=== block 1 ===
==> block_1/port_nets.png <==
The bar under the picture is 50 um long.
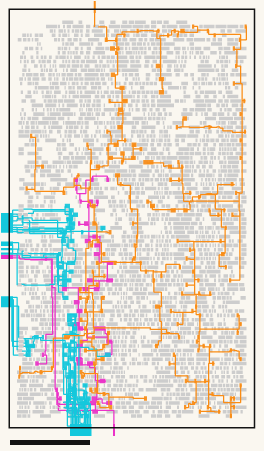

**src/rtl/exe_muldiv.sv**
```systemverilog
// rtl/exe_muldiv.sv - iterative MULT/MULTU/DIV/DIVU unit holding HI/LO; optional MULDIV_EARLY_EXIT_EN
module exe_muldiv #(
  parameter int XLEN  = 32,
  parameter int CNT_W = 6
) (
  input  logic            CLK,
  input  logic            RESET,
  input  logic            Start_IN,
  input  logic [2:0]      Op_IN,
  input  logic [XLEN-1:0] OperandA_IN,
  input  logic [XLEN-1:0] OperandB_IN,
  input  logic            Read_Hilo_IN,
  input  logic            Flush_IN,
  output logic [XLEN-1:0] HI_OUT,
  output logic [XLEN-1:0] LO_OUT,
  output logic            Busy_OUT,
  output logic            Done_OUT,
  output logic            Want_Freeze_OUT
);

  localparam logic [2:0] OP_MULT  = 3'd0;
  localparam logic [2:0] OP_MULTU = 3'd1;
  localparam logic [2:0] OP_DIV   = 3'd2;
  localparam logic [2:0] OP_DIVU  = 3'd3;
  localparam logic [2:0] OP_MTHI  = 3'd4;
  localparam logic [2:0] OP_MTLO  = 3'd5;
  localparam logic [CNT_W-1:0] LAST_ITER = CNT_W'(XLEN - 1);

`ifdef MULDIV_EARLY_EXIT_EN
  localparam logic EARLY_EXIT = 1'b1;
`else
  localparam logic EARLY_EXIT = 1'b0;
`endif

  typedef enum logic [1:0] {S_IDLE, S_RUN, S_FIX} state_t;

  state_t            r_state;
  logic [XLEN-1:0]   r_hi;
  logic [XLEN-1:0]   r_lo;
  logic              r_done;
  logic [CNT_W-1:0]  r_cnt;
  logic              r_is_div;
  logic              r_neg_q;     // product / quotient must be negated
  logic              r_neg_r;     // remainder must be negated
  logic [2*XLEN-1:0] r_acc;       // product accumulator
  logic [2*XLEN-1:0] r_mcand;     // multiplicand, shifted left each step
  logic [XLEN-1:0]   r_mplier;    // remaining multiplier, or dividend shifting into quotient
  logic [XLEN-1:0]   r_rem;       // partial remainder
  logic [XLEN-1:0]   r_dvsr;      // divisor magnitude

  logic              w_signed_op;
  logic              w_a_neg;
  logic              w_b_neg;
  logic [XLEN-1:0]   w_a_mag;
  logic [XLEN-1:0]   w_b_mag;
  logic [XLEN:0]     w_rem_sh;
  logic              w_ge;
  logic [XLEN-1:0]   w_sub;
  logic [2*XLEN-1:0] w_prod;
  logic [XLEN-1:0]   w_quot;
  logic [XLEN-1:0]   w_remf;
  logic              w_skip;

  assign w_signed_op = (Op_IN == OP_MULT) || (Op_IN == OP_DIV);
  assign w_a_neg     = w_signed_op && OperandA_IN[XLEN-1];
  assign w_b_neg     = w_signed_op && OperandB_IN[XLEN-1];
  // 0x80000000 negates to itself, which is the correct unsigned magnitude
  assign w_a_mag     = w_a_neg ? -OperandA_IN : OperandA_IN;
  assign w_b_mag     = w_b_neg ? -OperandB_IN : OperandB_IN;

  // 33-bit shifted partial remainder; the difference fits XLEN bits whenever it is kept
  assign w_rem_sh    = {r_rem, r_mplier[XLEN-1]};
  assign w_ge        = w_rem_sh >= {1'b0, r_dvsr};
  assign w_sub       = w_rem_sh[XLEN-1:0] - r_dvsr;

  assign w_prod      = r_neg_q ? -r_acc : r_acc;
  assign w_quot      = r_neg_q ? -r_mplier : r_mplier;
  assign w_remf      = r_neg_r ? -r_rem : r_rem;

  assign w_skip      = EARLY_EXIT && !r_is_div && (r_mplier == '0);

  assign HI_OUT          = r_hi;
  assign LO_OUT          = r_lo;
  assign Done_OUT        = r_done;
  assign Busy_OUT        = (r_state != S_IDLE);
  assign Want_Freeze_OUT = Busy_OUT && (Start_IN || Read_Hilo_IN);

  // Control FSM and datapath: accept in IDLE, iterate in RUN, sign-fix and commit in FIX
  always_ff @(posedge CLK) begin
    if (RESET) begin
      r_state  <= S_IDLE;
      r_hi     <= '0;
      r_lo     <= '0;
      r_done   <= 1'b0;
      r_cnt    <= '0;
      r_is_div <= 1'b0;
      r_neg_q  <= 1'b0;
      r_neg_r  <= 1'b0;
      r_acc    <= '0;
      r_mcand  <= '0;
      r_mplier <= '0;
      r_rem    <= '0;
      r_dvsr   <= '0;
    end else begin
      r_done <= 1'b0;
      if (Flush_IN) begin
        r_state <= S_IDLE;
      end else begin
        case (r_state)
          S_IDLE: begin
            if (Start_IN) begin
              case (Op_IN)
                OP_MTHI: r_hi <= OperandA_IN;
                OP_MTLO: r_lo <= OperandA_IN;
                OP_MULT, OP_MULTU, OP_DIV, OP_DIVU: begin
                  r_is_div <= Op_IN[1];
                  r_neg_q  <= w_a_neg ^ w_b_neg;
                  r_neg_r  <= w_a_neg;
                  r_cnt    <= '0;
                  r_acc    <= '0;
                  r_rem    <= '0;
                  r_mcand  <= {{XLEN{1'b0}}, w_a_mag};
                  r_mplier <= Op_IN[1] ? w_a_mag : w_b_mag;
                  r_dvsr   <= w_b_mag;
                  r_state  <= S_RUN;
                end
                default: ;
              endcase
            end
          end
          S_RUN: begin
            if (w_skip) begin
              r_state <= S_FIX;
            end else begin
              if (r_is_div) begin
                r_rem    <= w_ge ? w_sub : w_rem_sh[XLEN-1:0];
                r_mplier <= {r_mplier[XLEN-2:0], w_ge};
              end else begin
                if (r_mplier[0]) r_acc <= r_acc + r_mcand;
                r_mcand  <= r_mcand << 1;
                r_mplier <= r_mplier >> 1;
              end
              if (r_cnt == LAST_ITER) r_state <= S_FIX;
              else r_cnt <= r_cnt + CNT_W'(1);
            end
          end
          S_FIX: begin
            if (r_is_div) begin
              r_lo <= w_quot;
              r_hi <= w_remf;
            end else begin
              r_hi <= w_prod[2*XLEN-1:XLEN];
              r_lo <= w_prod[XLEN-1:0];
            end
            r_done  <= 1'b1;
            r_state <= S_IDLE;
          end
          default: r_state <= S_IDLE;
        endcase
      end
    end
  end

endmodule

```
**config.mk**
```make
export PLATFORM = sky130hd
export DESIGN_NAME = exe_muldiv
export DESIGN_NICKNAME = d
export VERILOG_FILES = /design/src/rtl/exe_muldiv.sv
export SDC_FILE = /design/constraint.sdc
export NUM_CORES = 1
export LEC_CHECK = 0
export CAP_MARGIN = 20
export CORE_ASPECT_RATIO = 1.75
export CORE_MARGIN = 4
export CORE_UTILIZATION = 60
export DETAILED_ROUTE_END_ITERATION = 10
export PLACE_DENSITY_LB_ADDON = 0.15
export SYNTH_ARGS = -nofsm -noshare
export SYNTH_HDL_FRONTEND = slang
export SYNTH_SLANG_ARGS = --single-unit
export TNS_END_PERCENT = 20
```
**constraint.sdc**
```tcl
create_clock -name CLK -period 4.4 [get_ports CLK]
set_clock_uncertainty 0.05 [all_clocks]
set_input_delay 0.66 -clock CLK [delete_from_list [all_inputs] [get_ports CLK]]
set_output_delay 0.66 -clock CLK [all_outputs]
set_load 0.01 [all_outputs]
```
=== block 2 ===
===== src/rtl/imem_boot_regfile.sv =====
// ---------------------------------------------------------------------------
// imem_boot_regfile
//   Instruction-memory register file for the i281 CPU. After reset it copies a
//   boot image, one word per cycle, from an external code source. When the copy
//   is done it becomes a memory with one write port and one read port.
//   A RELOAD request in RUN re-runs the copy. Writes attempted during the copy
//   are dropped and reported by WRITE_REJECT.
//
// Parameters
//   DATA_W   word width in bits
//   ADDR_W   address width; DEPTH = 2**ADDR_W words
//   OUT_REG  0: combinational read, 1: registered read (one-cycle latency)
//
// Ports
//   CLOCK         single clock, rising edge
//   RESET         asynchronous, active-low reset
//   READ_SELECT   read address
//   READ_DATA     read data
//   WRITE_ENABLE  write request, honoured only when READY=1
//   WRITE_SELECT  write address
//   IMEM_INPUT    write data
//   RELOAD        request to re-run the boot copy (ignored while booting)
//   BOOT_ADDR     address presented to the boot image source
//   BOOT_DATA     image word for BOOT_ADDR, valid in the same cycle
//   READY         1 = boot complete, writes accepted
//   WRITE_REJECT  registered pulse: a write was dropped in the previous cycle
// ---------------------------------------------------------------------------
module imem_boot_regfile #(
    parameter int DATA_W  = 16,
    parameter int ADDR_W  = 4,
    parameter int OUT_REG = 0
) (
    input  logic              CLOCK,
    input  logic              RESET,
    input  logic [ADDR_W-1:0] READ_SELECT,
    output logic [DATA_W-1:0] READ_DATA,
    input  logic              WRITE_ENABLE,
    input  logic [ADDR_W-1:0] WRITE_SELECT,
    input  logic [DATA_W-1:0] IMEM_INPUT,
    input  logic              RELOAD,
    output logic [ADDR_W-1:0] BOOT_ADDR,
    input  logic [DATA_W-1:0] BOOT_DATA,
    output logic              READY,
    output logic              WRITE_REJECT
);

    localparam int DEPTH = 1 << ADDR_W;

    typedef enum logic {
        ST_BOOT = 1'b0,
        ST_RUN  = 1'b1
    } state_t;

    state_t            state_q, state_d;
    logic [ADDR_W-1:0] cnt_q, cnt_d;
    logic [DATA_W-1:0] mem_q [DEPTH];
    logic [DATA_W-1:0] mem_d [DEPTH];
    logic              reject_q, reject_d;

    // Single internal write port shared by the boot copy and the user path.
    logic              wr_en;
    logic [ADDR_W-1:0] wr_addr;
    logic [DATA_W-1:0] wr_data;

    // -----------------------------------------------------------------------
    // State register
    // -----------------------------------------------------------------------
    // NOTE: sequential state is updated with non-blocking assignments so every
    // flop samples the pre-edge values, independent of block ordering.
    always_ff @(posedge CLOCK or negedge RESET) begin
        if (!RESET) begin
            state_q <= ST_BOOT;
            cnt_q   <= '0;
        end else begin
            state_q <= state_d;
            cnt_q   <= cnt_d;
        end
    end

    // -----------------------------------------------------------------------
    // Next-state logic
    // -----------------------------------------------------------------------
    // NOTE: every combinational output gets a default first, so no path
    // leaves a signal unassigned and no latch is inferred.
    always_comb begin
        state_d = state_q;
        cnt_d   = cnt_q;
        unique case (state_q)
            ST_BOOT: begin
                // Counter wraps to 0 naturally after the last word.
                cnt_d = cnt_q + 1'b1;
                if (&cnt_q) begin
                    state_d = ST_RUN;
                end
            end
            ST_RUN: begin
                if (RELOAD) begin
                    state_d = ST_BOOT;
                    cnt_d   = '0;
                end
            end
            default: begin
                state_d = ST_BOOT;
                cnt_d   = '0;
            end
        endcase
    end

    // -----------------------------------------------------------------------
    // Output logic
    // -----------------------------------------------------------------------
    always_comb begin
        wr_en     = 1'b0;
        wr_addr   = cnt_q;
        wr_data   = BOOT_DATA;
        reject_d  = 1'b0;
        READY     = 1'b0;
        BOOT_ADDR = cnt_q;
        unique case (state_q)
            ST_BOOT: begin
                wr_en    = 1'b1;
                reject_d = WRITE_ENABLE;
            end
            ST_RUN: begin
                READY   = 1'b1;
                wr_en   = WRITE_ENABLE;
                wr_addr = WRITE_SELECT;
                wr_data = IMEM_INPUT;
            end
            default: begin
                wr_en = 1'b0;
            end
        endcase
    end

    // -----------------------------------------------------------------------
    // Storage
    // -----------------------------------------------------------------------
    always_comb begin
        mem_d = mem_q;
        if (wr_en) begin
            mem_d[wr_addr] = wr_data;
        end
    end

    // NOTE: the array is reset because the contents must read as zero straight
    // after reset; that keeps it in flops rather than a RAM macro.
    always_ff @(posedge CLOCK or negedge RESET) begin
        if (!RESET) begin
            for (int i = 0; i < DEPTH; i++) begin
                mem_q[i] <= '0;
            end
        end else begin
            mem_q <= mem_d;
        end
    end

    always_ff @(posedge CLOCK or negedge RESET) begin
        if (!RESET) begin
            reject_q <= 1'b0;
        end else begin
            reject_q <= reject_d;
        end
    end

    assign WRITE_REJECT = reject_q;

    // -----------------------------------------------------------------------
    // Read path: neither variant bypasses a same-cycle write.
    // -----------------------------------------------------------------------
    generate
        if (OUT_REG != 0) begin : g_rd_reg
            logic [DATA_W-1:0] rd_q, rd_d;

            always_comb begin
                rd_d = mem_q[READ_SELECT];
            end

            always_ff @(posedge CLOCK or negedge RESET) begin
                if (!RESET) begin
                    rd_q <= '0;
                end else begin
                    rd_q <= rd_d;
                end
            end

            assign READ_DATA = rd_q;
        end else begin : g_rd_comb
            assign READ_DATA = mem_q[READ_SELECT];
        end
    endgenerate

endmodule


===== config.mk =====
export PLATFORM = sky130hd
export DESIGN_NAME = imem_boot_regfile
export DESIGN_NICKNAME = d
export VERILOG_FILES = /design/src/rtl/imem_boot_regfile.sv
export SDC_FILE = /design/constraint.sdc
export NUM_CORES = 1
export LEC_CHECK = 0
export CORE_ASPECT_RATIO = 1.75
export CORE_UTILIZATION = 35
export CTS_CLUSTER_DIAMETER = 30
export DETAILED_ROUTE_END_ITERATION = 6
export MAX_ROUTING_LAYER = met4
export PLACE_DENSITY_LB_ADDON = 0.3
export SLEW_MARGIN = 20
export SYNTH_ARGS = -nofsm -noshare
export SYNTH_HDL_FRONTEND = slang
export SYNTH_SLANG_ARGS = --single-unit

===== constraint.sdc =====
create_clock -name CLOCK -period 2 [get_ports CLOCK]
set_input_delay 0.4 -clock CLOCK [delete_from_list [all_inputs] [get_ports CLOCK]]
set_output_delay 0.4 -clock CLOCK [all_outputs]
set_load 0.02 [all_outputs]

=== block 3 ===
<file path="src/rtl/pe_single_conv_ctrl_if.sv">
// Purpose: bundles the convolution sequencer's control, PE-select and result signals.
// Latency: none; wires only.
// Backpressure: none; start is a single-cycle request and is dropped when the sequencer is busy.
interface pe_single_conv_ctrl_if;
    logic       start;
    logic [7:0] pe_out;
    logic [3:0] s0;
    logic [3:0] s1;
    logic       init;
    logic       busy;
    logic       done;
    logic       res_valid;
    logic [7:0] c11;
    logic [7:0] c12;
    logic [7:0] c21;
    logic [7:0] c22;

    // Sequencer side: takes start and the PE result, drives selects and results.
    modport master (
        input  start, pe_out,
        output s0, s1, init, busy, done, res_valid, c11, c12, c21, c22
    );

    // Requester / PE side.
    modport slave (
        output start, pe_out,
        input  s0, s1, init, busy, done, res_valid, c11, c12, c21, c22
    );
endinterface

</file>
<file path="src/rtl/pe_single_conv_ctrl.sv">
// Purpose: time-multiplexes one PE over four 3x3 windows of a 4x4 matrix, capturing a 2x2 result.
// Latency: 4*(9+PE_LAT)+1 cycles from the start edge to the done pulse.
// Backpressure: none; start is sampled only in IDLE and is neither queued nor acknowledged.
module pe_single_conv_ctrl #(
    parameter int PE_LAT = 1
) (
    input  logic              clk,
    input  logic              rst,
    pe_single_conv_ctrl_if.master bus
);
    typedef enum logic [1:0] {
        S_IDLE    = 2'd0,
        S_RUN     = 2'd1,
        S_CAPTURE = 2'd2,
        S_DONE    = 2'd3
    } state_t;

    localparam logic [1:0] WAIT_LAST = 2'(PE_LAT - 1);

    state_t     r_state;
    state_t     w_next;
    logic [3:0] r_k;
    logic [1:0] r_w;
    logic [1:0] r_wait;
    logic       r_res_valid;
    logic [7:0] r_c11, r_c12, r_c21, r_c22;

    logic       w_k_last;
    logic       w_wait_last;
    logic [3:0] w_s0;
    logic [3:0] w_s1;
    logic       w_init;
    logic       w_busy;
    logic       w_done;

    // Top-left a-element of each window: a11, a12, a21, a22.
    function automatic logic [3:0] win_base(input logic [1:0] w);
        case (w)
            2'd0:    win_base = 4'd0;
            2'd1:    win_base = 4'd1;
            2'd2:    win_base = 4'd4;
            default: win_base = 4'd5;
        endcase
    endfunction

    // Row-major offset of tap k inside a 3x3 window laid over a 4-wide matrix.
    function automatic logic [3:0] tap_off(input logic [3:0] k);
        case (k)
            4'd0:    tap_off = 4'd0;
            4'd1:    tap_off = 4'd1;
            4'd2:    tap_off = 4'd2;
            4'd3:    tap_off = 4'd4;
            4'd4:    tap_off = 4'd5;
            4'd5:    tap_off = 4'd6;
            4'd6:    tap_off = 4'd8;
            4'd7:    tap_off = 4'd9;
            4'd8:    tap_off = 4'd10;
            default: tap_off = 4'd0;
        endcase
    endfunction

    assign w_k_last    = (r_k == 4'd8);
    assign w_wait_last = (r_wait == WAIT_LAST);

    // State register.
    always_ff @(posedge clk) begin
        if (rst) r_state <= S_IDLE;
        else     r_state <= w_next;
    end

    // Next-state and state-decoded PE controls.
    always_comb begin
        w_next = r_state;
        w_s0   = 4'd0;
        w_s1   = 4'd0;
        w_init = 1'b0;
        w_busy = 1'b0;
        w_done = 1'b0;
        case (r_state)
            S_IDLE: begin
                if (bus.start) w_next = S_RUN;
            end
            S_RUN: begin
                w_busy = 1'b1;
                w_s1   = r_k;
                w_s0   = win_base(r_w) + tap_off(r_k);
                w_init = (r_k == 4'd0);
                if (w_k_last) w_next = S_CAPTURE;
            end
            S_CAPTURE: begin
                w_busy = 1'b1;
                if (w_wait_last) w_next = (r_w == 2'd3) ? S_DONE : S_RUN;
            end
            S_DONE: begin
                w_done = 1'b1;
                w_next = S_IDLE;
            end
            default: w_next = S_IDLE;
        endcase
    end

    // Tap/window/wait counters, result capture and the sticky results-valid flag.
    always_ff @(posedge clk) begin
        if (rst) begin
            r_k         <= 4'd0;
            r_w         <= 2'd0;
            r_wait      <= 2'd0;
            r_res_valid <= 1'b0;
            r_c11       <= 8'd0;
            r_c12       <= 8'd0;
            r_c21       <= 8'd0;
            r_c22       <= 8'd0;
        end else begin
            case (r_state)
                S_IDLE: begin
                    r_k    <= 4'd0;
                    r_w    <= 2'd0;
                    r_wait <= 2'd0;
                    if (bus.start) r_res_valid <= 1'b0;
                end
                S_RUN: begin
                    r_wait <= 2'd0;
                    r_k    <= w_k_last ? 4'd0 : r_k + 4'd1;
                end
                S_CAPTURE: begin
                    if (w_wait_last) begin
                        r_wait <= 2'd0;
                        case (r_w)
                            2'd0:    r_c11 <= bus.pe_out;
                            2'd1:    r_c12 <= bus.pe_out;
                            2'd2:    r_c21 <= bus.pe_out;
                            default: r_c22 <= bus.pe_out;
                        endcase
                        // res_valid rises together with c22 so it is high during the done cycle.
                        if (r_w == 2'd3) r_res_valid <= 1'b1;
                        else             r_w         <= r_w + 2'd1;
                    end else begin
                        r_wait <= r_wait + 2'd1;
                    end
                end
                default: begin
                    r_k <= 4'd0;
                    r_w <= 2'd0;
                end
            endcase
        end
    end

    assign bus.s0        = w_s0;
    assign bus.s1        = w_s1;
    assign bus.init      = w_init;
    assign bus.busy      = w_busy;
    assign bus.done      = w_done;
    assign bus.res_valid = r_res_valid;
    assign bus.c11       = r_c11;
    assign bus.c12       = r_c12;
    assign bus.c21       = r_c21;
    assign bus.c22       = r_c22;
endmodule

</file>
<file path="src/flat_wrapper.sv">
// flat-port wrapper written by rule: the top's interface ports become plain ports
module pe_single_conv_ctrl_flat 
#(
    parameter int PE_LAT = 1
)
  (clk, rst, bus_start, bus_pe_out, bus_s0, bus_s1, bus_init, bus_busy, bus_done, bus_res_valid, bus_c11, bus_c12, bus_c21, bus_c22);
  pe_single_conv_ctrl_if bus_i ();
  input  logic clk;
  input  logic rst;
  input wire logic [$bits(bus_i.start)-1:0] bus_start;
  input wire logic [$bits(bus_i.pe_out)-1:0] bus_pe_out;
  output wire logic [$bits(bus_i.s0)-1:0] bus_s0;
  output wire logic [$bits(bus_i.s1)-1:0] bus_s1;
  output wire logic [$bits(bus_i.init)-1:0] bus_init;
  output wire logic [$bits(bus_i.busy)-1:0] bus_busy;
  output wire logic [$bits(bus_i.done)-1:0] bus_done;
  output wire logic [$bits(bus_i.res_valid)-1:0] bus_res_valid;
  output wire logic [$bits(bus_i.c11)-1:0] bus_c11;
  output wire logic [$bits(bus_i.c12)-1:0] bus_c12;
  output wire logic [$bits(bus_i.c21)-1:0] bus_c21;
  output wire logic [$bits(bus_i.c22)-1:0] bus_c22;
  assign bus_i.start = bus_start;
  assign bus_i.pe_out = bus_pe_out;
  assign bus_s0 = bus_i.s0;
  assign bus_s1 = bus_i.s1;
  assign bus_init = bus_i.init;
  assign bus_busy = bus_i.busy;
  assign bus_done = bus_i.done;
  assign bus_res_valid = bus_i.res_valid;
  assign bus_c11 = bus_i.c11;
  assign bus_c12 = bus_i.c12;
  assign bus_c21 = bus_i.c21;
  assign bus_c22 = bus_i.c22;
  pe_single_conv_ctrl #(.PE_LAT(PE_LAT)) u_core (.clk(clk), .rst(rst), .bus(bus_i));
endmodule
</file>
<file path="config.mk">
export PLATFORM = sky130hd
export DESIGN_NAME = pe_single_conv_ctrl_flat
export DESIGN_NICKNAME = d
export VERILOG_FILES = /design/src/rtl/pe_single_conv_ctrl_if.sv /design/src/rtl/pe_single_conv_ctrl.sv /design/src/flat_wrapper.sv
export SDC_FILE = /design/constraint.sdc
export NUM_CORES = 1
export LEC_CHECK = 0
export ABC_AREA = 1
export CAP_MARGIN = 20
export CORE_MARGIN = 10
export CORE_UTILIZATION = 45
export DETAILED_ROUTE_END_ITERATION = 8
export GPL_ROUTABILITY_DRIVEN = 0
export GPL_TIMING_DRIVEN = 0
export PLACE_DENSITY = 0.78
export SYNTH_ARGS = -nofsm -noshare
export SYNTH_HDL_FRONTEND = slang
export SYNTH_SLANG_ARGS = --single-unit
</file>
<file path="constraint.sdc">
create_clock -name clk -period 2.7 [get_ports clk]
set_input_delay 0.81 -clock clk [delete_from_list [all_inputs] [get_ports clk]]
set_output_delay 0.81 -clock clk [all_outputs]
set_load 0.02 [all_outputs]
</file>
=== block 4 ===
`config.mk`:
```
export PLATFORM = sky130hd
export DESIGN_NAME = tap_ctrl
export DESIGN_NICKNAME = d
export VERILOG_FILES = /design/src/rtl/as_pack.sv /design/src/rtl/tap_fsm.sv /design/src/rtl/tap_ctrl.sv
export SDC_FILE = /design/constraint.sdc
export NUM_CORES = 1
export LEC_CHECK = 0
export CORE_AREA = 3 3 40 42
export CTS_CLUSTER_SIZE = 25
export DETAILED_ROUTE_END_ITERATION = 6
export DIE_AREA = 0 0 43 45
export PLACE_DENSITY = 0.77
export SETUP_SLACK_MARGIN = 0.3
export SYNTH_ARGS = -nofsm -noshare
export SYNTH_HDL_FRONTEND = slang
export SYNTH_SLANG_ARGS = --single-unit
```
`constraint.sdc`:
```
create_clock -name tck -period 2.9 [get_ports tck]
set_clock_uncertainty 0.05 [all_clocks]
set_input_delay 0.725 -clock tck [delete_from_list [all_inputs] [get_ports tck]]
set_output_delay 0.725 -clock tck [all_outputs]
set_load 0.01 [all_outputs]
```
`src/rtl/as_pack.sv`:
```
// as_pack: shared definitions for the JTAG debug port.
//   ir_width    - default instruction register width
//   tap_state_t - IEEE 1149.1 TAP state encoding
//   IDCODE, BYPASS, USER - instruction opcodes
//   IR_RESET    - value loaded into ir_reg in Test-Logic-Reset
package as_pack;

    localparam int ir_width = 8;

    typedef enum logic [3:0] {
        EX2_DR = 4'h0,
        EX1_DR = 4'h1,
        SH_DR  = 4'h2,
        PAU_DR = 4'h3,
        SEL_IR = 4'h4,
        UPD_DR = 4'h5,
        CAP_DR = 4'h6,
        SEL_DR = 4'h7,
        EX2_IR = 4'h8,
        EX1_IR = 4'h9,
        SH_IR  = 4'hA,
        PAU_IR = 4'hB,
        RTI    = 4'hC,
        UPD_IR = 4'hD,
        CAP_IR = 4'hE,
        TLR    = 4'hF
    } tap_state_t;

    localparam logic [ir_width-1:0] IDCODE   = 8'h01;
    localparam logic [ir_width-1:0] USER     = 8'h10;
    localparam logic [ir_width-1:0] BYPASS   = 8'hFF;
    localparam logic [ir_width-1:0] IR_RESET = IDCODE;

endpackage

```
`src/rtl/tap_fsm.sv`:
```
// tap_fsm: 16-state TAP state register and next-state logic.
//   tck   - JTAG clock, state advances on the rising edge
//   trst  - synchronous active-high reset into Test-Logic-Reset
//   tms   - mode select steering the transitions
//   state - current TAP state
module tap_fsm
    import as_pack::*;
(
    input  logic       tck,
    input  logic       trst,
    input  logic       tms,
    output tap_state_t state
);

    tap_state_t state_nxt;

    always_comb begin
        state_nxt = TLR;
        unique case (state)
            TLR:    state_nxt = tms ? TLR    : RTI;
            RTI:    state_nxt = tms ? SEL_DR : RTI;
            SEL_DR: state_nxt = tms ? SEL_IR : CAP_DR;
            SEL_IR: state_nxt = tms ? TLR    : CAP_IR;
            CAP_DR: state_nxt = tms ? EX1_DR : SH_DR;
            SH_DR:  state_nxt = tms ? EX1_DR : SH_DR;
            EX1_DR: state_nxt = tms ? UPD_DR : PAU_DR;
            PAU_DR: state_nxt = tms ? EX2_DR : PAU_DR;
            EX2_DR: state_nxt = tms ? UPD_DR : SH_DR;
            UPD_DR: state_nxt = tms ? SEL_DR : RTI;
            CAP_IR: state_nxt = tms ? EX1_IR : SH_IR;
            SH_IR:  state_nxt = tms ? EX1_IR : SH_IR;
            EX1_IR: state_nxt = tms ? UPD_IR : PAU_IR;
            PAU_IR: state_nxt = tms ? EX2_IR : PAU_IR;
            EX2_IR: state_nxt = tms ? UPD_IR : SH_IR;
            UPD_IR: state_nxt = tms ? SEL_DR : RTI;
            default: state_nxt = TLR;
        endcase
    end

    // trst wins over tms, so an in-flight scan is abandoned without
    // passing through an update state.
    always_ff @(posedge tck) begin
        if (trst) begin
            state <= TLR;
        end else begin
            state <= state_nxt;
        end
    end

endmodule

```
`src/rtl/tap_ctrl.sv`:
```
// tap_ctrl: IEEE 1149.1 TAP controller.
//   tck, trst, tms        - JTAG clock, sync active-high reset, mode select
//   ir_q                  - current instruction from ir_reg
//   ir_sero, dr_sero      - serial outputs of ir_reg and the selected DR
//   ir_shift/clock/upd    - ir_reg shift select, clock enable, update enable
//   dr_shift/clock/upd    - the same enables for the data registers
//   tap_rst               - high in Test-Logic-Reset
//   sel_bypass/idcode/user- one-hot data-register select from ir_q
//   tdo, tdo_oe           - serial output and its enable
//   state                 - current TAP state for debug
module tap_ctrl
    import as_pack::*;
#(
    parameter int IR_W = ir_width
) (
    input  logic            tck,
    input  logic            trst,
    input  logic            tms,
    input  logic [IR_W-1:0] ir_q,
    input  logic            ir_sero,
    input  logic            dr_sero,
    output logic            ir_shift,
    output logic            ir_clock,
    output logic            ir_upd,
    output logic            dr_shift,
    output logic            dr_clock,
    output logic            dr_upd,
    output logic            tap_rst,
    output logic            sel_bypass,
    output logic            sel_idcode,
    output logic            sel_user,
    output logic            tdo,
    output logic            tdo_oe,
    output logic [3:0]      state
);

    tap_state_t cur;

    tap_fsm u_fsm (
        .tck   (tck),
        .trst  (trst),
        .tms   (tms),
        .state (cur)
    );

    assign state = cur;

    // Moore enables: each one is valid for the whole cycle in its state and
    // the target register acts on the edge that leaves that state.
    always_comb begin
        ir_shift = 1'b0;
        ir_clock = 1'b0;
        ir_upd   = 1'b0;
        dr_shift = 1'b0;
        dr_clock = 1'b0;
        dr_upd   = 1'b0;
        tap_rst  = 1'b0;
        tdo      = 1'b0;
        tdo_oe   = 1'b0;
        case (cur)
            TLR:    tap_rst  = 1'b1;
            CAP_IR: ir_clock = 1'b1;
            SH_IR: begin
                ir_clock = 1'b1;
                ir_shift = 1'b1;
                tdo      = ir_sero;
                tdo_oe   = 1'b1;
            end
            UPD_IR: ir_upd   = 1'b1;
            CAP_DR: dr_clock = 1'b1;
            SH_DR: begin
                dr_clock = 1'b1;
                dr_shift = 1'b1;
                tdo      = dr_sero;
                tdo_oe   = 1'b1;
            end
            UPD_DR: dr_upd   = 1'b1;
            default: ;
        endcase
    end

    // Unknown opcodes fall back to BYPASS so exactly one select is always high.
    always_comb begin
        sel_idcode = 1'b0;
        sel_user   = 1'b0;
        sel_bypass = 1'b0;
        if (ir_q == IR_W'(IDCODE)) begin
            sel_idcode = 1'b1;
        end else if (ir_q == IR_W'(USER)) begin
            sel_user = 1'b1;
        end else begin
            sel_bypass = 1'b1;
        end
    end

endmodule

```
==> block_2/pdn.png <==
The bar under the picture is 50 um long. Pins as bars on the die edge. Tap cells in gray.
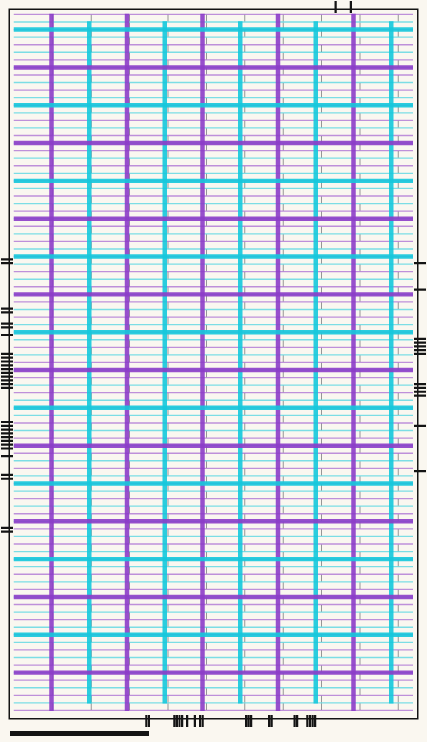
purple -> VSS
cyan -> VDD
tap cells = 470
signal pins = 66
rows = 92

==> notes.md, block 2 <==
Summary of implementation figures.

Floorplan
The core area is 35,900 um^2. At the floorplan stage, the core utilization is reported as 35.5%. The number of tap cells added at floorplan is 470.

Flow run
The max-capacitance violation count is 0. The warning total across the stage logs is 29.

Logic synthesis
The dominant non-sequential cell family after synthesis is multiplexers.

Final layout
The fraction of cell area in multi-input combinational cells is reported as 36.6%. Clock tree buffers and inverters occupy 9.19% of the routed design's cell area. Fill cells in the final layout number 3,024. The fraction of final layout cells sized beyond drive strength 1 is 65.1%. The layout stage reports a final design area of 17,800 um^2.

The core occupancy in the finished layout is 49.5%. The number of diodes added for antenna fixing is 0.

Worst setup path
The beginning of the worst register-to-register path is state_q. The number of buffers and inverters on the critical path is 1.

Pwr
The cell-internal power is 0.0218 W. Per report_power, the Sequential row totals 0.00958 W. The flow reported a cell area power density of 1740 nW/um^2.

Routing
The number of vias per cell after detailed routing is 5.23. The routed wirelength normalized by instance count is 24.0 um. In the detailed route, the total length drawn on met2 is 18.3 mm. The violation count after the first detailed-route iteration is 376.

The DRC violation count after routing is 0.

Final timing
The last timing report of the flow puts the setup violation total at 218. The setup slack after layout is -0.311 ns. The time the worst path needs with I/O delays and setup is 2.31 ns.

GRT
The number of antenna violations at the first check in global routing is 0. The met3 usage is 2.95%.

Run status
The run finished, with violations left. The checks that failed: negative setup slack.
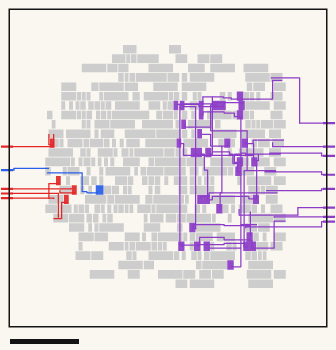
(block_3/port_nets.png)
The bar under the picture is 20 um long.
red -> bus_s1  # bits 4, direction output, edge west, end cells 4, buffers 4, wire 91.4 um
blue -> bus_init  # bits 1, direction output, edge west, end cells 1, buffers 1, wire 31.8 um
purple -> bus_pe_out  # bits 8, direction input, edge east, end cells 32, buffers 8, wire 734 um

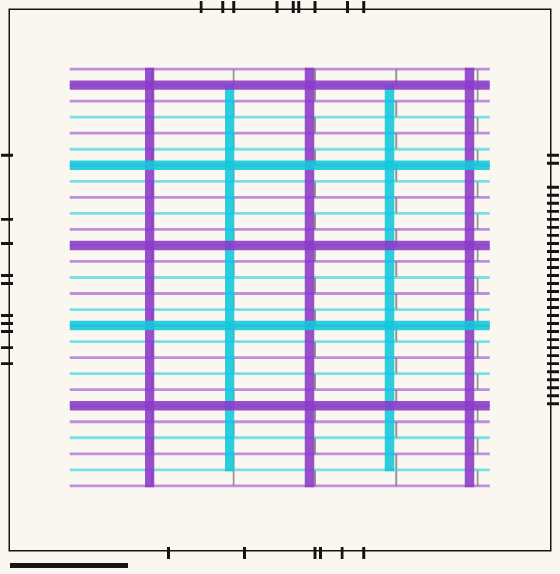
(block_3/pdn.png)
The bar under the picture is 20 um long. Pins as bars on the die edge. Tap cells in gray.
cyan -> VDD
purple -> VSS
met5 straps = 5
tap cells = 70
met1 rails = 27

==> notes.md, block 3 <==
Summary of implementation figures.

Worst setup path
The capturing element of the worst setup path is bus_s0[3]. Measured in cells, the most critical reg-to-reg path has a length of 14.

Final layout
The clock tree cell share of total cell area is 3.54%. The fraction of cell area in multi-input combinational cells is reported as 39.0%. The post-route netlist has 17.3% of its cells at a drive strength greater than 1.

Floorplan
The count of boundary I/O pins is 55. The number of tap cells added at floorplan is 70.

Final timing
For the final routed database, the setup TNS stands at -0.0468 ns. Setup slack on the critical path of the routed design comes to -0.0468 ns. Clock skew on the completed layout was measured at 0.0128 ns. Setup violations remaining at the end of the flow were counted as 1.

Run status
The final reports fail on negative setup slack. The run finished, with violations left.

Pwr
The completed layout was analyzed and its total power is 0.00205 W.

Logic synthesis
The dominant non-sequential cell family after synthesis is simple AND/OR/NAND/NOR gates. The cell count after synthesis is 294. The post-synth register bit count is 47.
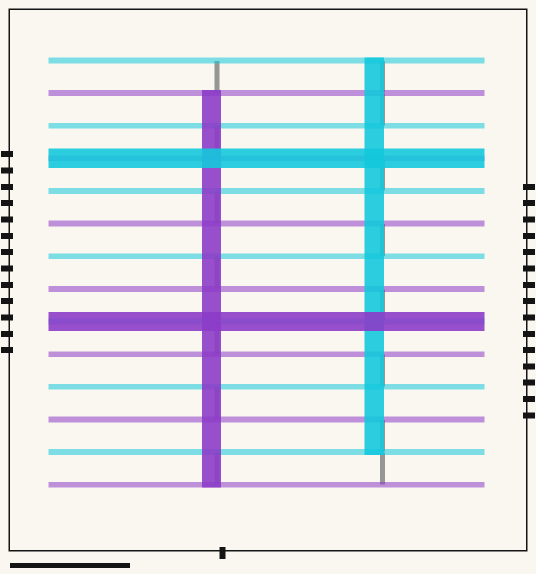
(block_4/pdn.png)
The bar under the picture is 10 um long. Pins as bars on the die edge. Tap cells in gray.
cyan -> VDD
purple -> VSS
met4 straps = 2
tap cells = 15
met5 straps = 2
rows = 13

==> notes.md, block 4 <==
Summary of implementation figures.

Final layout
The core occupancy in the finished layout is 50.5%. The registers reported with the highest flop counts are u_fsm.state: 4 flops. The final layout report lists a non-clock buffer count of 29. The logic area is 246 um^2. The most used logic cell in the final layout is sky130_fd_sc_hd__clkdlybuf4s50_1. The non-clock inverter instance count of the final layout is 1.

The fraction of final layout cells sized beyond drive strength 1 is 17.3%.

Flow run
The report counts max-capacitance violations totalling 0.

Worst setup path
STA classifies the critical path endpoint as an output pin. The worst setup path is of the in2out kind. The report lists the cells along the critical path as clkdlybuf4s50_1, xor2_1, nand3_1, dlygate4sd2_1. The critical-path maximum fanout is 3.

Logic synthesis
The fraction of post-synthesis cell area in the top cell type by area is 23.3%. By count the netlist is led by 7 x sky130_fd_sc_hd__nor2_1, 5 x sky130_fd_sc_hd__nand2_1, 4 x sky130_fd_sc_hd__dfxtp_1, 4 x sky130_fd_sc_hd__nor3b_1.

Final timing
The worst path meets setup with 0.338 ns of slack. The final hold violation count recorded for this run is 0. The number of setup violations in the final report is 0. Pins over their slew limit in the final report were tallied at 0.

Clock network
The maximum clock insertion buffer count is 2.

Pwr
The power in combinational cells is 0.0000976 W. Of the total power, the share spent switching nets is 32.5%. In this run the power spent charging and discharging nets is 0.0000807 W.

GRT
The global routing report lists met3 layer usage as 5.58%.

Run status
The run finished with clean final reports.

Floorplan
The core area is 1280 um^2. The starting density of the core is 26.8%.
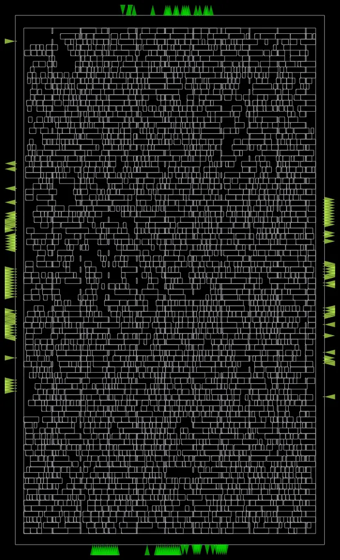
(block_1/final_placement.png)
number of well taps: 465
sequential cell count: 300
flip-flop and latch share of the layout cell area: 24.5%
post-layout instance count excluding filler cells: 3,394

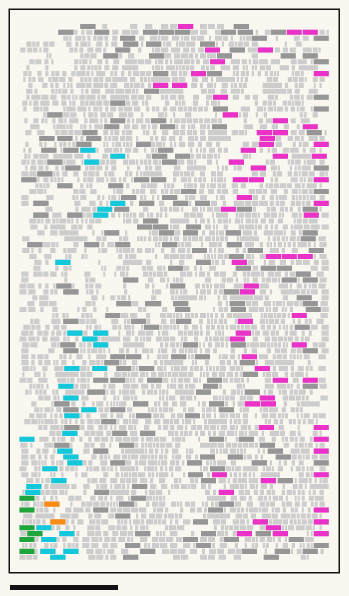
(block_1/registers.png)
The bar under the picture is 50 um long.
orange -> r_state  # sequential cells 2
cyan -> r_dvsr  # sequential cells 32
green -> r_cnt  # sequential cells 6, where south-west
magenta -> r_acc  # sequential cells 64

Notes on block_1/port_nets.png above:
orange -> RESET  # bits 1, direction input, edge north, end cells 179, buffers 3, wire 2,140 um
cyan -> OperandB_IN  # bits 32, direction input, edge 18 west, 14 south, end cells 69, buffers 32, wire 1,840 um
magenta -> Op_IN  # bits 3, direction input, edge 2 west, 1 south, end cells 45, buffers 4, wire 657 um

==> notes.md, block 1 <==
Summary of implementation figures.

Run status
The flow ran to the end, and the final reports show no timing, DRC or antenna violations.

Clock network
The count of cells resized by post-cts repair is 0. The clock edge transition at the registers on the reported setup and hold paths is 0.07 ns. After clock tree synthesis, the flow added hold-fix buffers numbering 0. The post-CTS setup-driven buffer insertion count is 0. Per the skew report, the later register of the worst-skew pair sees a clock latency of 0.59 ns.

Logic synthesis
The average cell area after synthesis is 7.53 um^2. Looking at the cell usage after synthesis, the top flip-flop cell is sky130_fd_sc_hd__dfxtp_1. The post-synthesis register bit count is 300. Yosys shows that the main logic family after synthesis is AND-OR/OR-AND gates. After synthesis, the netlist uses 75 different library cells.

Worst setup path
STA reports a reg2reg setup slack of 0.43 ns. The data arrival time reported for the critical path is 4.36 ns. The critical path's largest stage delay is 0.54 ns. According to the timing report, the critical path is launched from r_mplier[2]. Data on the critical path is required at its endpoint by 4.78 ns.

Worst hold path
STA shows the worst min-delay path finishing at LO_OUT[15]. The worst hold path begins at LO_OUT[15].

Final layout
The logic area is 14,600 um^2. The area used by sequential logic in the layout is 6010 um^2.

Floorplan
The vertical die size is 259 um. The starting density of the core is 61.1%. The count of boundary I/O pins is 139.

Placement
The placement stage leaves a total instance area of 23,400 um^2.

Pwr
The sequential power is 0.00285 W. The combinational share of power is 17.0%.

Routing
For this run, design rule violations remaining after detail routing come to 0. For this run, the detailed router's first-pass iteration total came to 7. The count of nets left with antenna violations after detail routing is 0. Summing over every cut layer, the via total after detailed routing is 23,102.

The total wire length is 83.4 mm.

Final timing
The final layout reports a setup TNS of 0 ns. Per the timing report, the achievable frequency comes out to 252 MHz. Pins over their slew limit in the final report were tallied at 0.

Flow run
In this run the maximum-capacitance check reported violations numbering 0.

GRT
The via count of the first global-routing pass is 21,843.

## Gallery

Cell area per tile.
image #1
The bar under the picture is 20 um long. The die is cut into 9 by 9 equal tiles; white is low, dark blue is high, 0 to 100% covered.
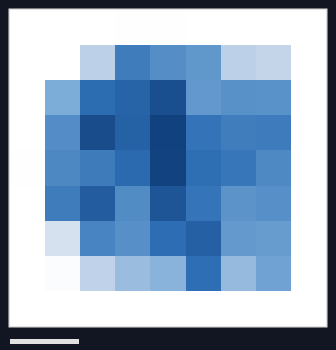
image #2
The bar under the picture is 50 um long. The die is cut into 15 by 26 equal tiles; white is low, dark blue is high, 0 to 100% covered.
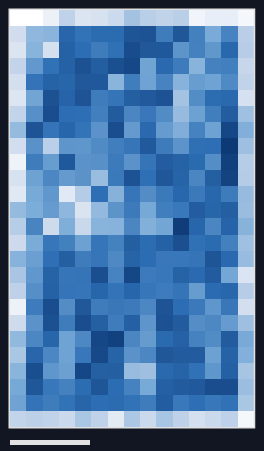
image #3
The bar under the picture is 10 um long. The die is cut into 9 by 9 equal tiles; white is low, dark blue is high, 0 to 100% covered.
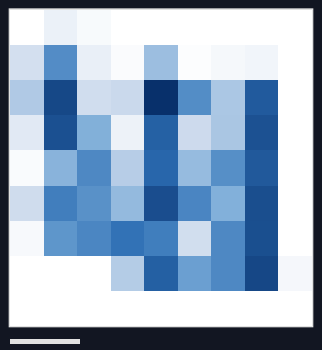
image #4
The bar under the picture is 50 um long. The die is cut into 15 by 25 equal tiles; white is low, dark blue is high, 0 to 100% covered.
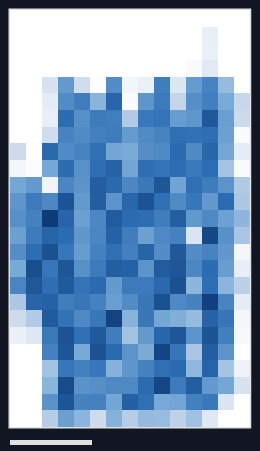
| picture | from |
|---|---|
| image #2 | block 1 |
| image #3 | block 4 |
| image #4 | block 2 |
| image #1 | block 3 |


=== block 5 ===
==> block_5/port_nets.png <==
The bar under the picture is 20 um long.
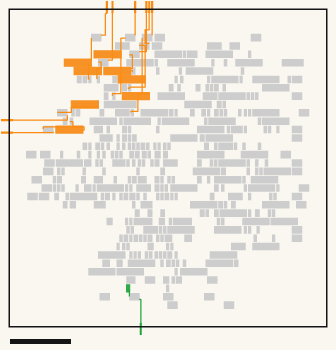

--- src/rtl/spi_frame_sequencer.sv ---
// spi_frame_sequencer: parses SPI frames (N, N x (din,win), bias) and launches one MAC term per pair.
module spi_frame_sequencer #(
    parameter int MAX_TERMS = 16
) (
    input  logic       clk,
    input  logic       rst,
    input  logic       spi_done,
    input  logic [7:0] spi_dout,
    input  logic       cs_n,
    input  logic       mac_busy,
    output logic       mac_start,
    output logic [7:0] mac_din,
    output logic [7:0] mac_win,
    output logic [7:0] mac_bias,
    output logic       acc_clr,
    output logic       frame_done,
    output logic       busy,
    output logic       err_len,
    output logic       err_overrun
);
    typedef enum logic [2:0] {IDLE, GET_DIN, GET_WIN, ISSUE, GET_BIAS, FINISH, ERR} state_t;
    localparam logic [7:0] MAX_N = 8'(MAX_TERMS);
    state_t     state_q;
    logic [7:0] cnt_q, din_q, win_q, mac_din_q, mac_win_q, mac_bias_q;
    logic       mac_start_q, start_prev_q, acc_clr_q, frame_done_q, err_len_q, err_overrun_q;
    logic       can_issue;
    // mac_busy may lag mac_start by a cycle, so it is trusted only two cycles after a launch
    assign can_issue = !mac_busy && !mac_start_q && !start_prev_q;
    always_ff @(posedge clk or posedge rst) begin
        if (rst) begin
            state_q       <= IDLE;
            cnt_q         <= 8'd0;
            din_q         <= 8'd0;
            win_q         <= 8'd0;
            mac_din_q     <= 8'd0;
            mac_win_q     <= 8'd0;
            mac_bias_q    <= 8'd0;
            mac_start_q   <= 1'b0;
            start_prev_q  <= 1'b0;
            acc_clr_q     <= 1'b0;
            frame_done_q  <= 1'b0;
            err_len_q     <= 1'b0;
            err_overrun_q <= 1'b0;
        end else begin
            mac_start_q  <= 1'b0;
            acc_clr_q    <= 1'b0;
            frame_done_q <= 1'b0;
            start_prev_q <= mac_start_q;
            if (cs_n) state_q <= IDLE;
            else case (state_q)
                IDLE: if (spi_done) begin
                    if (spi_dout != 8'd0 && spi_dout <= MAX_N) begin
                        cnt_q     <= spi_dout;
                        acc_clr_q <= 1'b1;
                        state_q   <= GET_DIN;
                    end else begin
                        err_len_q <= 1'b1;
                        state_q   <= ERR;
                    end
                end
                GET_DIN: if (spi_done) begin
                    din_q   <= spi_dout;
                    state_q <= GET_WIN;
                end
                GET_WIN: if (spi_done) begin
                    win_q   <= spi_dout;
                    state_q <= ISSUE;
                end
                ISSUE: begin
                    if (spi_done) err_overrun_q <= 1'b1;
                    if (can_issue) begin
                        mac_din_q   <= din_q;
                        mac_win_q   <= win_q;
                        mac_start_q <= 1'b1;
                        cnt_q       <= cnt_q - 8'd1;
                        state_q     <= (cnt_q == 8'd1) ? GET_BIAS : GET_DIN;
                    end
                end
                GET_BIAS: if (spi_done) begin
                    mac_bias_q <= spi_dout;
                    state_q    <= FINISH;
                end
                FINISH: if (can_issue) begin
                    frame_done_q <= 1'b1;
                    state_q      <= IDLE;
                end
                ERR: state_q <= ERR;
                default: state_q <= IDLE;
            endcase
        end
    end
    assign mac_start   = mac_start_q;
    assign mac_din     = mac_din_q;
    assign mac_win     = mac_win_q;
    assign mac_bias    = mac_bias_q;
    assign acc_clr     = acc_clr_q;
    assign frame_done  = frame_done_q;
    assign busy        = (state_q != IDLE);
    assign err_len     = err_len_q;
    assign err_overrun = err_overrun_q;
endmodule

--- config.mk ---
export PLATFORM = sky130hd
export DESIGN_NAME = spi_frame_sequencer
export DESIGN_NICKNAME = d
export VERILOG_FILES = /design/src/rtl/spi_frame_sequencer.sv
export SDC_FILE = /design/constraint.sdc
export NUM_CORES = 1
export LEC_CHECK = 0
export ABC_AREA = 1
export ABC_CLOCK_PERIOD_IN_PS = 3290
export CORE_MARGIN = 5
export CORE_UTILIZATION = 30
export CTS_CLUSTER_DIAMETER = 100
export DETAILED_ROUTE_END_ITERATION = 8
export GPL_TIMING_DRIVEN = 0
export PLACE_DENSITY = 0.58
export SYNTH_ARGS = -nofsm -noshare
export SYNTH_HDL_FRONTEND = slang
export SYNTH_SLANG_ARGS = --single-unit
--- constraint.sdc ---
create_clock -name clk -period 3.29 [get_ports clk]
set_input_delay 0.658 -clock clk [delete_from_list [all_inputs] [get_ports clk]]
set_output_delay 0.658 -clock clk [all_outputs]
set_load 0.05 [all_outputs]
=== block 6 ===
## src/rtl/hqm_list_sel_rf_access_pkg.sv

```systemverilog
// Shared constants and request/record types for the list-select 32x96 RF access pipe.
package hqm_list_sel_rf_access_pkg;

  localparam int unsigned DEPTH      = 32;
  localparam int unsigned AW         = 5;
  localparam int unsigned DW         = 96;
  localparam int unsigned RSPQ_DEPTH = 2;
  localparam int unsigned RSPQ_CW    = $clog2(RSPQ_DEPTH + 1);

  typedef struct packed {
    logic          we;
    logic [AW-1:0] addr;
    logic [DW-1:0] wdata;
  } rf_req_t;

  typedef struct packed {
    logic          v;
    logic [AW-1:0] addr;
    logic [DW-1:0] wdata;
  } rf_lastwr_t;

endpackage

```

## src/rtl/hqm_list_sel_rf_rspq.sv

```systemverilog
// Small response FIFO with synchronous flush; head entry is always presented on o_data.
module hqm_list_sel_rf_rspq
  import hqm_list_sel_rf_access_pkg::*;
#(
  parameter int unsigned DATA_W  = DW,
  parameter int unsigned ENTRIES = RSPQ_DEPTH,
  localparam int unsigned PW = (ENTRIES > 1) ? $clog2(ENTRIES) : 1,
  localparam int unsigned CW = $clog2(ENTRIES + 1)
) (
  input  logic              i_clk,
  input  logic              i_rst,
  input  logic              i_flush,
  input  logic              i_push,
  input  logic              i_pop,
  input  logic [DATA_W-1:0] i_data,
  output logic [DATA_W-1:0] o_data,
  output logic [CW-1:0]     o_count,
  output logic              o_full,
  output logic              o_empty
);

  logic [DATA_W-1:0] r_mem [ENTRIES];
  logic [PW-1:0]     r_wptr;
  logic [PW-1:0]     r_rptr;
  logic [CW-1:0]     r_count;
  logic              w_pop;

  function automatic logic [PW-1:0] f_inc(input logic [PW-1:0] p);
    return (p == PW'(ENTRIES - 1)) ? '0 : p + PW'(1);
  endfunction

  assign o_empty = (r_count == '0);
  assign o_full  = (r_count == CW'(ENTRIES));
  assign o_count = r_count;
  assign o_data  = r_mem[r_rptr];
  assign w_pop   = i_pop & ~o_empty;

  // Storage, pointers and occupancy; flush empties the queue without touching storage.
  always_ff @(posedge i_clk) begin
    if (i_rst) begin
      for (int unsigned i = 0; i < ENTRIES; i++) r_mem[i] <= '0;
      r_wptr  <= '0;
      r_rptr  <= '0;
      r_count <= '0;
    end else if (i_flush) begin
      r_wptr  <= '0;
      r_rptr  <= '0;
      r_count <= '0;
    end else begin
      if (i_push) begin
        r_mem[r_wptr] <= i_data;
        r_wptr        <= f_inc(r_wptr);
      end
      if (w_pop) r_rptr <= f_inc(r_rptr);
      if (i_push && !w_pop)      r_count <= r_count + CW'(1);
      else if (!i_push && w_pop) r_count <= r_count - CW'(1);
    end
  end

endmodule

```

## src/rtl/hqm_list_sel_rf_32x96_access_pipe.sv

```systemverilog
// Request-side access controller for the list-select 32x96 power-gated RF:
// drives RF ports, queues read data under credit, forwards RAW data, fences on power-down.
module hqm_list_sel_rf_32x96_access_pipe
  import hqm_list_sel_rf_access_pkg::*;
(
  input  logic          clk,
  input  logic          rst,
  input  logic          req_v,
  output logic          req_ready,
  input  logic          req_we,
  input  logic [AW-1:0] req_addr,
  input  logic [DW-1:0] req_wdata,
  output logic          rsp_v,
  input  logic          rsp_ready,
  output logic [DW-1:0] rsp_rdata,
  output logic          mem_we,
  output logic [AW-1:0] mem_waddr,
  output logic [DW-1:0] mem_wdata,
  output logic          mem_re,
  output logic [AW-1:0] mem_raddr,
  input  logic [DW-1:0] mem_rdata,
  input  logic          mem_pwr_enable_b,
  output logic          pwr_flush
);

  logic               r_pwr_ok;
  logic               r_inflight;
  logic               r_fwd_sel;
  logic [DW-1:0]      r_fwd_data;
  rf_lastwr_t         r_lastwr;

  rf_req_t            w_req;
  logic               w_acc_wr;
  logic               w_acc_rd;
  logic               w_push;
  logic               w_pop;
  logic               w_full;
  logic               w_empty;
  logic [RSPQ_CW-1:0] w_count;
  logic [RSPQ_CW:0]   w_used;
  logic [DW-1:0]      w_push_data;

  assign w_req = '{we: req_we, addr: req_addr, wdata: req_wdata};

  // A pop in the current cycle frees its slot immediately, which is what lets
  // back-to-back reads run at one per cycle while the consumer keeps up.
  assign w_used    = {1'b0, w_count} + {{RSPQ_CW{1'b0}}, r_inflight}
                   - {{RSPQ_CW{1'b0}}, w_pop};
  assign req_ready = r_pwr_ok & (w_used < (RSPQ_CW + 1)'(RSPQ_DEPTH));

  assign w_acc_wr  = req_v & req_ready & w_req.we;
  assign w_acc_rd  = req_v & req_ready & ~w_req.we;

  assign mem_we    = w_acc_wr;
  assign mem_waddr = w_acc_wr ? w_req.addr  : '0;
  assign mem_wdata = w_acc_wr ? w_req.wdata : '0;
  assign mem_re    = w_acc_rd;
  assign mem_raddr = w_acc_rd ? w_req.addr  : '0;

  // Read data lands one cycle after mem_re; a powered-down cycle drops it.
  assign w_push      = r_inflight & r_pwr_ok;
  assign w_push_data = r_fwd_sel ? r_fwd_data : mem_rdata;

  // Head is withheld during the flush cycle since it is being discarded.
  assign rsp_v     = ~w_empty & r_pwr_ok;
  assign w_pop     = rsp_v & rsp_ready;
  assign pwr_flush = ~rst & ~r_pwr_ok & (r_inflight | ~w_empty);

  // Power sampling, in-flight/forward tracking and the one-cycle last-write record.
  always_ff @(posedge clk) begin
    if (rst) begin
      r_pwr_ok   <= 1'b0;
      r_inflight <= 1'b0;
      r_fwd_sel  <= 1'b0;
      r_fwd_data <= '0;
      r_lastwr   <= '0;
    end else begin
      r_pwr_ok   <= ~mem_pwr_enable_b;
      r_inflight <= w_acc_rd;
      if (w_acc_rd) begin
        r_fwd_sel  <= r_lastwr.v & (r_lastwr.addr == w_req.addr);
        r_fwd_data <= r_lastwr.wdata;
      end
      r_lastwr.v <= w_acc_wr;
      if (w_acc_wr) begin
        r_lastwr.addr  <= w_req.addr;
        r_lastwr.wdata <= w_req.wdata;
      end
    end
  end

  hqm_list_sel_rf_rspq #(
    .DATA_W  (DW),
    .ENTRIES (RSPQ_DEPTH)
  ) u_rspq (
    .i_clk   (clk),
    .i_rst   (rst),
    .i_flush (~r_pwr_ok),
    .i_push  (w_push),
    .i_pop   (w_pop),
    .i_data  (w_push_data),
    .o_data  (rsp_rdata),
    .o_count (w_count),
    .o_full  (w_full),
    .o_empty (w_empty)
  );

  a_no_push_when_full: assert property (@(posedge clk) disable iff (rst) !(w_push && w_full));

endmodule

```

## config.mk

```make
export PLATFORM = sky130hd
export DESIGN_NAME = hqm_list_sel_rf_32x96_access_pipe
export DESIGN_NICKNAME = d
export VERILOG_FILES = /design/src/rtl/hqm_list_sel_rf_access_pkg.sv /design/src/rtl/hqm_list_sel_rf_rspq.sv /design/src/rtl/hqm_list_sel_rf_32x96_access_pipe.sv
export SDC_FILE = /design/constraint.sdc
export NUM_CORES = 1
export LEC_CHECK = 0
export CAP_MARGIN = 10
export CORE_ASPECT_RATIO = 1.4
export CORE_MARGIN = 8
export CORE_UTILIZATION = 35
export CTS_BUF_LIST = sky130_fd_sc_hd__clkbuf_4
export DETAILED_ROUTE_END_ITERATION = 8
export PLACE_DENSITY = 0.6
export SLEW_MARGIN = 25
export SYNTH_ARGS = -nofsm -noshare
export SYNTH_HDL_FRONTEND = slang
export SYNTH_SLANG_ARGS = --single-unit
```

## constraint.sdc

```tcl
create_clock -name clk -period 11.2 [get_ports clk]
set_input_delay 1.68 -clock clk [delete_from_list [all_inputs] [get_ports clk]]
set_output_delay 1.68 -clock clk [all_outputs]
set_load 0.02 [all_outputs]
```

=== block 7 ===
### config.mk
export PLATFORM = sky130hd
export DESIGN_NAME = param_register_file_flat
export DESIGN_NICKNAME = d
export VERILOG_FILES = /design/src/rtl/rf_pkg.sv /design/src/rtl/param_register_file_if.sv /design/src/rtl/rf_scoreboard.sv /design/src/rtl/param_register_file.sv /design/src/flat_wrapper.sv
export SDC_FILE = /design/constraint.sdc
export NUM_CORES = 2
export LEC_CHECK = 0
export CORE_MARGIN = 2
export CORE_UTILIZATION = 38
export DETAILED_ROUTE_END_ITERATION = 8
export GPL_TIMING_DRIVEN = 0
export PLACE_DENSITY = 0.65
export SLEW_MARGIN = 30
export SYNTH_ARGS = -nofsm -noshare
export SYNTH_HDL_FRONTEND = slang
export SYNTH_SLANG_ARGS = --single-unit
### constraint.sdc
create_clock -name Clk -period 4.7 [get_ports Clk]
set_clock_uncertainty 0.1 [all_clocks]
set_input_delay 1.41 -clock Clk [delete_from_list [all_inputs] [get_ports Clk]]
set_output_delay 1.41 -clock Clk [all_outputs]
set_load 0.02 [all_outputs]
### src/rtl/rf_pkg.sv
// Shared constants and reset-image helper for the parametrised register file.
package rf_pkg;

    localparam logic [31:0] RF_PROT_DEFAULT      = 32'h0C00_0001;
    localparam logic [31:0] RF_ZERO_DEFAULT      = 32'hD000_0000;
    localparam int unsigned RF_SP_IDX_DEFAULT    = 29;
    localparam int unsigned RF_SP_INIT_DEFAULT   = 1020;
    localparam int unsigned RF_INIT_BASE_DEFAULT = 100;

    // Reset value of register idx; callers truncate to their data width.
    function automatic logic [63:0] rf_reset_value(
        input int unsigned idx,
        input logic        prot,
        input logic        zero,
        input int unsigned init_base,
        input int unsigned sp_idx,
        input logic [63:0] sp_init
    );
        if (prot || zero) begin
            return 64'd0;
        end else if (idx == sp_idx) begin
            return sp_init;
        end else begin
            return 64'(idx) + 64'(init_base);
        end
    endfunction

endpackage

### src/rtl/param_register_file_if.sv
// Decode/writeback bus of the register file: two read ports, one write port, reservation and error.
interface param_register_file_if #(
    parameter int unsigned DATA_W = 32,
    parameter int unsigned ADDR_W = 5
) ();

    logic [ADDR_W-1:0] RdAddr1;
    logic [ADDR_W-1:0] RdAddr2;
    logic [DATA_W-1:0] RdData1;
    logic [DATA_W-1:0] RdData2;
    logic              Busy1;
    logic              Busy2;
    logic              WrEn;
    logic [ADDR_W-1:0] WrAddr;
    logic [DATA_W-1:0] WrData;
    logic              ResvEn;
    logic [ADDR_W-1:0] ResvAddr;
    logic              ErrClr;
    logic              WrErr;
    logic [DATA_W-1:0] v0;
    logic [DATA_W-1:0] v1;

    modport master (
        output RdAddr1, RdAddr2, WrEn, WrAddr, WrData, ResvEn, ResvAddr, ErrClr,
        input  RdData1, RdData2, Busy1, Busy2, WrErr, v0, v1
    );

    modport slave (
        input  RdAddr1, RdAddr2, WrEn, WrAddr, WrData, ResvEn, ResvAddr, ErrClr,
        output RdData1, RdData2, Busy1, Busy2, WrErr, v0, v1
    );

endinterface

### src/rtl/rf_scoreboard.sv
// Pending-write scoreboard: one busy bit per register, reservation wins over a same-edge retire.
module rf_scoreboard #(
    parameter int unsigned             ADDR_W    = 5,
    parameter logic [2**ADDR_W-1:0]    PROT_MASK = '0
) (
    input  logic              clk,
    input  logic              rst_n,
    input  logic              set_en,
    input  logic [ADDR_W-1:0] set_addr,
    input  logic              clr_en,
    input  logic [ADDR_W-1:0] clr_addr,
    input  logic [ADDR_W-1:0] look_addr1,
    input  logic [ADDR_W-1:0] look_addr2,
    output logic              busy1_c,
    output logic              busy2_c
);

    localparam int unsigned NREGS = 2**ADDR_W;

    logic [NREGS-1:0] busy_q;
    logic [NREGS-1:0] busy_d;

    // Clear first so a coincident reservation overrides it; protected bits never set.
    always_comb begin
        busy_d = busy_q;
        if (clr_en) begin
            busy_d[clr_addr] = 1'b0;
        end
        if (set_en && !PROT_MASK[set_addr]) begin
            busy_d[set_addr] = 1'b1;
        end
    end

    always_ff @(posedge clk or negedge rst_n) begin
        if (!rst_n) begin
            busy_q <= '0;
        end else begin
            busy_q <= busy_d;
        end
    end

    assign busy1_c = busy_q[look_addr1];
    assign busy2_c = busy_q[look_addr2];

endmodule

### src/rtl/param_register_file.sv
// Parametrised two-read/one-write register file with reset images, protection, bypass and hazard scoreboard.
module param_register_file
    import rf_pkg::*;
#(
    parameter int unsigned          DATA_W    = 32,
    parameter int unsigned          ADDR_W    = 5,
    parameter int unsigned          INIT_BASE = RF_INIT_BASE_DEFAULT,
    parameter int unsigned          SP_IDX    = RF_SP_IDX_DEFAULT,
    parameter int unsigned          SP_INIT   = RF_SP_INIT_DEFAULT,
    parameter logic [2**ADDR_W-1:0] PROT_MASK = (2**ADDR_W)'(RF_PROT_DEFAULT),
    parameter logic [2**ADDR_W-1:0] ZERO_MASK = (2**ADDR_W)'(RF_ZERO_DEFAULT),
    parameter bit                   BYPASS    = 1'b1
) (
    input  logic                Clk,
    input  logic                Rst_n,
    param_register_file_if.slave bus
);

    localparam int unsigned NREGS = 2**ADDR_W;

    function automatic logic [NREGS-1:0][DATA_W-1:0] build_image();
        logic [NREGS-1:0][DATA_W-1:0] img;
        for (int unsigned i = 0; i < NREGS; i++) begin
            img[i] = DATA_W'(rf_reset_value(i, PROT_MASK[i], ZERO_MASK[i],
                                            INIT_BASE, SP_IDX, 64'(SP_INIT)));
        end
        return img;
    endfunction

    localparam logic [NREGS-1:0][DATA_W-1:0] RST_IMG = build_image();

    logic [NREGS-1:0][DATA_W-1:0] regs_q;
    logic [NREGS-1:0][DATA_W-1:0] regs_d;
    logic                         wr_err_q;
    logic                         wr_err_d;
    logic                         wr_commit_c;
    logic                         wr_prot_c;
    logic                         fwd1_c;
    logic                         fwd2_c;
    logic                         sb_busy1_c;
    logic                         sb_busy2_c;

    assign wr_commit_c = bus.WrEn & ~PROT_MASK[bus.WrAddr];
    assign wr_prot_c   = bus.WrEn &  PROT_MASK[bus.WrAddr];

    // Protected registers are never written, so they keep their reset image.
    always_comb begin
        regs_d = regs_q;
        if (wr_commit_c) begin
            regs_d[bus.WrAddr] = bus.WrData;
        end
    end

    // A protected-write attempt outranks a clear on the same edge.
    always_comb begin
        wr_err_d = wr_err_q;
        if (bus.ErrClr) begin
            wr_err_d = 1'b0;
        end
        if (wr_prot_c) begin
            wr_err_d = 1'b1;
        end
    end

    always_ff @(posedge Clk or negedge Rst_n) begin
        if (!Rst_n) begin
            regs_q   <= RST_IMG;
            wr_err_q <= 1'b0;
        end else begin
            regs_q   <= regs_d;
            wr_err_q <= wr_err_d;
        end
    end

    assign fwd1_c = BYPASS && wr_commit_c && (bus.WrAddr == bus.RdAddr1);
    assign fwd2_c = BYPASS && wr_commit_c && (bus.WrAddr == bus.RdAddr2);

    rf_scoreboard #(
        .ADDR_W    (ADDR_W),
        .PROT_MASK (PROT_MASK)
    ) u_scoreboard (
        .clk        (Clk),
        .rst_n      (Rst_n),
        .set_en     (bus.ResvEn),
        .set_addr   (bus.ResvAddr),
        .clr_en     (wr_commit_c),
        .clr_addr   (bus.WrAddr),
        .look_addr1 (bus.RdAddr1),
        .look_addr2 (bus.RdAddr2),
        .busy1_c    (sb_busy1_c),
        .busy2_c    (sb_busy2_c)
    );

    assign bus.RdData1 = fwd1_c ? bus.WrData : regs_q[bus.RdAddr1];
    assign bus.RdData2 = fwd2_c ? bus.WrData : regs_q[bus.RdAddr2];
    assign bus.Busy1   = sb_busy1_c & ~fwd1_c;
    assign bus.Busy2   = sb_busy2_c & ~fwd2_c;
    assign bus.WrErr   = wr_err_q;
    assign bus.v0      = regs_q[2];
    assign bus.v1      = regs_q[3];

endmodule
### src/flat_wrapper.sv
// flat-port wrapper written by rule: the top's interface ports become plain ports
module param_register_file_flat import rf_pkg::*;
#(
    parameter int unsigned          DATA_W    = 32,
    parameter int unsigned          ADDR_W    = 5,
    parameter int unsigned          INIT_BASE = RF_INIT_BASE_DEFAULT,
    parameter int unsigned          SP_IDX    = RF_SP_IDX_DEFAULT,
    parameter int unsigned          SP_INIT   = RF_SP_INIT_DEFAULT,
    parameter logic [2**ADDR_W-1:0] PROT_MASK = (2**ADDR_W)'(RF_PROT_DEFAULT),
    parameter logic [2**ADDR_W-1:0] ZERO_MASK = (2**ADDR_W)'(RF_ZERO_DEFAULT),
    parameter bit                   BYPASS    = 1'b1
)
  (Clk, Rst_n, bus_RdAddr1, bus_RdAddr2, bus_WrEn, bus_WrAddr, bus_WrData, bus_ResvEn, bus_ResvAddr, bus_ErrClr, bus_RdData1, bus_RdData2, bus_Busy1, bus_Busy2, bus_WrErr, bus_v0, bus_v1);
  param_register_file_if #(.DATA_W(DATA_W), .ADDR_W(ADDR_W)) bus_i ();
  input  logic Clk;
  input  logic Rst_n;
  input wire logic [$bits(bus_i.RdAddr1)-1:0] bus_RdAddr1;
  input wire logic [$bits(bus_i.RdAddr2)-1:0] bus_RdAddr2;
  input wire logic [$bits(bus_i.WrEn)-1:0] bus_WrEn;
  input wire logic [$bits(bus_i.WrAddr)-1:0] bus_WrAddr;
  input wire logic [$bits(bus_i.WrData)-1:0] bus_WrData;
  input wire logic [$bits(bus_i.ResvEn)-1:0] bus_ResvEn;
  input wire logic [$bits(bus_i.ResvAddr)-1:0] bus_ResvAddr;
  input wire logic [$bits(bus_i.ErrClr)-1:0] bus_ErrClr;
  output wire logic [$bits(bus_i.RdData1)-1:0] bus_RdData1;
  output wire logic [$bits(bus_i.RdData2)-1:0] bus_RdData2;
  output wire logic [$bits(bus_i.Busy1)-1:0] bus_Busy1;
  output wire logic [$bits(bus_i.Busy2)-1:0] bus_Busy2;
  output wire logic [$bits(bus_i.WrErr)-1:0] bus_WrErr;
  output wire logic [$bits(bus_i.v0)-1:0] bus_v0;
  output wire logic [$bits(bus_i.v1)-1:0] bus_v1;
  assign bus_i.RdAddr1 = bus_RdAddr1;
  assign bus_i.RdAddr2 = bus_RdAddr2;
  assign bus_i.WrEn = bus_WrEn;
  assign bus_i.WrAddr = bus_WrAddr;
  assign bus_i.WrData = bus_WrData;
  assign bus_i.ResvEn = bus_ResvEn;
  assign bus_i.ResvAddr = bus_ResvAddr;
  assign bus_i.ErrClr = bus_ErrClr;
  assign bus_RdData1 = bus_i.RdData1;
  assign bus_RdData2 = bus_i.RdData2;
  assign bus_Busy1 = bus_i.Busy1;
  assign bus_Busy2 = bus_i.Busy2;
  assign bus_WrErr = bus_i.WrErr;
  assign bus_v0 = bus_i.v0;
  assign bus_v1 = bus_i.v1;
  param_register_file #(.DATA_W(DATA_W), .ADDR_W(ADDR_W), .INIT_BASE(INIT_BASE), .SP_IDX(SP_IDX), .SP_INIT(SP_INIT), .PROT_MASK(PROT_MASK), .ZERO_MASK(ZERO_MASK), .BYPASS(BYPASS)) u_core (.Clk(Clk), .Rst_n(Rst_n), .bus(bus_i));
endmodule
=== block 8 ===
$ cat src/rtl/td4_pkg.sv
// Shared constants for the TD4 sequencing decoder: opcodes, source-mux codes,
// load-enable bit positions and FSM state encodings.
package td4_pkg;

    localparam logic [3:0] OP_ADD_A_IM = 4'b0000;
    localparam logic [3:0] OP_MOV_A_B  = 4'b0001;
    localparam logic [3:0] OP_IN_A     = 4'b0010;
    localparam logic [3:0] OP_MOV_A_IM = 4'b0011;
    localparam logic [3:0] OP_MOV_B_A  = 4'b0100;
    localparam logic [3:0] OP_ADD_B_IM = 4'b0101;
    localparam logic [3:0] OP_IN_B     = 4'b0110;
    localparam logic [3:0] OP_MOV_B_IM = 4'b0111;
    localparam logic [3:0] OP_HALT     = 4'b1000;
    localparam logic [3:0] OP_OUT_B    = 4'b1001;
    localparam logic [3:0] OP_OUT_IM   = 4'b1011;
    localparam logic [3:0] OP_JNC      = 4'b1110;
    localparam logic [3:0] OP_JMP      = 4'b1111;

    localparam logic [1:0] SEL_A    = 2'b00;
    localparam logic [1:0] SEL_B    = 2'b01;
    localparam logic [1:0] SEL_IN   = 2'b10;
    localparam logic [1:0] SEL_ZERO = 2'b11;

    localparam logic [1:0] LD_A   = 2'd3;
    localparam logic [1:0] LD_B   = 2'd2;
    localparam logic [1:0] LD_OUT = 2'd1;
    localparam logic [1:0] LD_PC  = 2'd0;

    localparam logic [3:0] LOAD_NONE = 4'b1111;

    localparam logic [1:0] ST_FETCH = 2'd0;
    localparam logic [1:0] ST_EXEC  = 2'd1;
    localparam logic [1:0] ST_HALT  = 2'd2;

    typedef enum logic [1:0] {
        S_FETCH = ST_FETCH,
        S_EXEC  = ST_EXEC,
        S_HALT  = ST_HALT
    } state_e;

    // Active-low enable word with only the addressed register loading.
    function automatic logic [3:0] load_only(input logic [1:0] idx);
        logic [3:0] m;
        m      = LOAD_NONE;
        m[idx] = 1'b0;
        return m;
    endfunction

endpackage

$ cat src/rtl/td4_op_decode.sv
// Combinational opcode table: maps the captured opcode and carry flag to the
// source-mux select and active-low load enables.
module td4_op_decode
    import td4_pkg::*;
#(
    parameter bit HALT_EN = 1'b1
) (
    input  logic [3:0] op_i,
    input  logic       cflg_i,
    output logic [1:0] select_o,
    output logic [3:0] load_n_o,
    output logic       is_add_o,
    output logic       is_halt_o
);

    always_comb begin
        select_o  = SEL_ZERO;
        load_n_o  = LOAD_NONE;
        is_add_o  = 1'b0;
        is_halt_o = 1'b0;
        case (op_i)
            OP_ADD_A_IM: begin
                select_o = SEL_A;
                load_n_o = load_only(LD_A);
                is_add_o = 1'b1;
            end
            OP_MOV_A_B: begin
                select_o = SEL_B;
                load_n_o = load_only(LD_A);
            end
            OP_IN_A: begin
                select_o = SEL_IN;
                load_n_o = load_only(LD_A);
            end
            OP_MOV_A_IM: begin
                select_o = SEL_ZERO;
                load_n_o = load_only(LD_A);
            end
            OP_MOV_B_A: begin
                select_o = SEL_A;
                load_n_o = load_only(LD_B);
            end
            OP_ADD_B_IM: begin
                select_o = SEL_B;
                load_n_o = load_only(LD_B);
                is_add_o = 1'b1;
            end
            OP_IN_B: begin
                select_o = SEL_IN;
                load_n_o = load_only(LD_B);
            end
            OP_MOV_B_IM: begin
                select_o = SEL_ZERO;
                load_n_o = load_only(LD_B);
            end
            OP_OUT_B: begin
                select_o = SEL_B;
                load_n_o = load_only(LD_OUT);
            end
            OP_OUT_IM: begin
                select_o = SEL_ZERO;
                load_n_o = load_only(LD_OUT);
            end
            OP_JMP: begin
                select_o = SEL_ZERO;
                load_n_o = load_only(LD_PC);
            end
            // Jump is taken only when the previous instruction left no carry.
            OP_JNC: begin
                select_o = SEL_ZERO;
                if (!cflg_i) begin
                    load_n_o = load_only(LD_PC);
                end
            end
            OP_HALT: begin
                is_halt_o = HALT_EN;
            end
            default: begin
            end
        endcase
    end

endmodule

$ cat src/rtl/td4_seq_decoder.sv
// TD4 instruction sequencer: FETCH/EXEC/HALT FSM with instruction capture,
// a registered carry flag and a one-cycle decoded control strobe.
module td4_seq_decoder
    import td4_pkg::*;
#(
    parameter int unsigned DATA_W  = 4,
    parameter bit          HALT_EN = 1'b1
) (
    input  logic              clk,
    input  logic              reset,
    input  logic              instr_valid,
    output logic              instr_ready,
    input  logic [3:0]        instr_op,
    input  logic [DATA_W-1:0] instr_imm,
    input  logic              alu_carry,
    output logic [1:0]        select,
    output logic [3:0]        load_n,
    output logic [DATA_W-1:0] imm,
    output logic              exec,
    output logic              cflg,
    output logic              halted
);

    state_e            state_q, state_d;
    logic [3:0]        op_q, op_d;
    logic [DATA_W-1:0] imm_q, imm_d;
    logic              cflg_q, cflg_d;

    logic [1:0] dec_select;
    logic [3:0] dec_load_n;
    logic       dec_is_add;
    logic       dec_is_halt;
    logic       handshake;

    td4_op_decode #(
        .HALT_EN (HALT_EN)
    ) u_op_decode (
        .op_i      (op_q),
        .cflg_i    (cflg_q),
        .select_o  (dec_select),
        .load_n_o  (dec_load_n),
        .is_add_o  (dec_is_add),
        .is_halt_o (dec_is_halt)
    );

    assign instr_ready = (state_q == S_FETCH);
    assign handshake   = instr_valid & instr_ready;

    always_comb begin
        state_d = state_q;
        op_d    = op_q;
        imm_d   = imm_q;
        cflg_d  = cflg_q;
        case (state_q)
            S_FETCH: begin
                if (handshake) begin
                    op_d    = instr_op;
                    imm_d   = instr_imm;
                    state_d = S_EXEC;
                end
            end
            // HALT keeps the flag; every other executed opcode rewrites it.
            S_EXEC: begin
                if (dec_is_halt) begin
                    state_d = S_HALT;
                end else begin
                    cflg_d  = dec_is_add ? alu_carry : 1'b0;
                    state_d = S_FETCH;
                end
            end
            S_HALT: begin
                state_d = S_HALT;
            end
            default: begin
                state_d = S_FETCH;
            end
        endcase
    end

    always_ff @(posedge clk) begin
        if (reset) begin
            state_q <= S_FETCH;
            op_q    <= '0;
            imm_q   <= '0;
            cflg_q  <= 1'b0;
        end else begin
            state_q <= state_d;
            op_q    <= op_d;
            imm_q   <= imm_d;
            cflg_q  <= cflg_d;
        end
    end

    assign exec   = (state_q == S_EXEC);
    assign halted = (state_q == S_HALT);
    assign select = exec ? dec_select : SEL_ZERO;
    assign load_n = exec ? dec_load_n : LOAD_NONE;
    assign imm    = imm_q;
    assign cflg   = cflg_q;

endmodule
$ cat config.mk
export PLATFORM = sky130hd
export DESIGN_NAME = td4_seq_decoder
export DESIGN_NICKNAME = d
export VERILOG_FILES = /design/src/rtl/td4_pkg.sv /design/src/rtl/td4_op_decode.sv /design/src/rtl/td4_seq_decoder.sv
export SDC_FILE = /design/constraint.sdc
export NUM_CORES = 1
export LEC_CHECK = 0
export CAP_MARGIN = 20
export CORE_MARGIN = 5
export CORE_UTILIZATION = 35
export CTS_BUF_LIST = sky130_fd_sc_hd__clkbuf_2
export DETAILED_ROUTE_END_ITERATION = 16
export PLACE_DENSITY = 0.75
export SYNTH_ARGS = -nofsm -noshare
export SYNTH_HDL_FRONTEND = slang
export SYNTH_SLANG_ARGS = --single-unit
$ cat constraint.sdc
create_clock -name clk -period 1.3 [get_ports clk]
set_input_delay 0.13 -clock clk [delete_from_list [all_inputs] [get_ports clk]]
set_output_delay 0.13 -clock clk [all_outputs]
set_load 0.02 [all_outputs]

==> layout pictures side by side <==
Floorplan with the power grid.
panel A
The bar under the picture is 20 um long. Pins as bars on the die edge. Tap cells in gray.
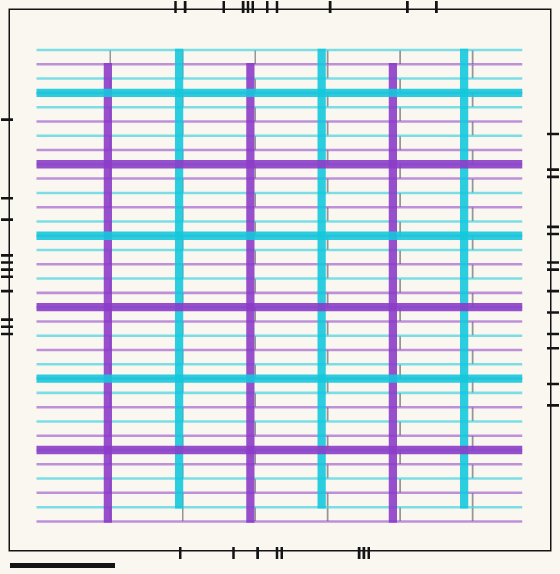
panel B
The bar under the picture is 100 um long. Pins as bars on the die edge. Tap cells in gray.
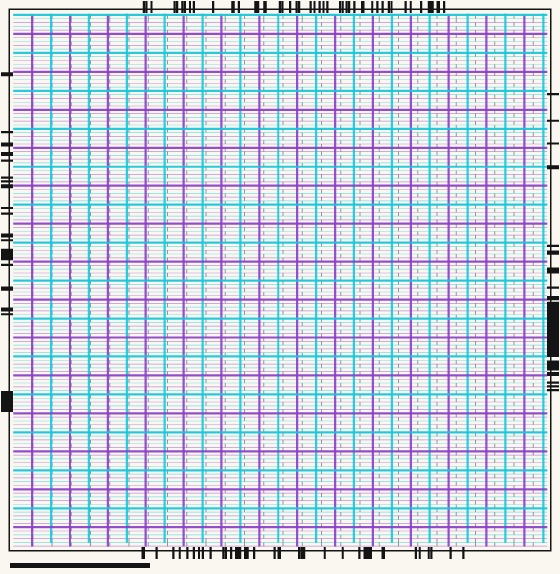
panel C
The bar under the picture is 10 um long. Pins as bars on the die edge. Tap cells in gray.
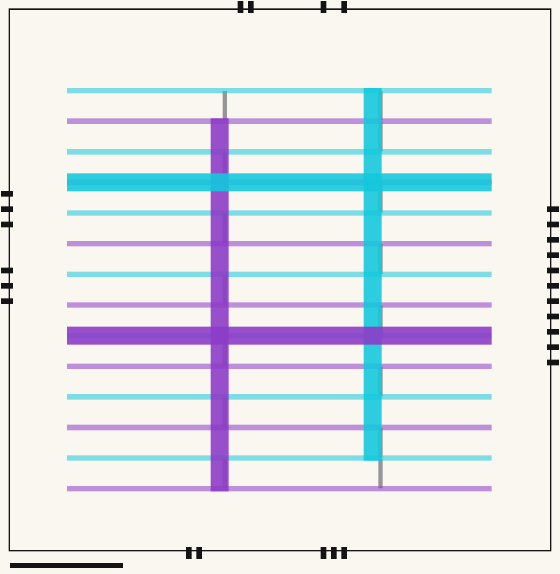
panel D
The bar under the picture is 50 um long. Pins as bars on the die edge. Tap cells in gray.
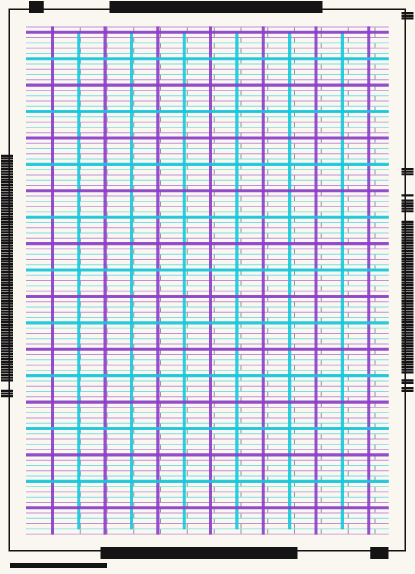
The one with the smallest die is panel C.
The one with the most pins is panel D.
block 5 -> panel A
block 6 -> panel D
block 8 -> panel C
block 7 -> panel B

==> block_7/final_placement.png <==
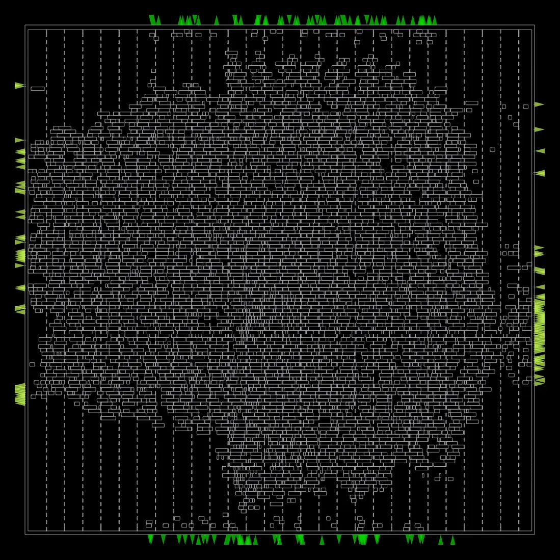
post-layout instance count excluding filler cells: 6,195
placeable core region: 146,000 um^2

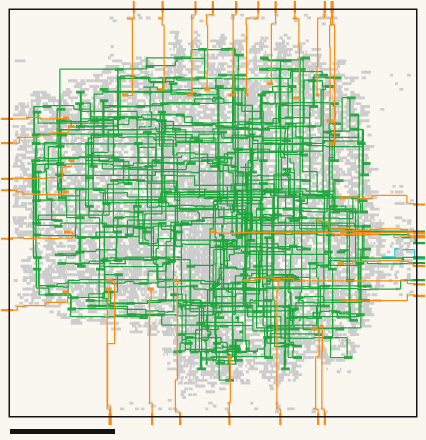
(block_7/port_nets.png)
The bar under the picture is 100 um long.
green -> bus_RdAddr1  # bits 5, direction input, edge east, end cells 298, buffers 103, wire 28.5 mm
cyan -> bus_WrErr  # bits 1, direction output, edge east, end cells 1, buffers 1, wire 38.3 um
orange -> bus_RdData1  # bits 32, direction output, edge 11 north, 8 south, 7 east, 6 west, end cells 32, buffers 32, wire 3,080 um

==> notes.md, block 7 <==
Summary of implementation figures.

Final layout
Leaving out fill and tap cells, the most frequent cells in the layout are 933 x sky130_fd_sc_hd__dfrtp_1, 930 x sky130_fd_sc_hd__mux2_2, 525 x sky130_fd_sc_hd__mux4_2, 239 x sky130_fd_sc_hd__clkbuf_1, 194 x sky130_fd_sc_hd__o22ai_1. 8 antenna diodes ended up in the layout. The flip-flop count of the largest register, all copies and words added is 960. The sequential share of cell area is 37.7%. Compared with the post-synthesis result, the final layout area differs by 26.4%. Counting the inverters off the clock network in the layout gives 11.

The layout has 184 clock buffers.

Worst setup path
The instance count on the critical path is 9. The data arrival time of the critical path is 3.45 ns. The setup slack on the worst flop-to-flop path is 3.62 ns.

Logic synthesis
The synthesis log from Yosys contains 0 warnings. Synthesis produced a netlist whose cell count is 3,722. When the netlist entered floorplanning its net count stood at 3,779. Per the synthesis report, the XOR/XNOR share of the synthesized area is 0.157%. Summing the areas of all and, or, nand and nor instances in the mapped netlist gives 2.49% of the synthesized area. The share of the Yosys chip area taken by registers is 47.7%.

GRT
Entering global routing, the biggest net connects 132 pins. The number of antenna violations at the first check in global routing is 5. The met2 capacity usage during global routing is 43.6%.

The via count of the first global-routing pass is 40,000.

Pwr
The part of the power in registers is 43.0%. The clock share of power is 32.8%.

Routing
The violation count after the first detailed-route iteration is 5,340. Once detail routing completed, the nets flagged for antenna violations numbered 0. The routed wirelength normalized by instance count is 37.4 um.

Floorplan
The die outline area is 150,000 um^2.

Run status
The flow ran to the end, but the final reports show violations. The final reports fail on negative setup slack.

Clock network
The clock reaches the later pin of the worst-skew pair after 0.77 ns. The count of cells resized by post-cts repair is 1,160. The H-tree generated during clock tree synthesis spans 3 levels.

TritonCTS built the clock tree.

Final timing
The number of setup violations in the final report is 66. The setup slack after layout is -0.262 ns.

Flow run
Max-cap violations in this run came to 0.

Worst hold path
The worst hold path class is in2async.
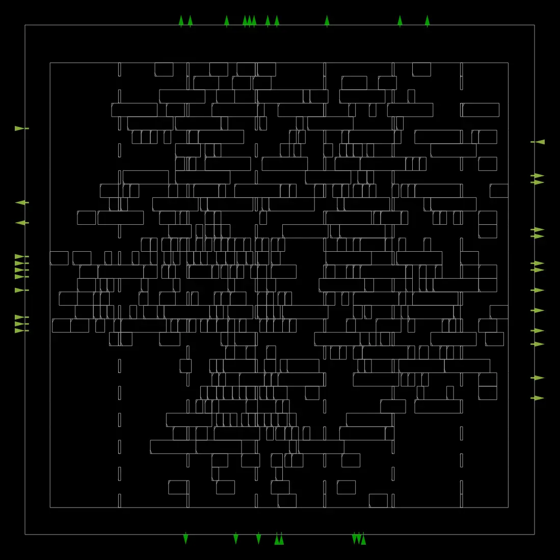
(block_5/final_placement.png)
sequential cell count: 57
number of filler cells placed in the layout: 845

## Picture notes: block_5/port_nets.png
green -> busy  # bits 1, direction output, edge south, end cells 1, buffers 1, wire 10.7 um
orange -> mac_bias  # bits 8, direction output, edge 6 north, 2 west, end cells 8, buffers 8, wire 238 um

==> notes.md, block 5 <==
Summary of implementation figures.

GRT
The met2 capacity usage during global routing is 19.7%. Per the GRT log, the top usage layer is met2.

Final layout
By area, flip-flops and latches come first. The library cell used most frequently in the layout, excluding fill and tap cells, is sky130_fd_sc_hd__nand2_1. The logic gate fraction of the total cell area is 30.1%.

Worst setup path
The report puts the cell count of the worst reg-to-reg path at 6. Traced cell by cell, the critical path runs through inv_1, nand2_2, nor2_2, inv_1, clkdlybuf4s50_1.

Logic synthesis
In this run the cell area of the synthesized design comes to 2580 um^2. The number of distinct library cells after synthesis is 26. The most common cell in the synthesized netlist is sky130_fd_sc_hd__nand2_1.

Run status
The flow ran to the end, and the final reports show no timing, DRC or antenna violations.

Pwr
The power density over cell area is 950 nW/um^2. The total design power is 0.00319 W.

Placement
The number of port buffers is 42.

Final timing
Setup repair after global routing left no endpoint under its margin.
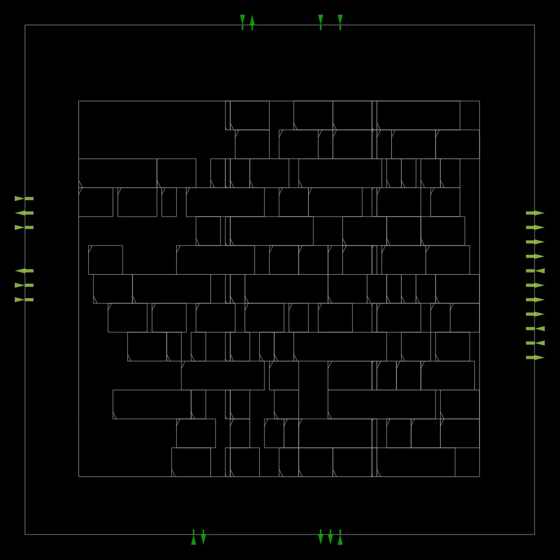
(block_8/final_placement.png)
Post-Route Utilization: 70.6%
sequential cell count: 11
placeable core region: 1330 um^2
flip-flop and latch share of the layout cell area: 24.0%
number of well taps: 15

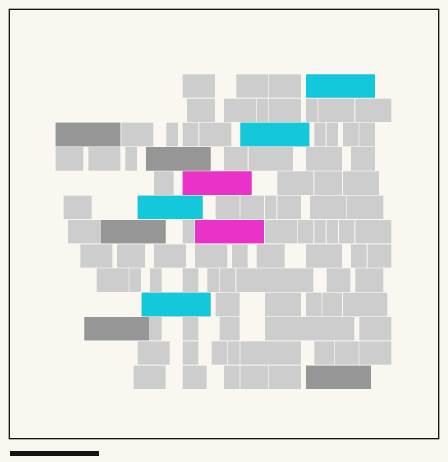
(block_8/registers.png)
The bar under the picture is 10 um long.
cyan -> op_q  # sequential cells 4
magenta -> state_q  # sequential cells 2
seq pwr: 0.000374 W
register area: 226 um^2

==> notes.md, block 8 <==
Summary of implementation figures.

Final layout
The tally of non-filler cells in the final layout is 111. Per the run report, area growth between synthesis and finish was 86.8%. The layout clock buffer count is 4.

Floorplan
Measured along the y axis, the die boundary spans 48.0 um. The number of placement rows is 13. The share of the core area taken by cells at floorplan is 37.8%. The horizontal die dimension is 48.0 um.

Routing
The met3 wirelength from detailed routing is 117 um. Per the log, the first TritonRoute iteration ended with a DRC count of 6. After detailed routing, the met2 layer carries 732 um of wire.

Clock network
Counting along the longest clock path gives a buffer depth of 2. Looking at the clock tree report, the root buffer type is sky130_fd_sc_hd__clkbuf_2. Per the CTS log, the maximum H-tree level is 1. The post-CTS setup-driven buffer insertion count is 2.

Worst setup path
The report lists the cells along the critical path as nand2b_4, buf_6, inv_4, nand4b_1, buf_4. The buffering stage count on the worst path with inverters included is 3.

Final timing
The final report lists the setup-violating endpoint count as 2. The final-report max-slew violation count is 0. Looking at the max-slew report, the worst-margin pin has a slew of 0.334 ns.

Setup slack on the critical path of the routed design comes to -0.0478 ns.

Run status
The final reports fail on negative setup slack. The run finished, with violations left.

Pwr
Per report_power, the clock group accounts for 24.5% of the total. The cell-internal power is 0.000571 W.

Worst hold path
In this run the worst hold path is classified as in2reg.

Logic synthesis
The gate-level netlist out of Yosys references 19 unique cell types. The share of synthesized area occupied by flip-flops and latches is 43.7%. Of all flip-flops after synthesis, the portion carrying an async set or reset was 0%. Of the total synthesized cell area, the portion taken by XOR and XNOR cells is 1.74%.

The dominant non-sequential cell family after synthesis is simple AND/OR/NAND/NOR gates.

GRT
The number of antenna violations at the first check in global routing is 0. The global routing report lists combined usage of all routing layers as 14.1%.

Flow run
The warning total across the stage logs is 28.
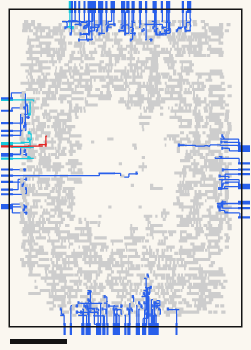
(block_6/port_nets.png)
The bar under the picture is 50 um long.
cyan -> mem_raddr  # bits 5, direction output, edge 4 west, 1 north, end cells 5, buffers 5, wire 140 um
blue -> req_wdata  # bits 96, direction input, edge 34 north, 33 south, 15 west, 14 east, end cells 96, buffers 96, wire 2,500 um
red -> mem_re  # bits 1, direction output, edge west, end cells 1, buffers 1, wire 43.2 um

==> notes.md, block 6 <==
Summary of implementation figures.

Run status
The flow ran to the end, and the final reports show no timing, DRC or antenna violations.

Pwr
The sequential power is 0.00156 W.

Final timing
The setup slack after layout is 3.80 ns.

Logic synthesis
The dominant non-sequential cell family after synthesis is multiplexers. After synthesis the cells add up to 17,200 um^2. In the synthesis report, Yosys lists the chip area as 17,200 um^2. The share of synthesized area occupied by flip-flops and latches is 57.6%.

The commonest cells after synthesis are 206 x sky130_fd_sc_hd__dfxtp_1, 198 x sky130_fd_sc_hd__a21oi_1, 198 x sky130_fd_sc_hd__o21ai_0, 197 x sky130_fd_sc_hd__nand3_1, 192 x sky130_fd_sc_hd__edfxtp_1. The area fraction in full adders, half adders and majority gates is 0.262%.

Worst setup path
The origin of the worst setup path is rsp_ready. The worst setup path is launched from an input port. According to the timing report, the critical path is captured at mem_raddr[0].

The critical-path maximum fanout is 53.

Worst hold path
Note that the worst hold path type here is reg2reg.

Clock network
Counting the buffers created by CTS gives 98. The clock tree has to reach 398 sinks.

Final layout
The logic gate fraction of the total cell area is 27.1%. The number of inserted filler cells in the final layout is 4,666.


==> screenshots <==
Cell area per tile.
(a)
The bar under the picture is 50 um long. The die is cut into 20 by 28 equal tiles; white is low, dark blue is high, 0 to 100% covered.
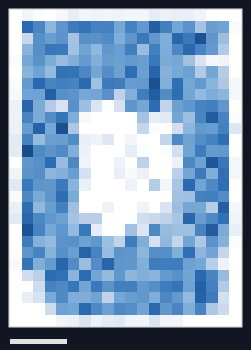
(b)
The bar under the picture is 20 um long. The die is cut into 10 by 10 equal tiles; white is low, dark blue is high, 0 to 100% covered.
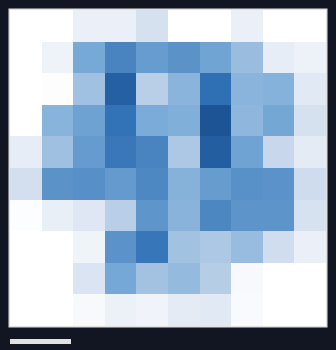
(c)
The bar under the picture is 100 um long. The die is cut into 39 by 39 equal tiles; white is low, dark blue is high, 0 to 100% covered.
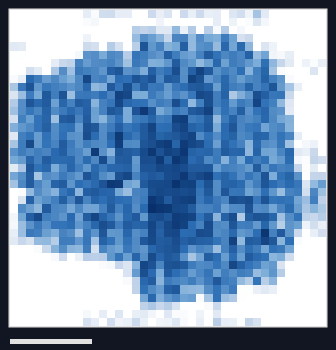
(d)
The bar under the picture is 10 um long. The die is cut into 10 by 10 equal tiles; white is low, dark blue is high, 0 to 100% covered.
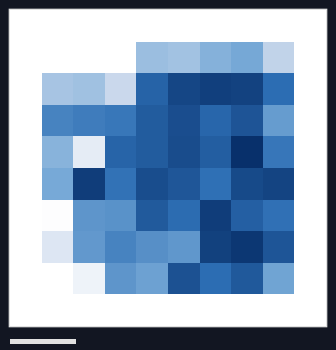
(a) -> block 6
(b) -> block 5
(d) -> block 8
(c) -> block 7
Of these, lowest utilization: (b)


## Gallery

Cell outlines without signal wires.
picture 1
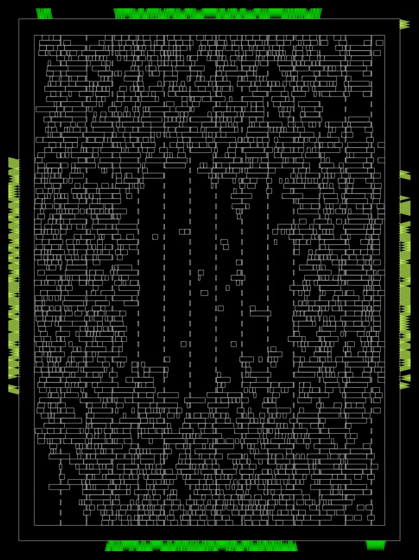
picture 2
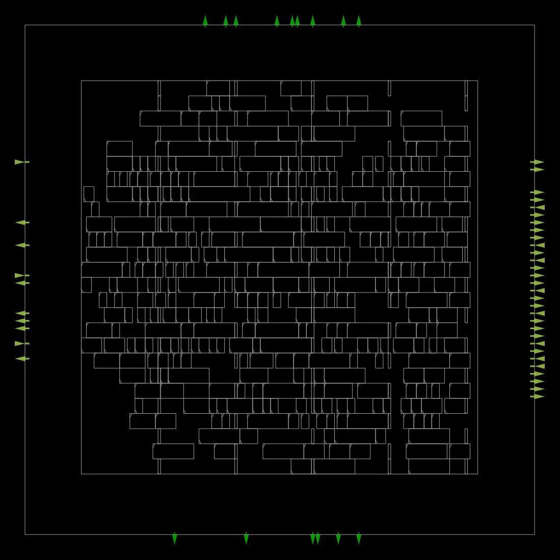
picture 3
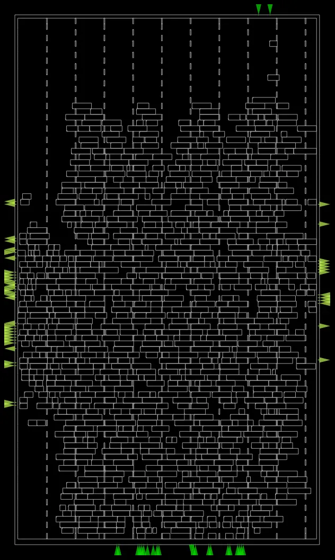
block 2: picture 3
block 3: picture 2
block 6: picture 1

Power figures rest on the tool's default switching activity, not on a simulated workload.
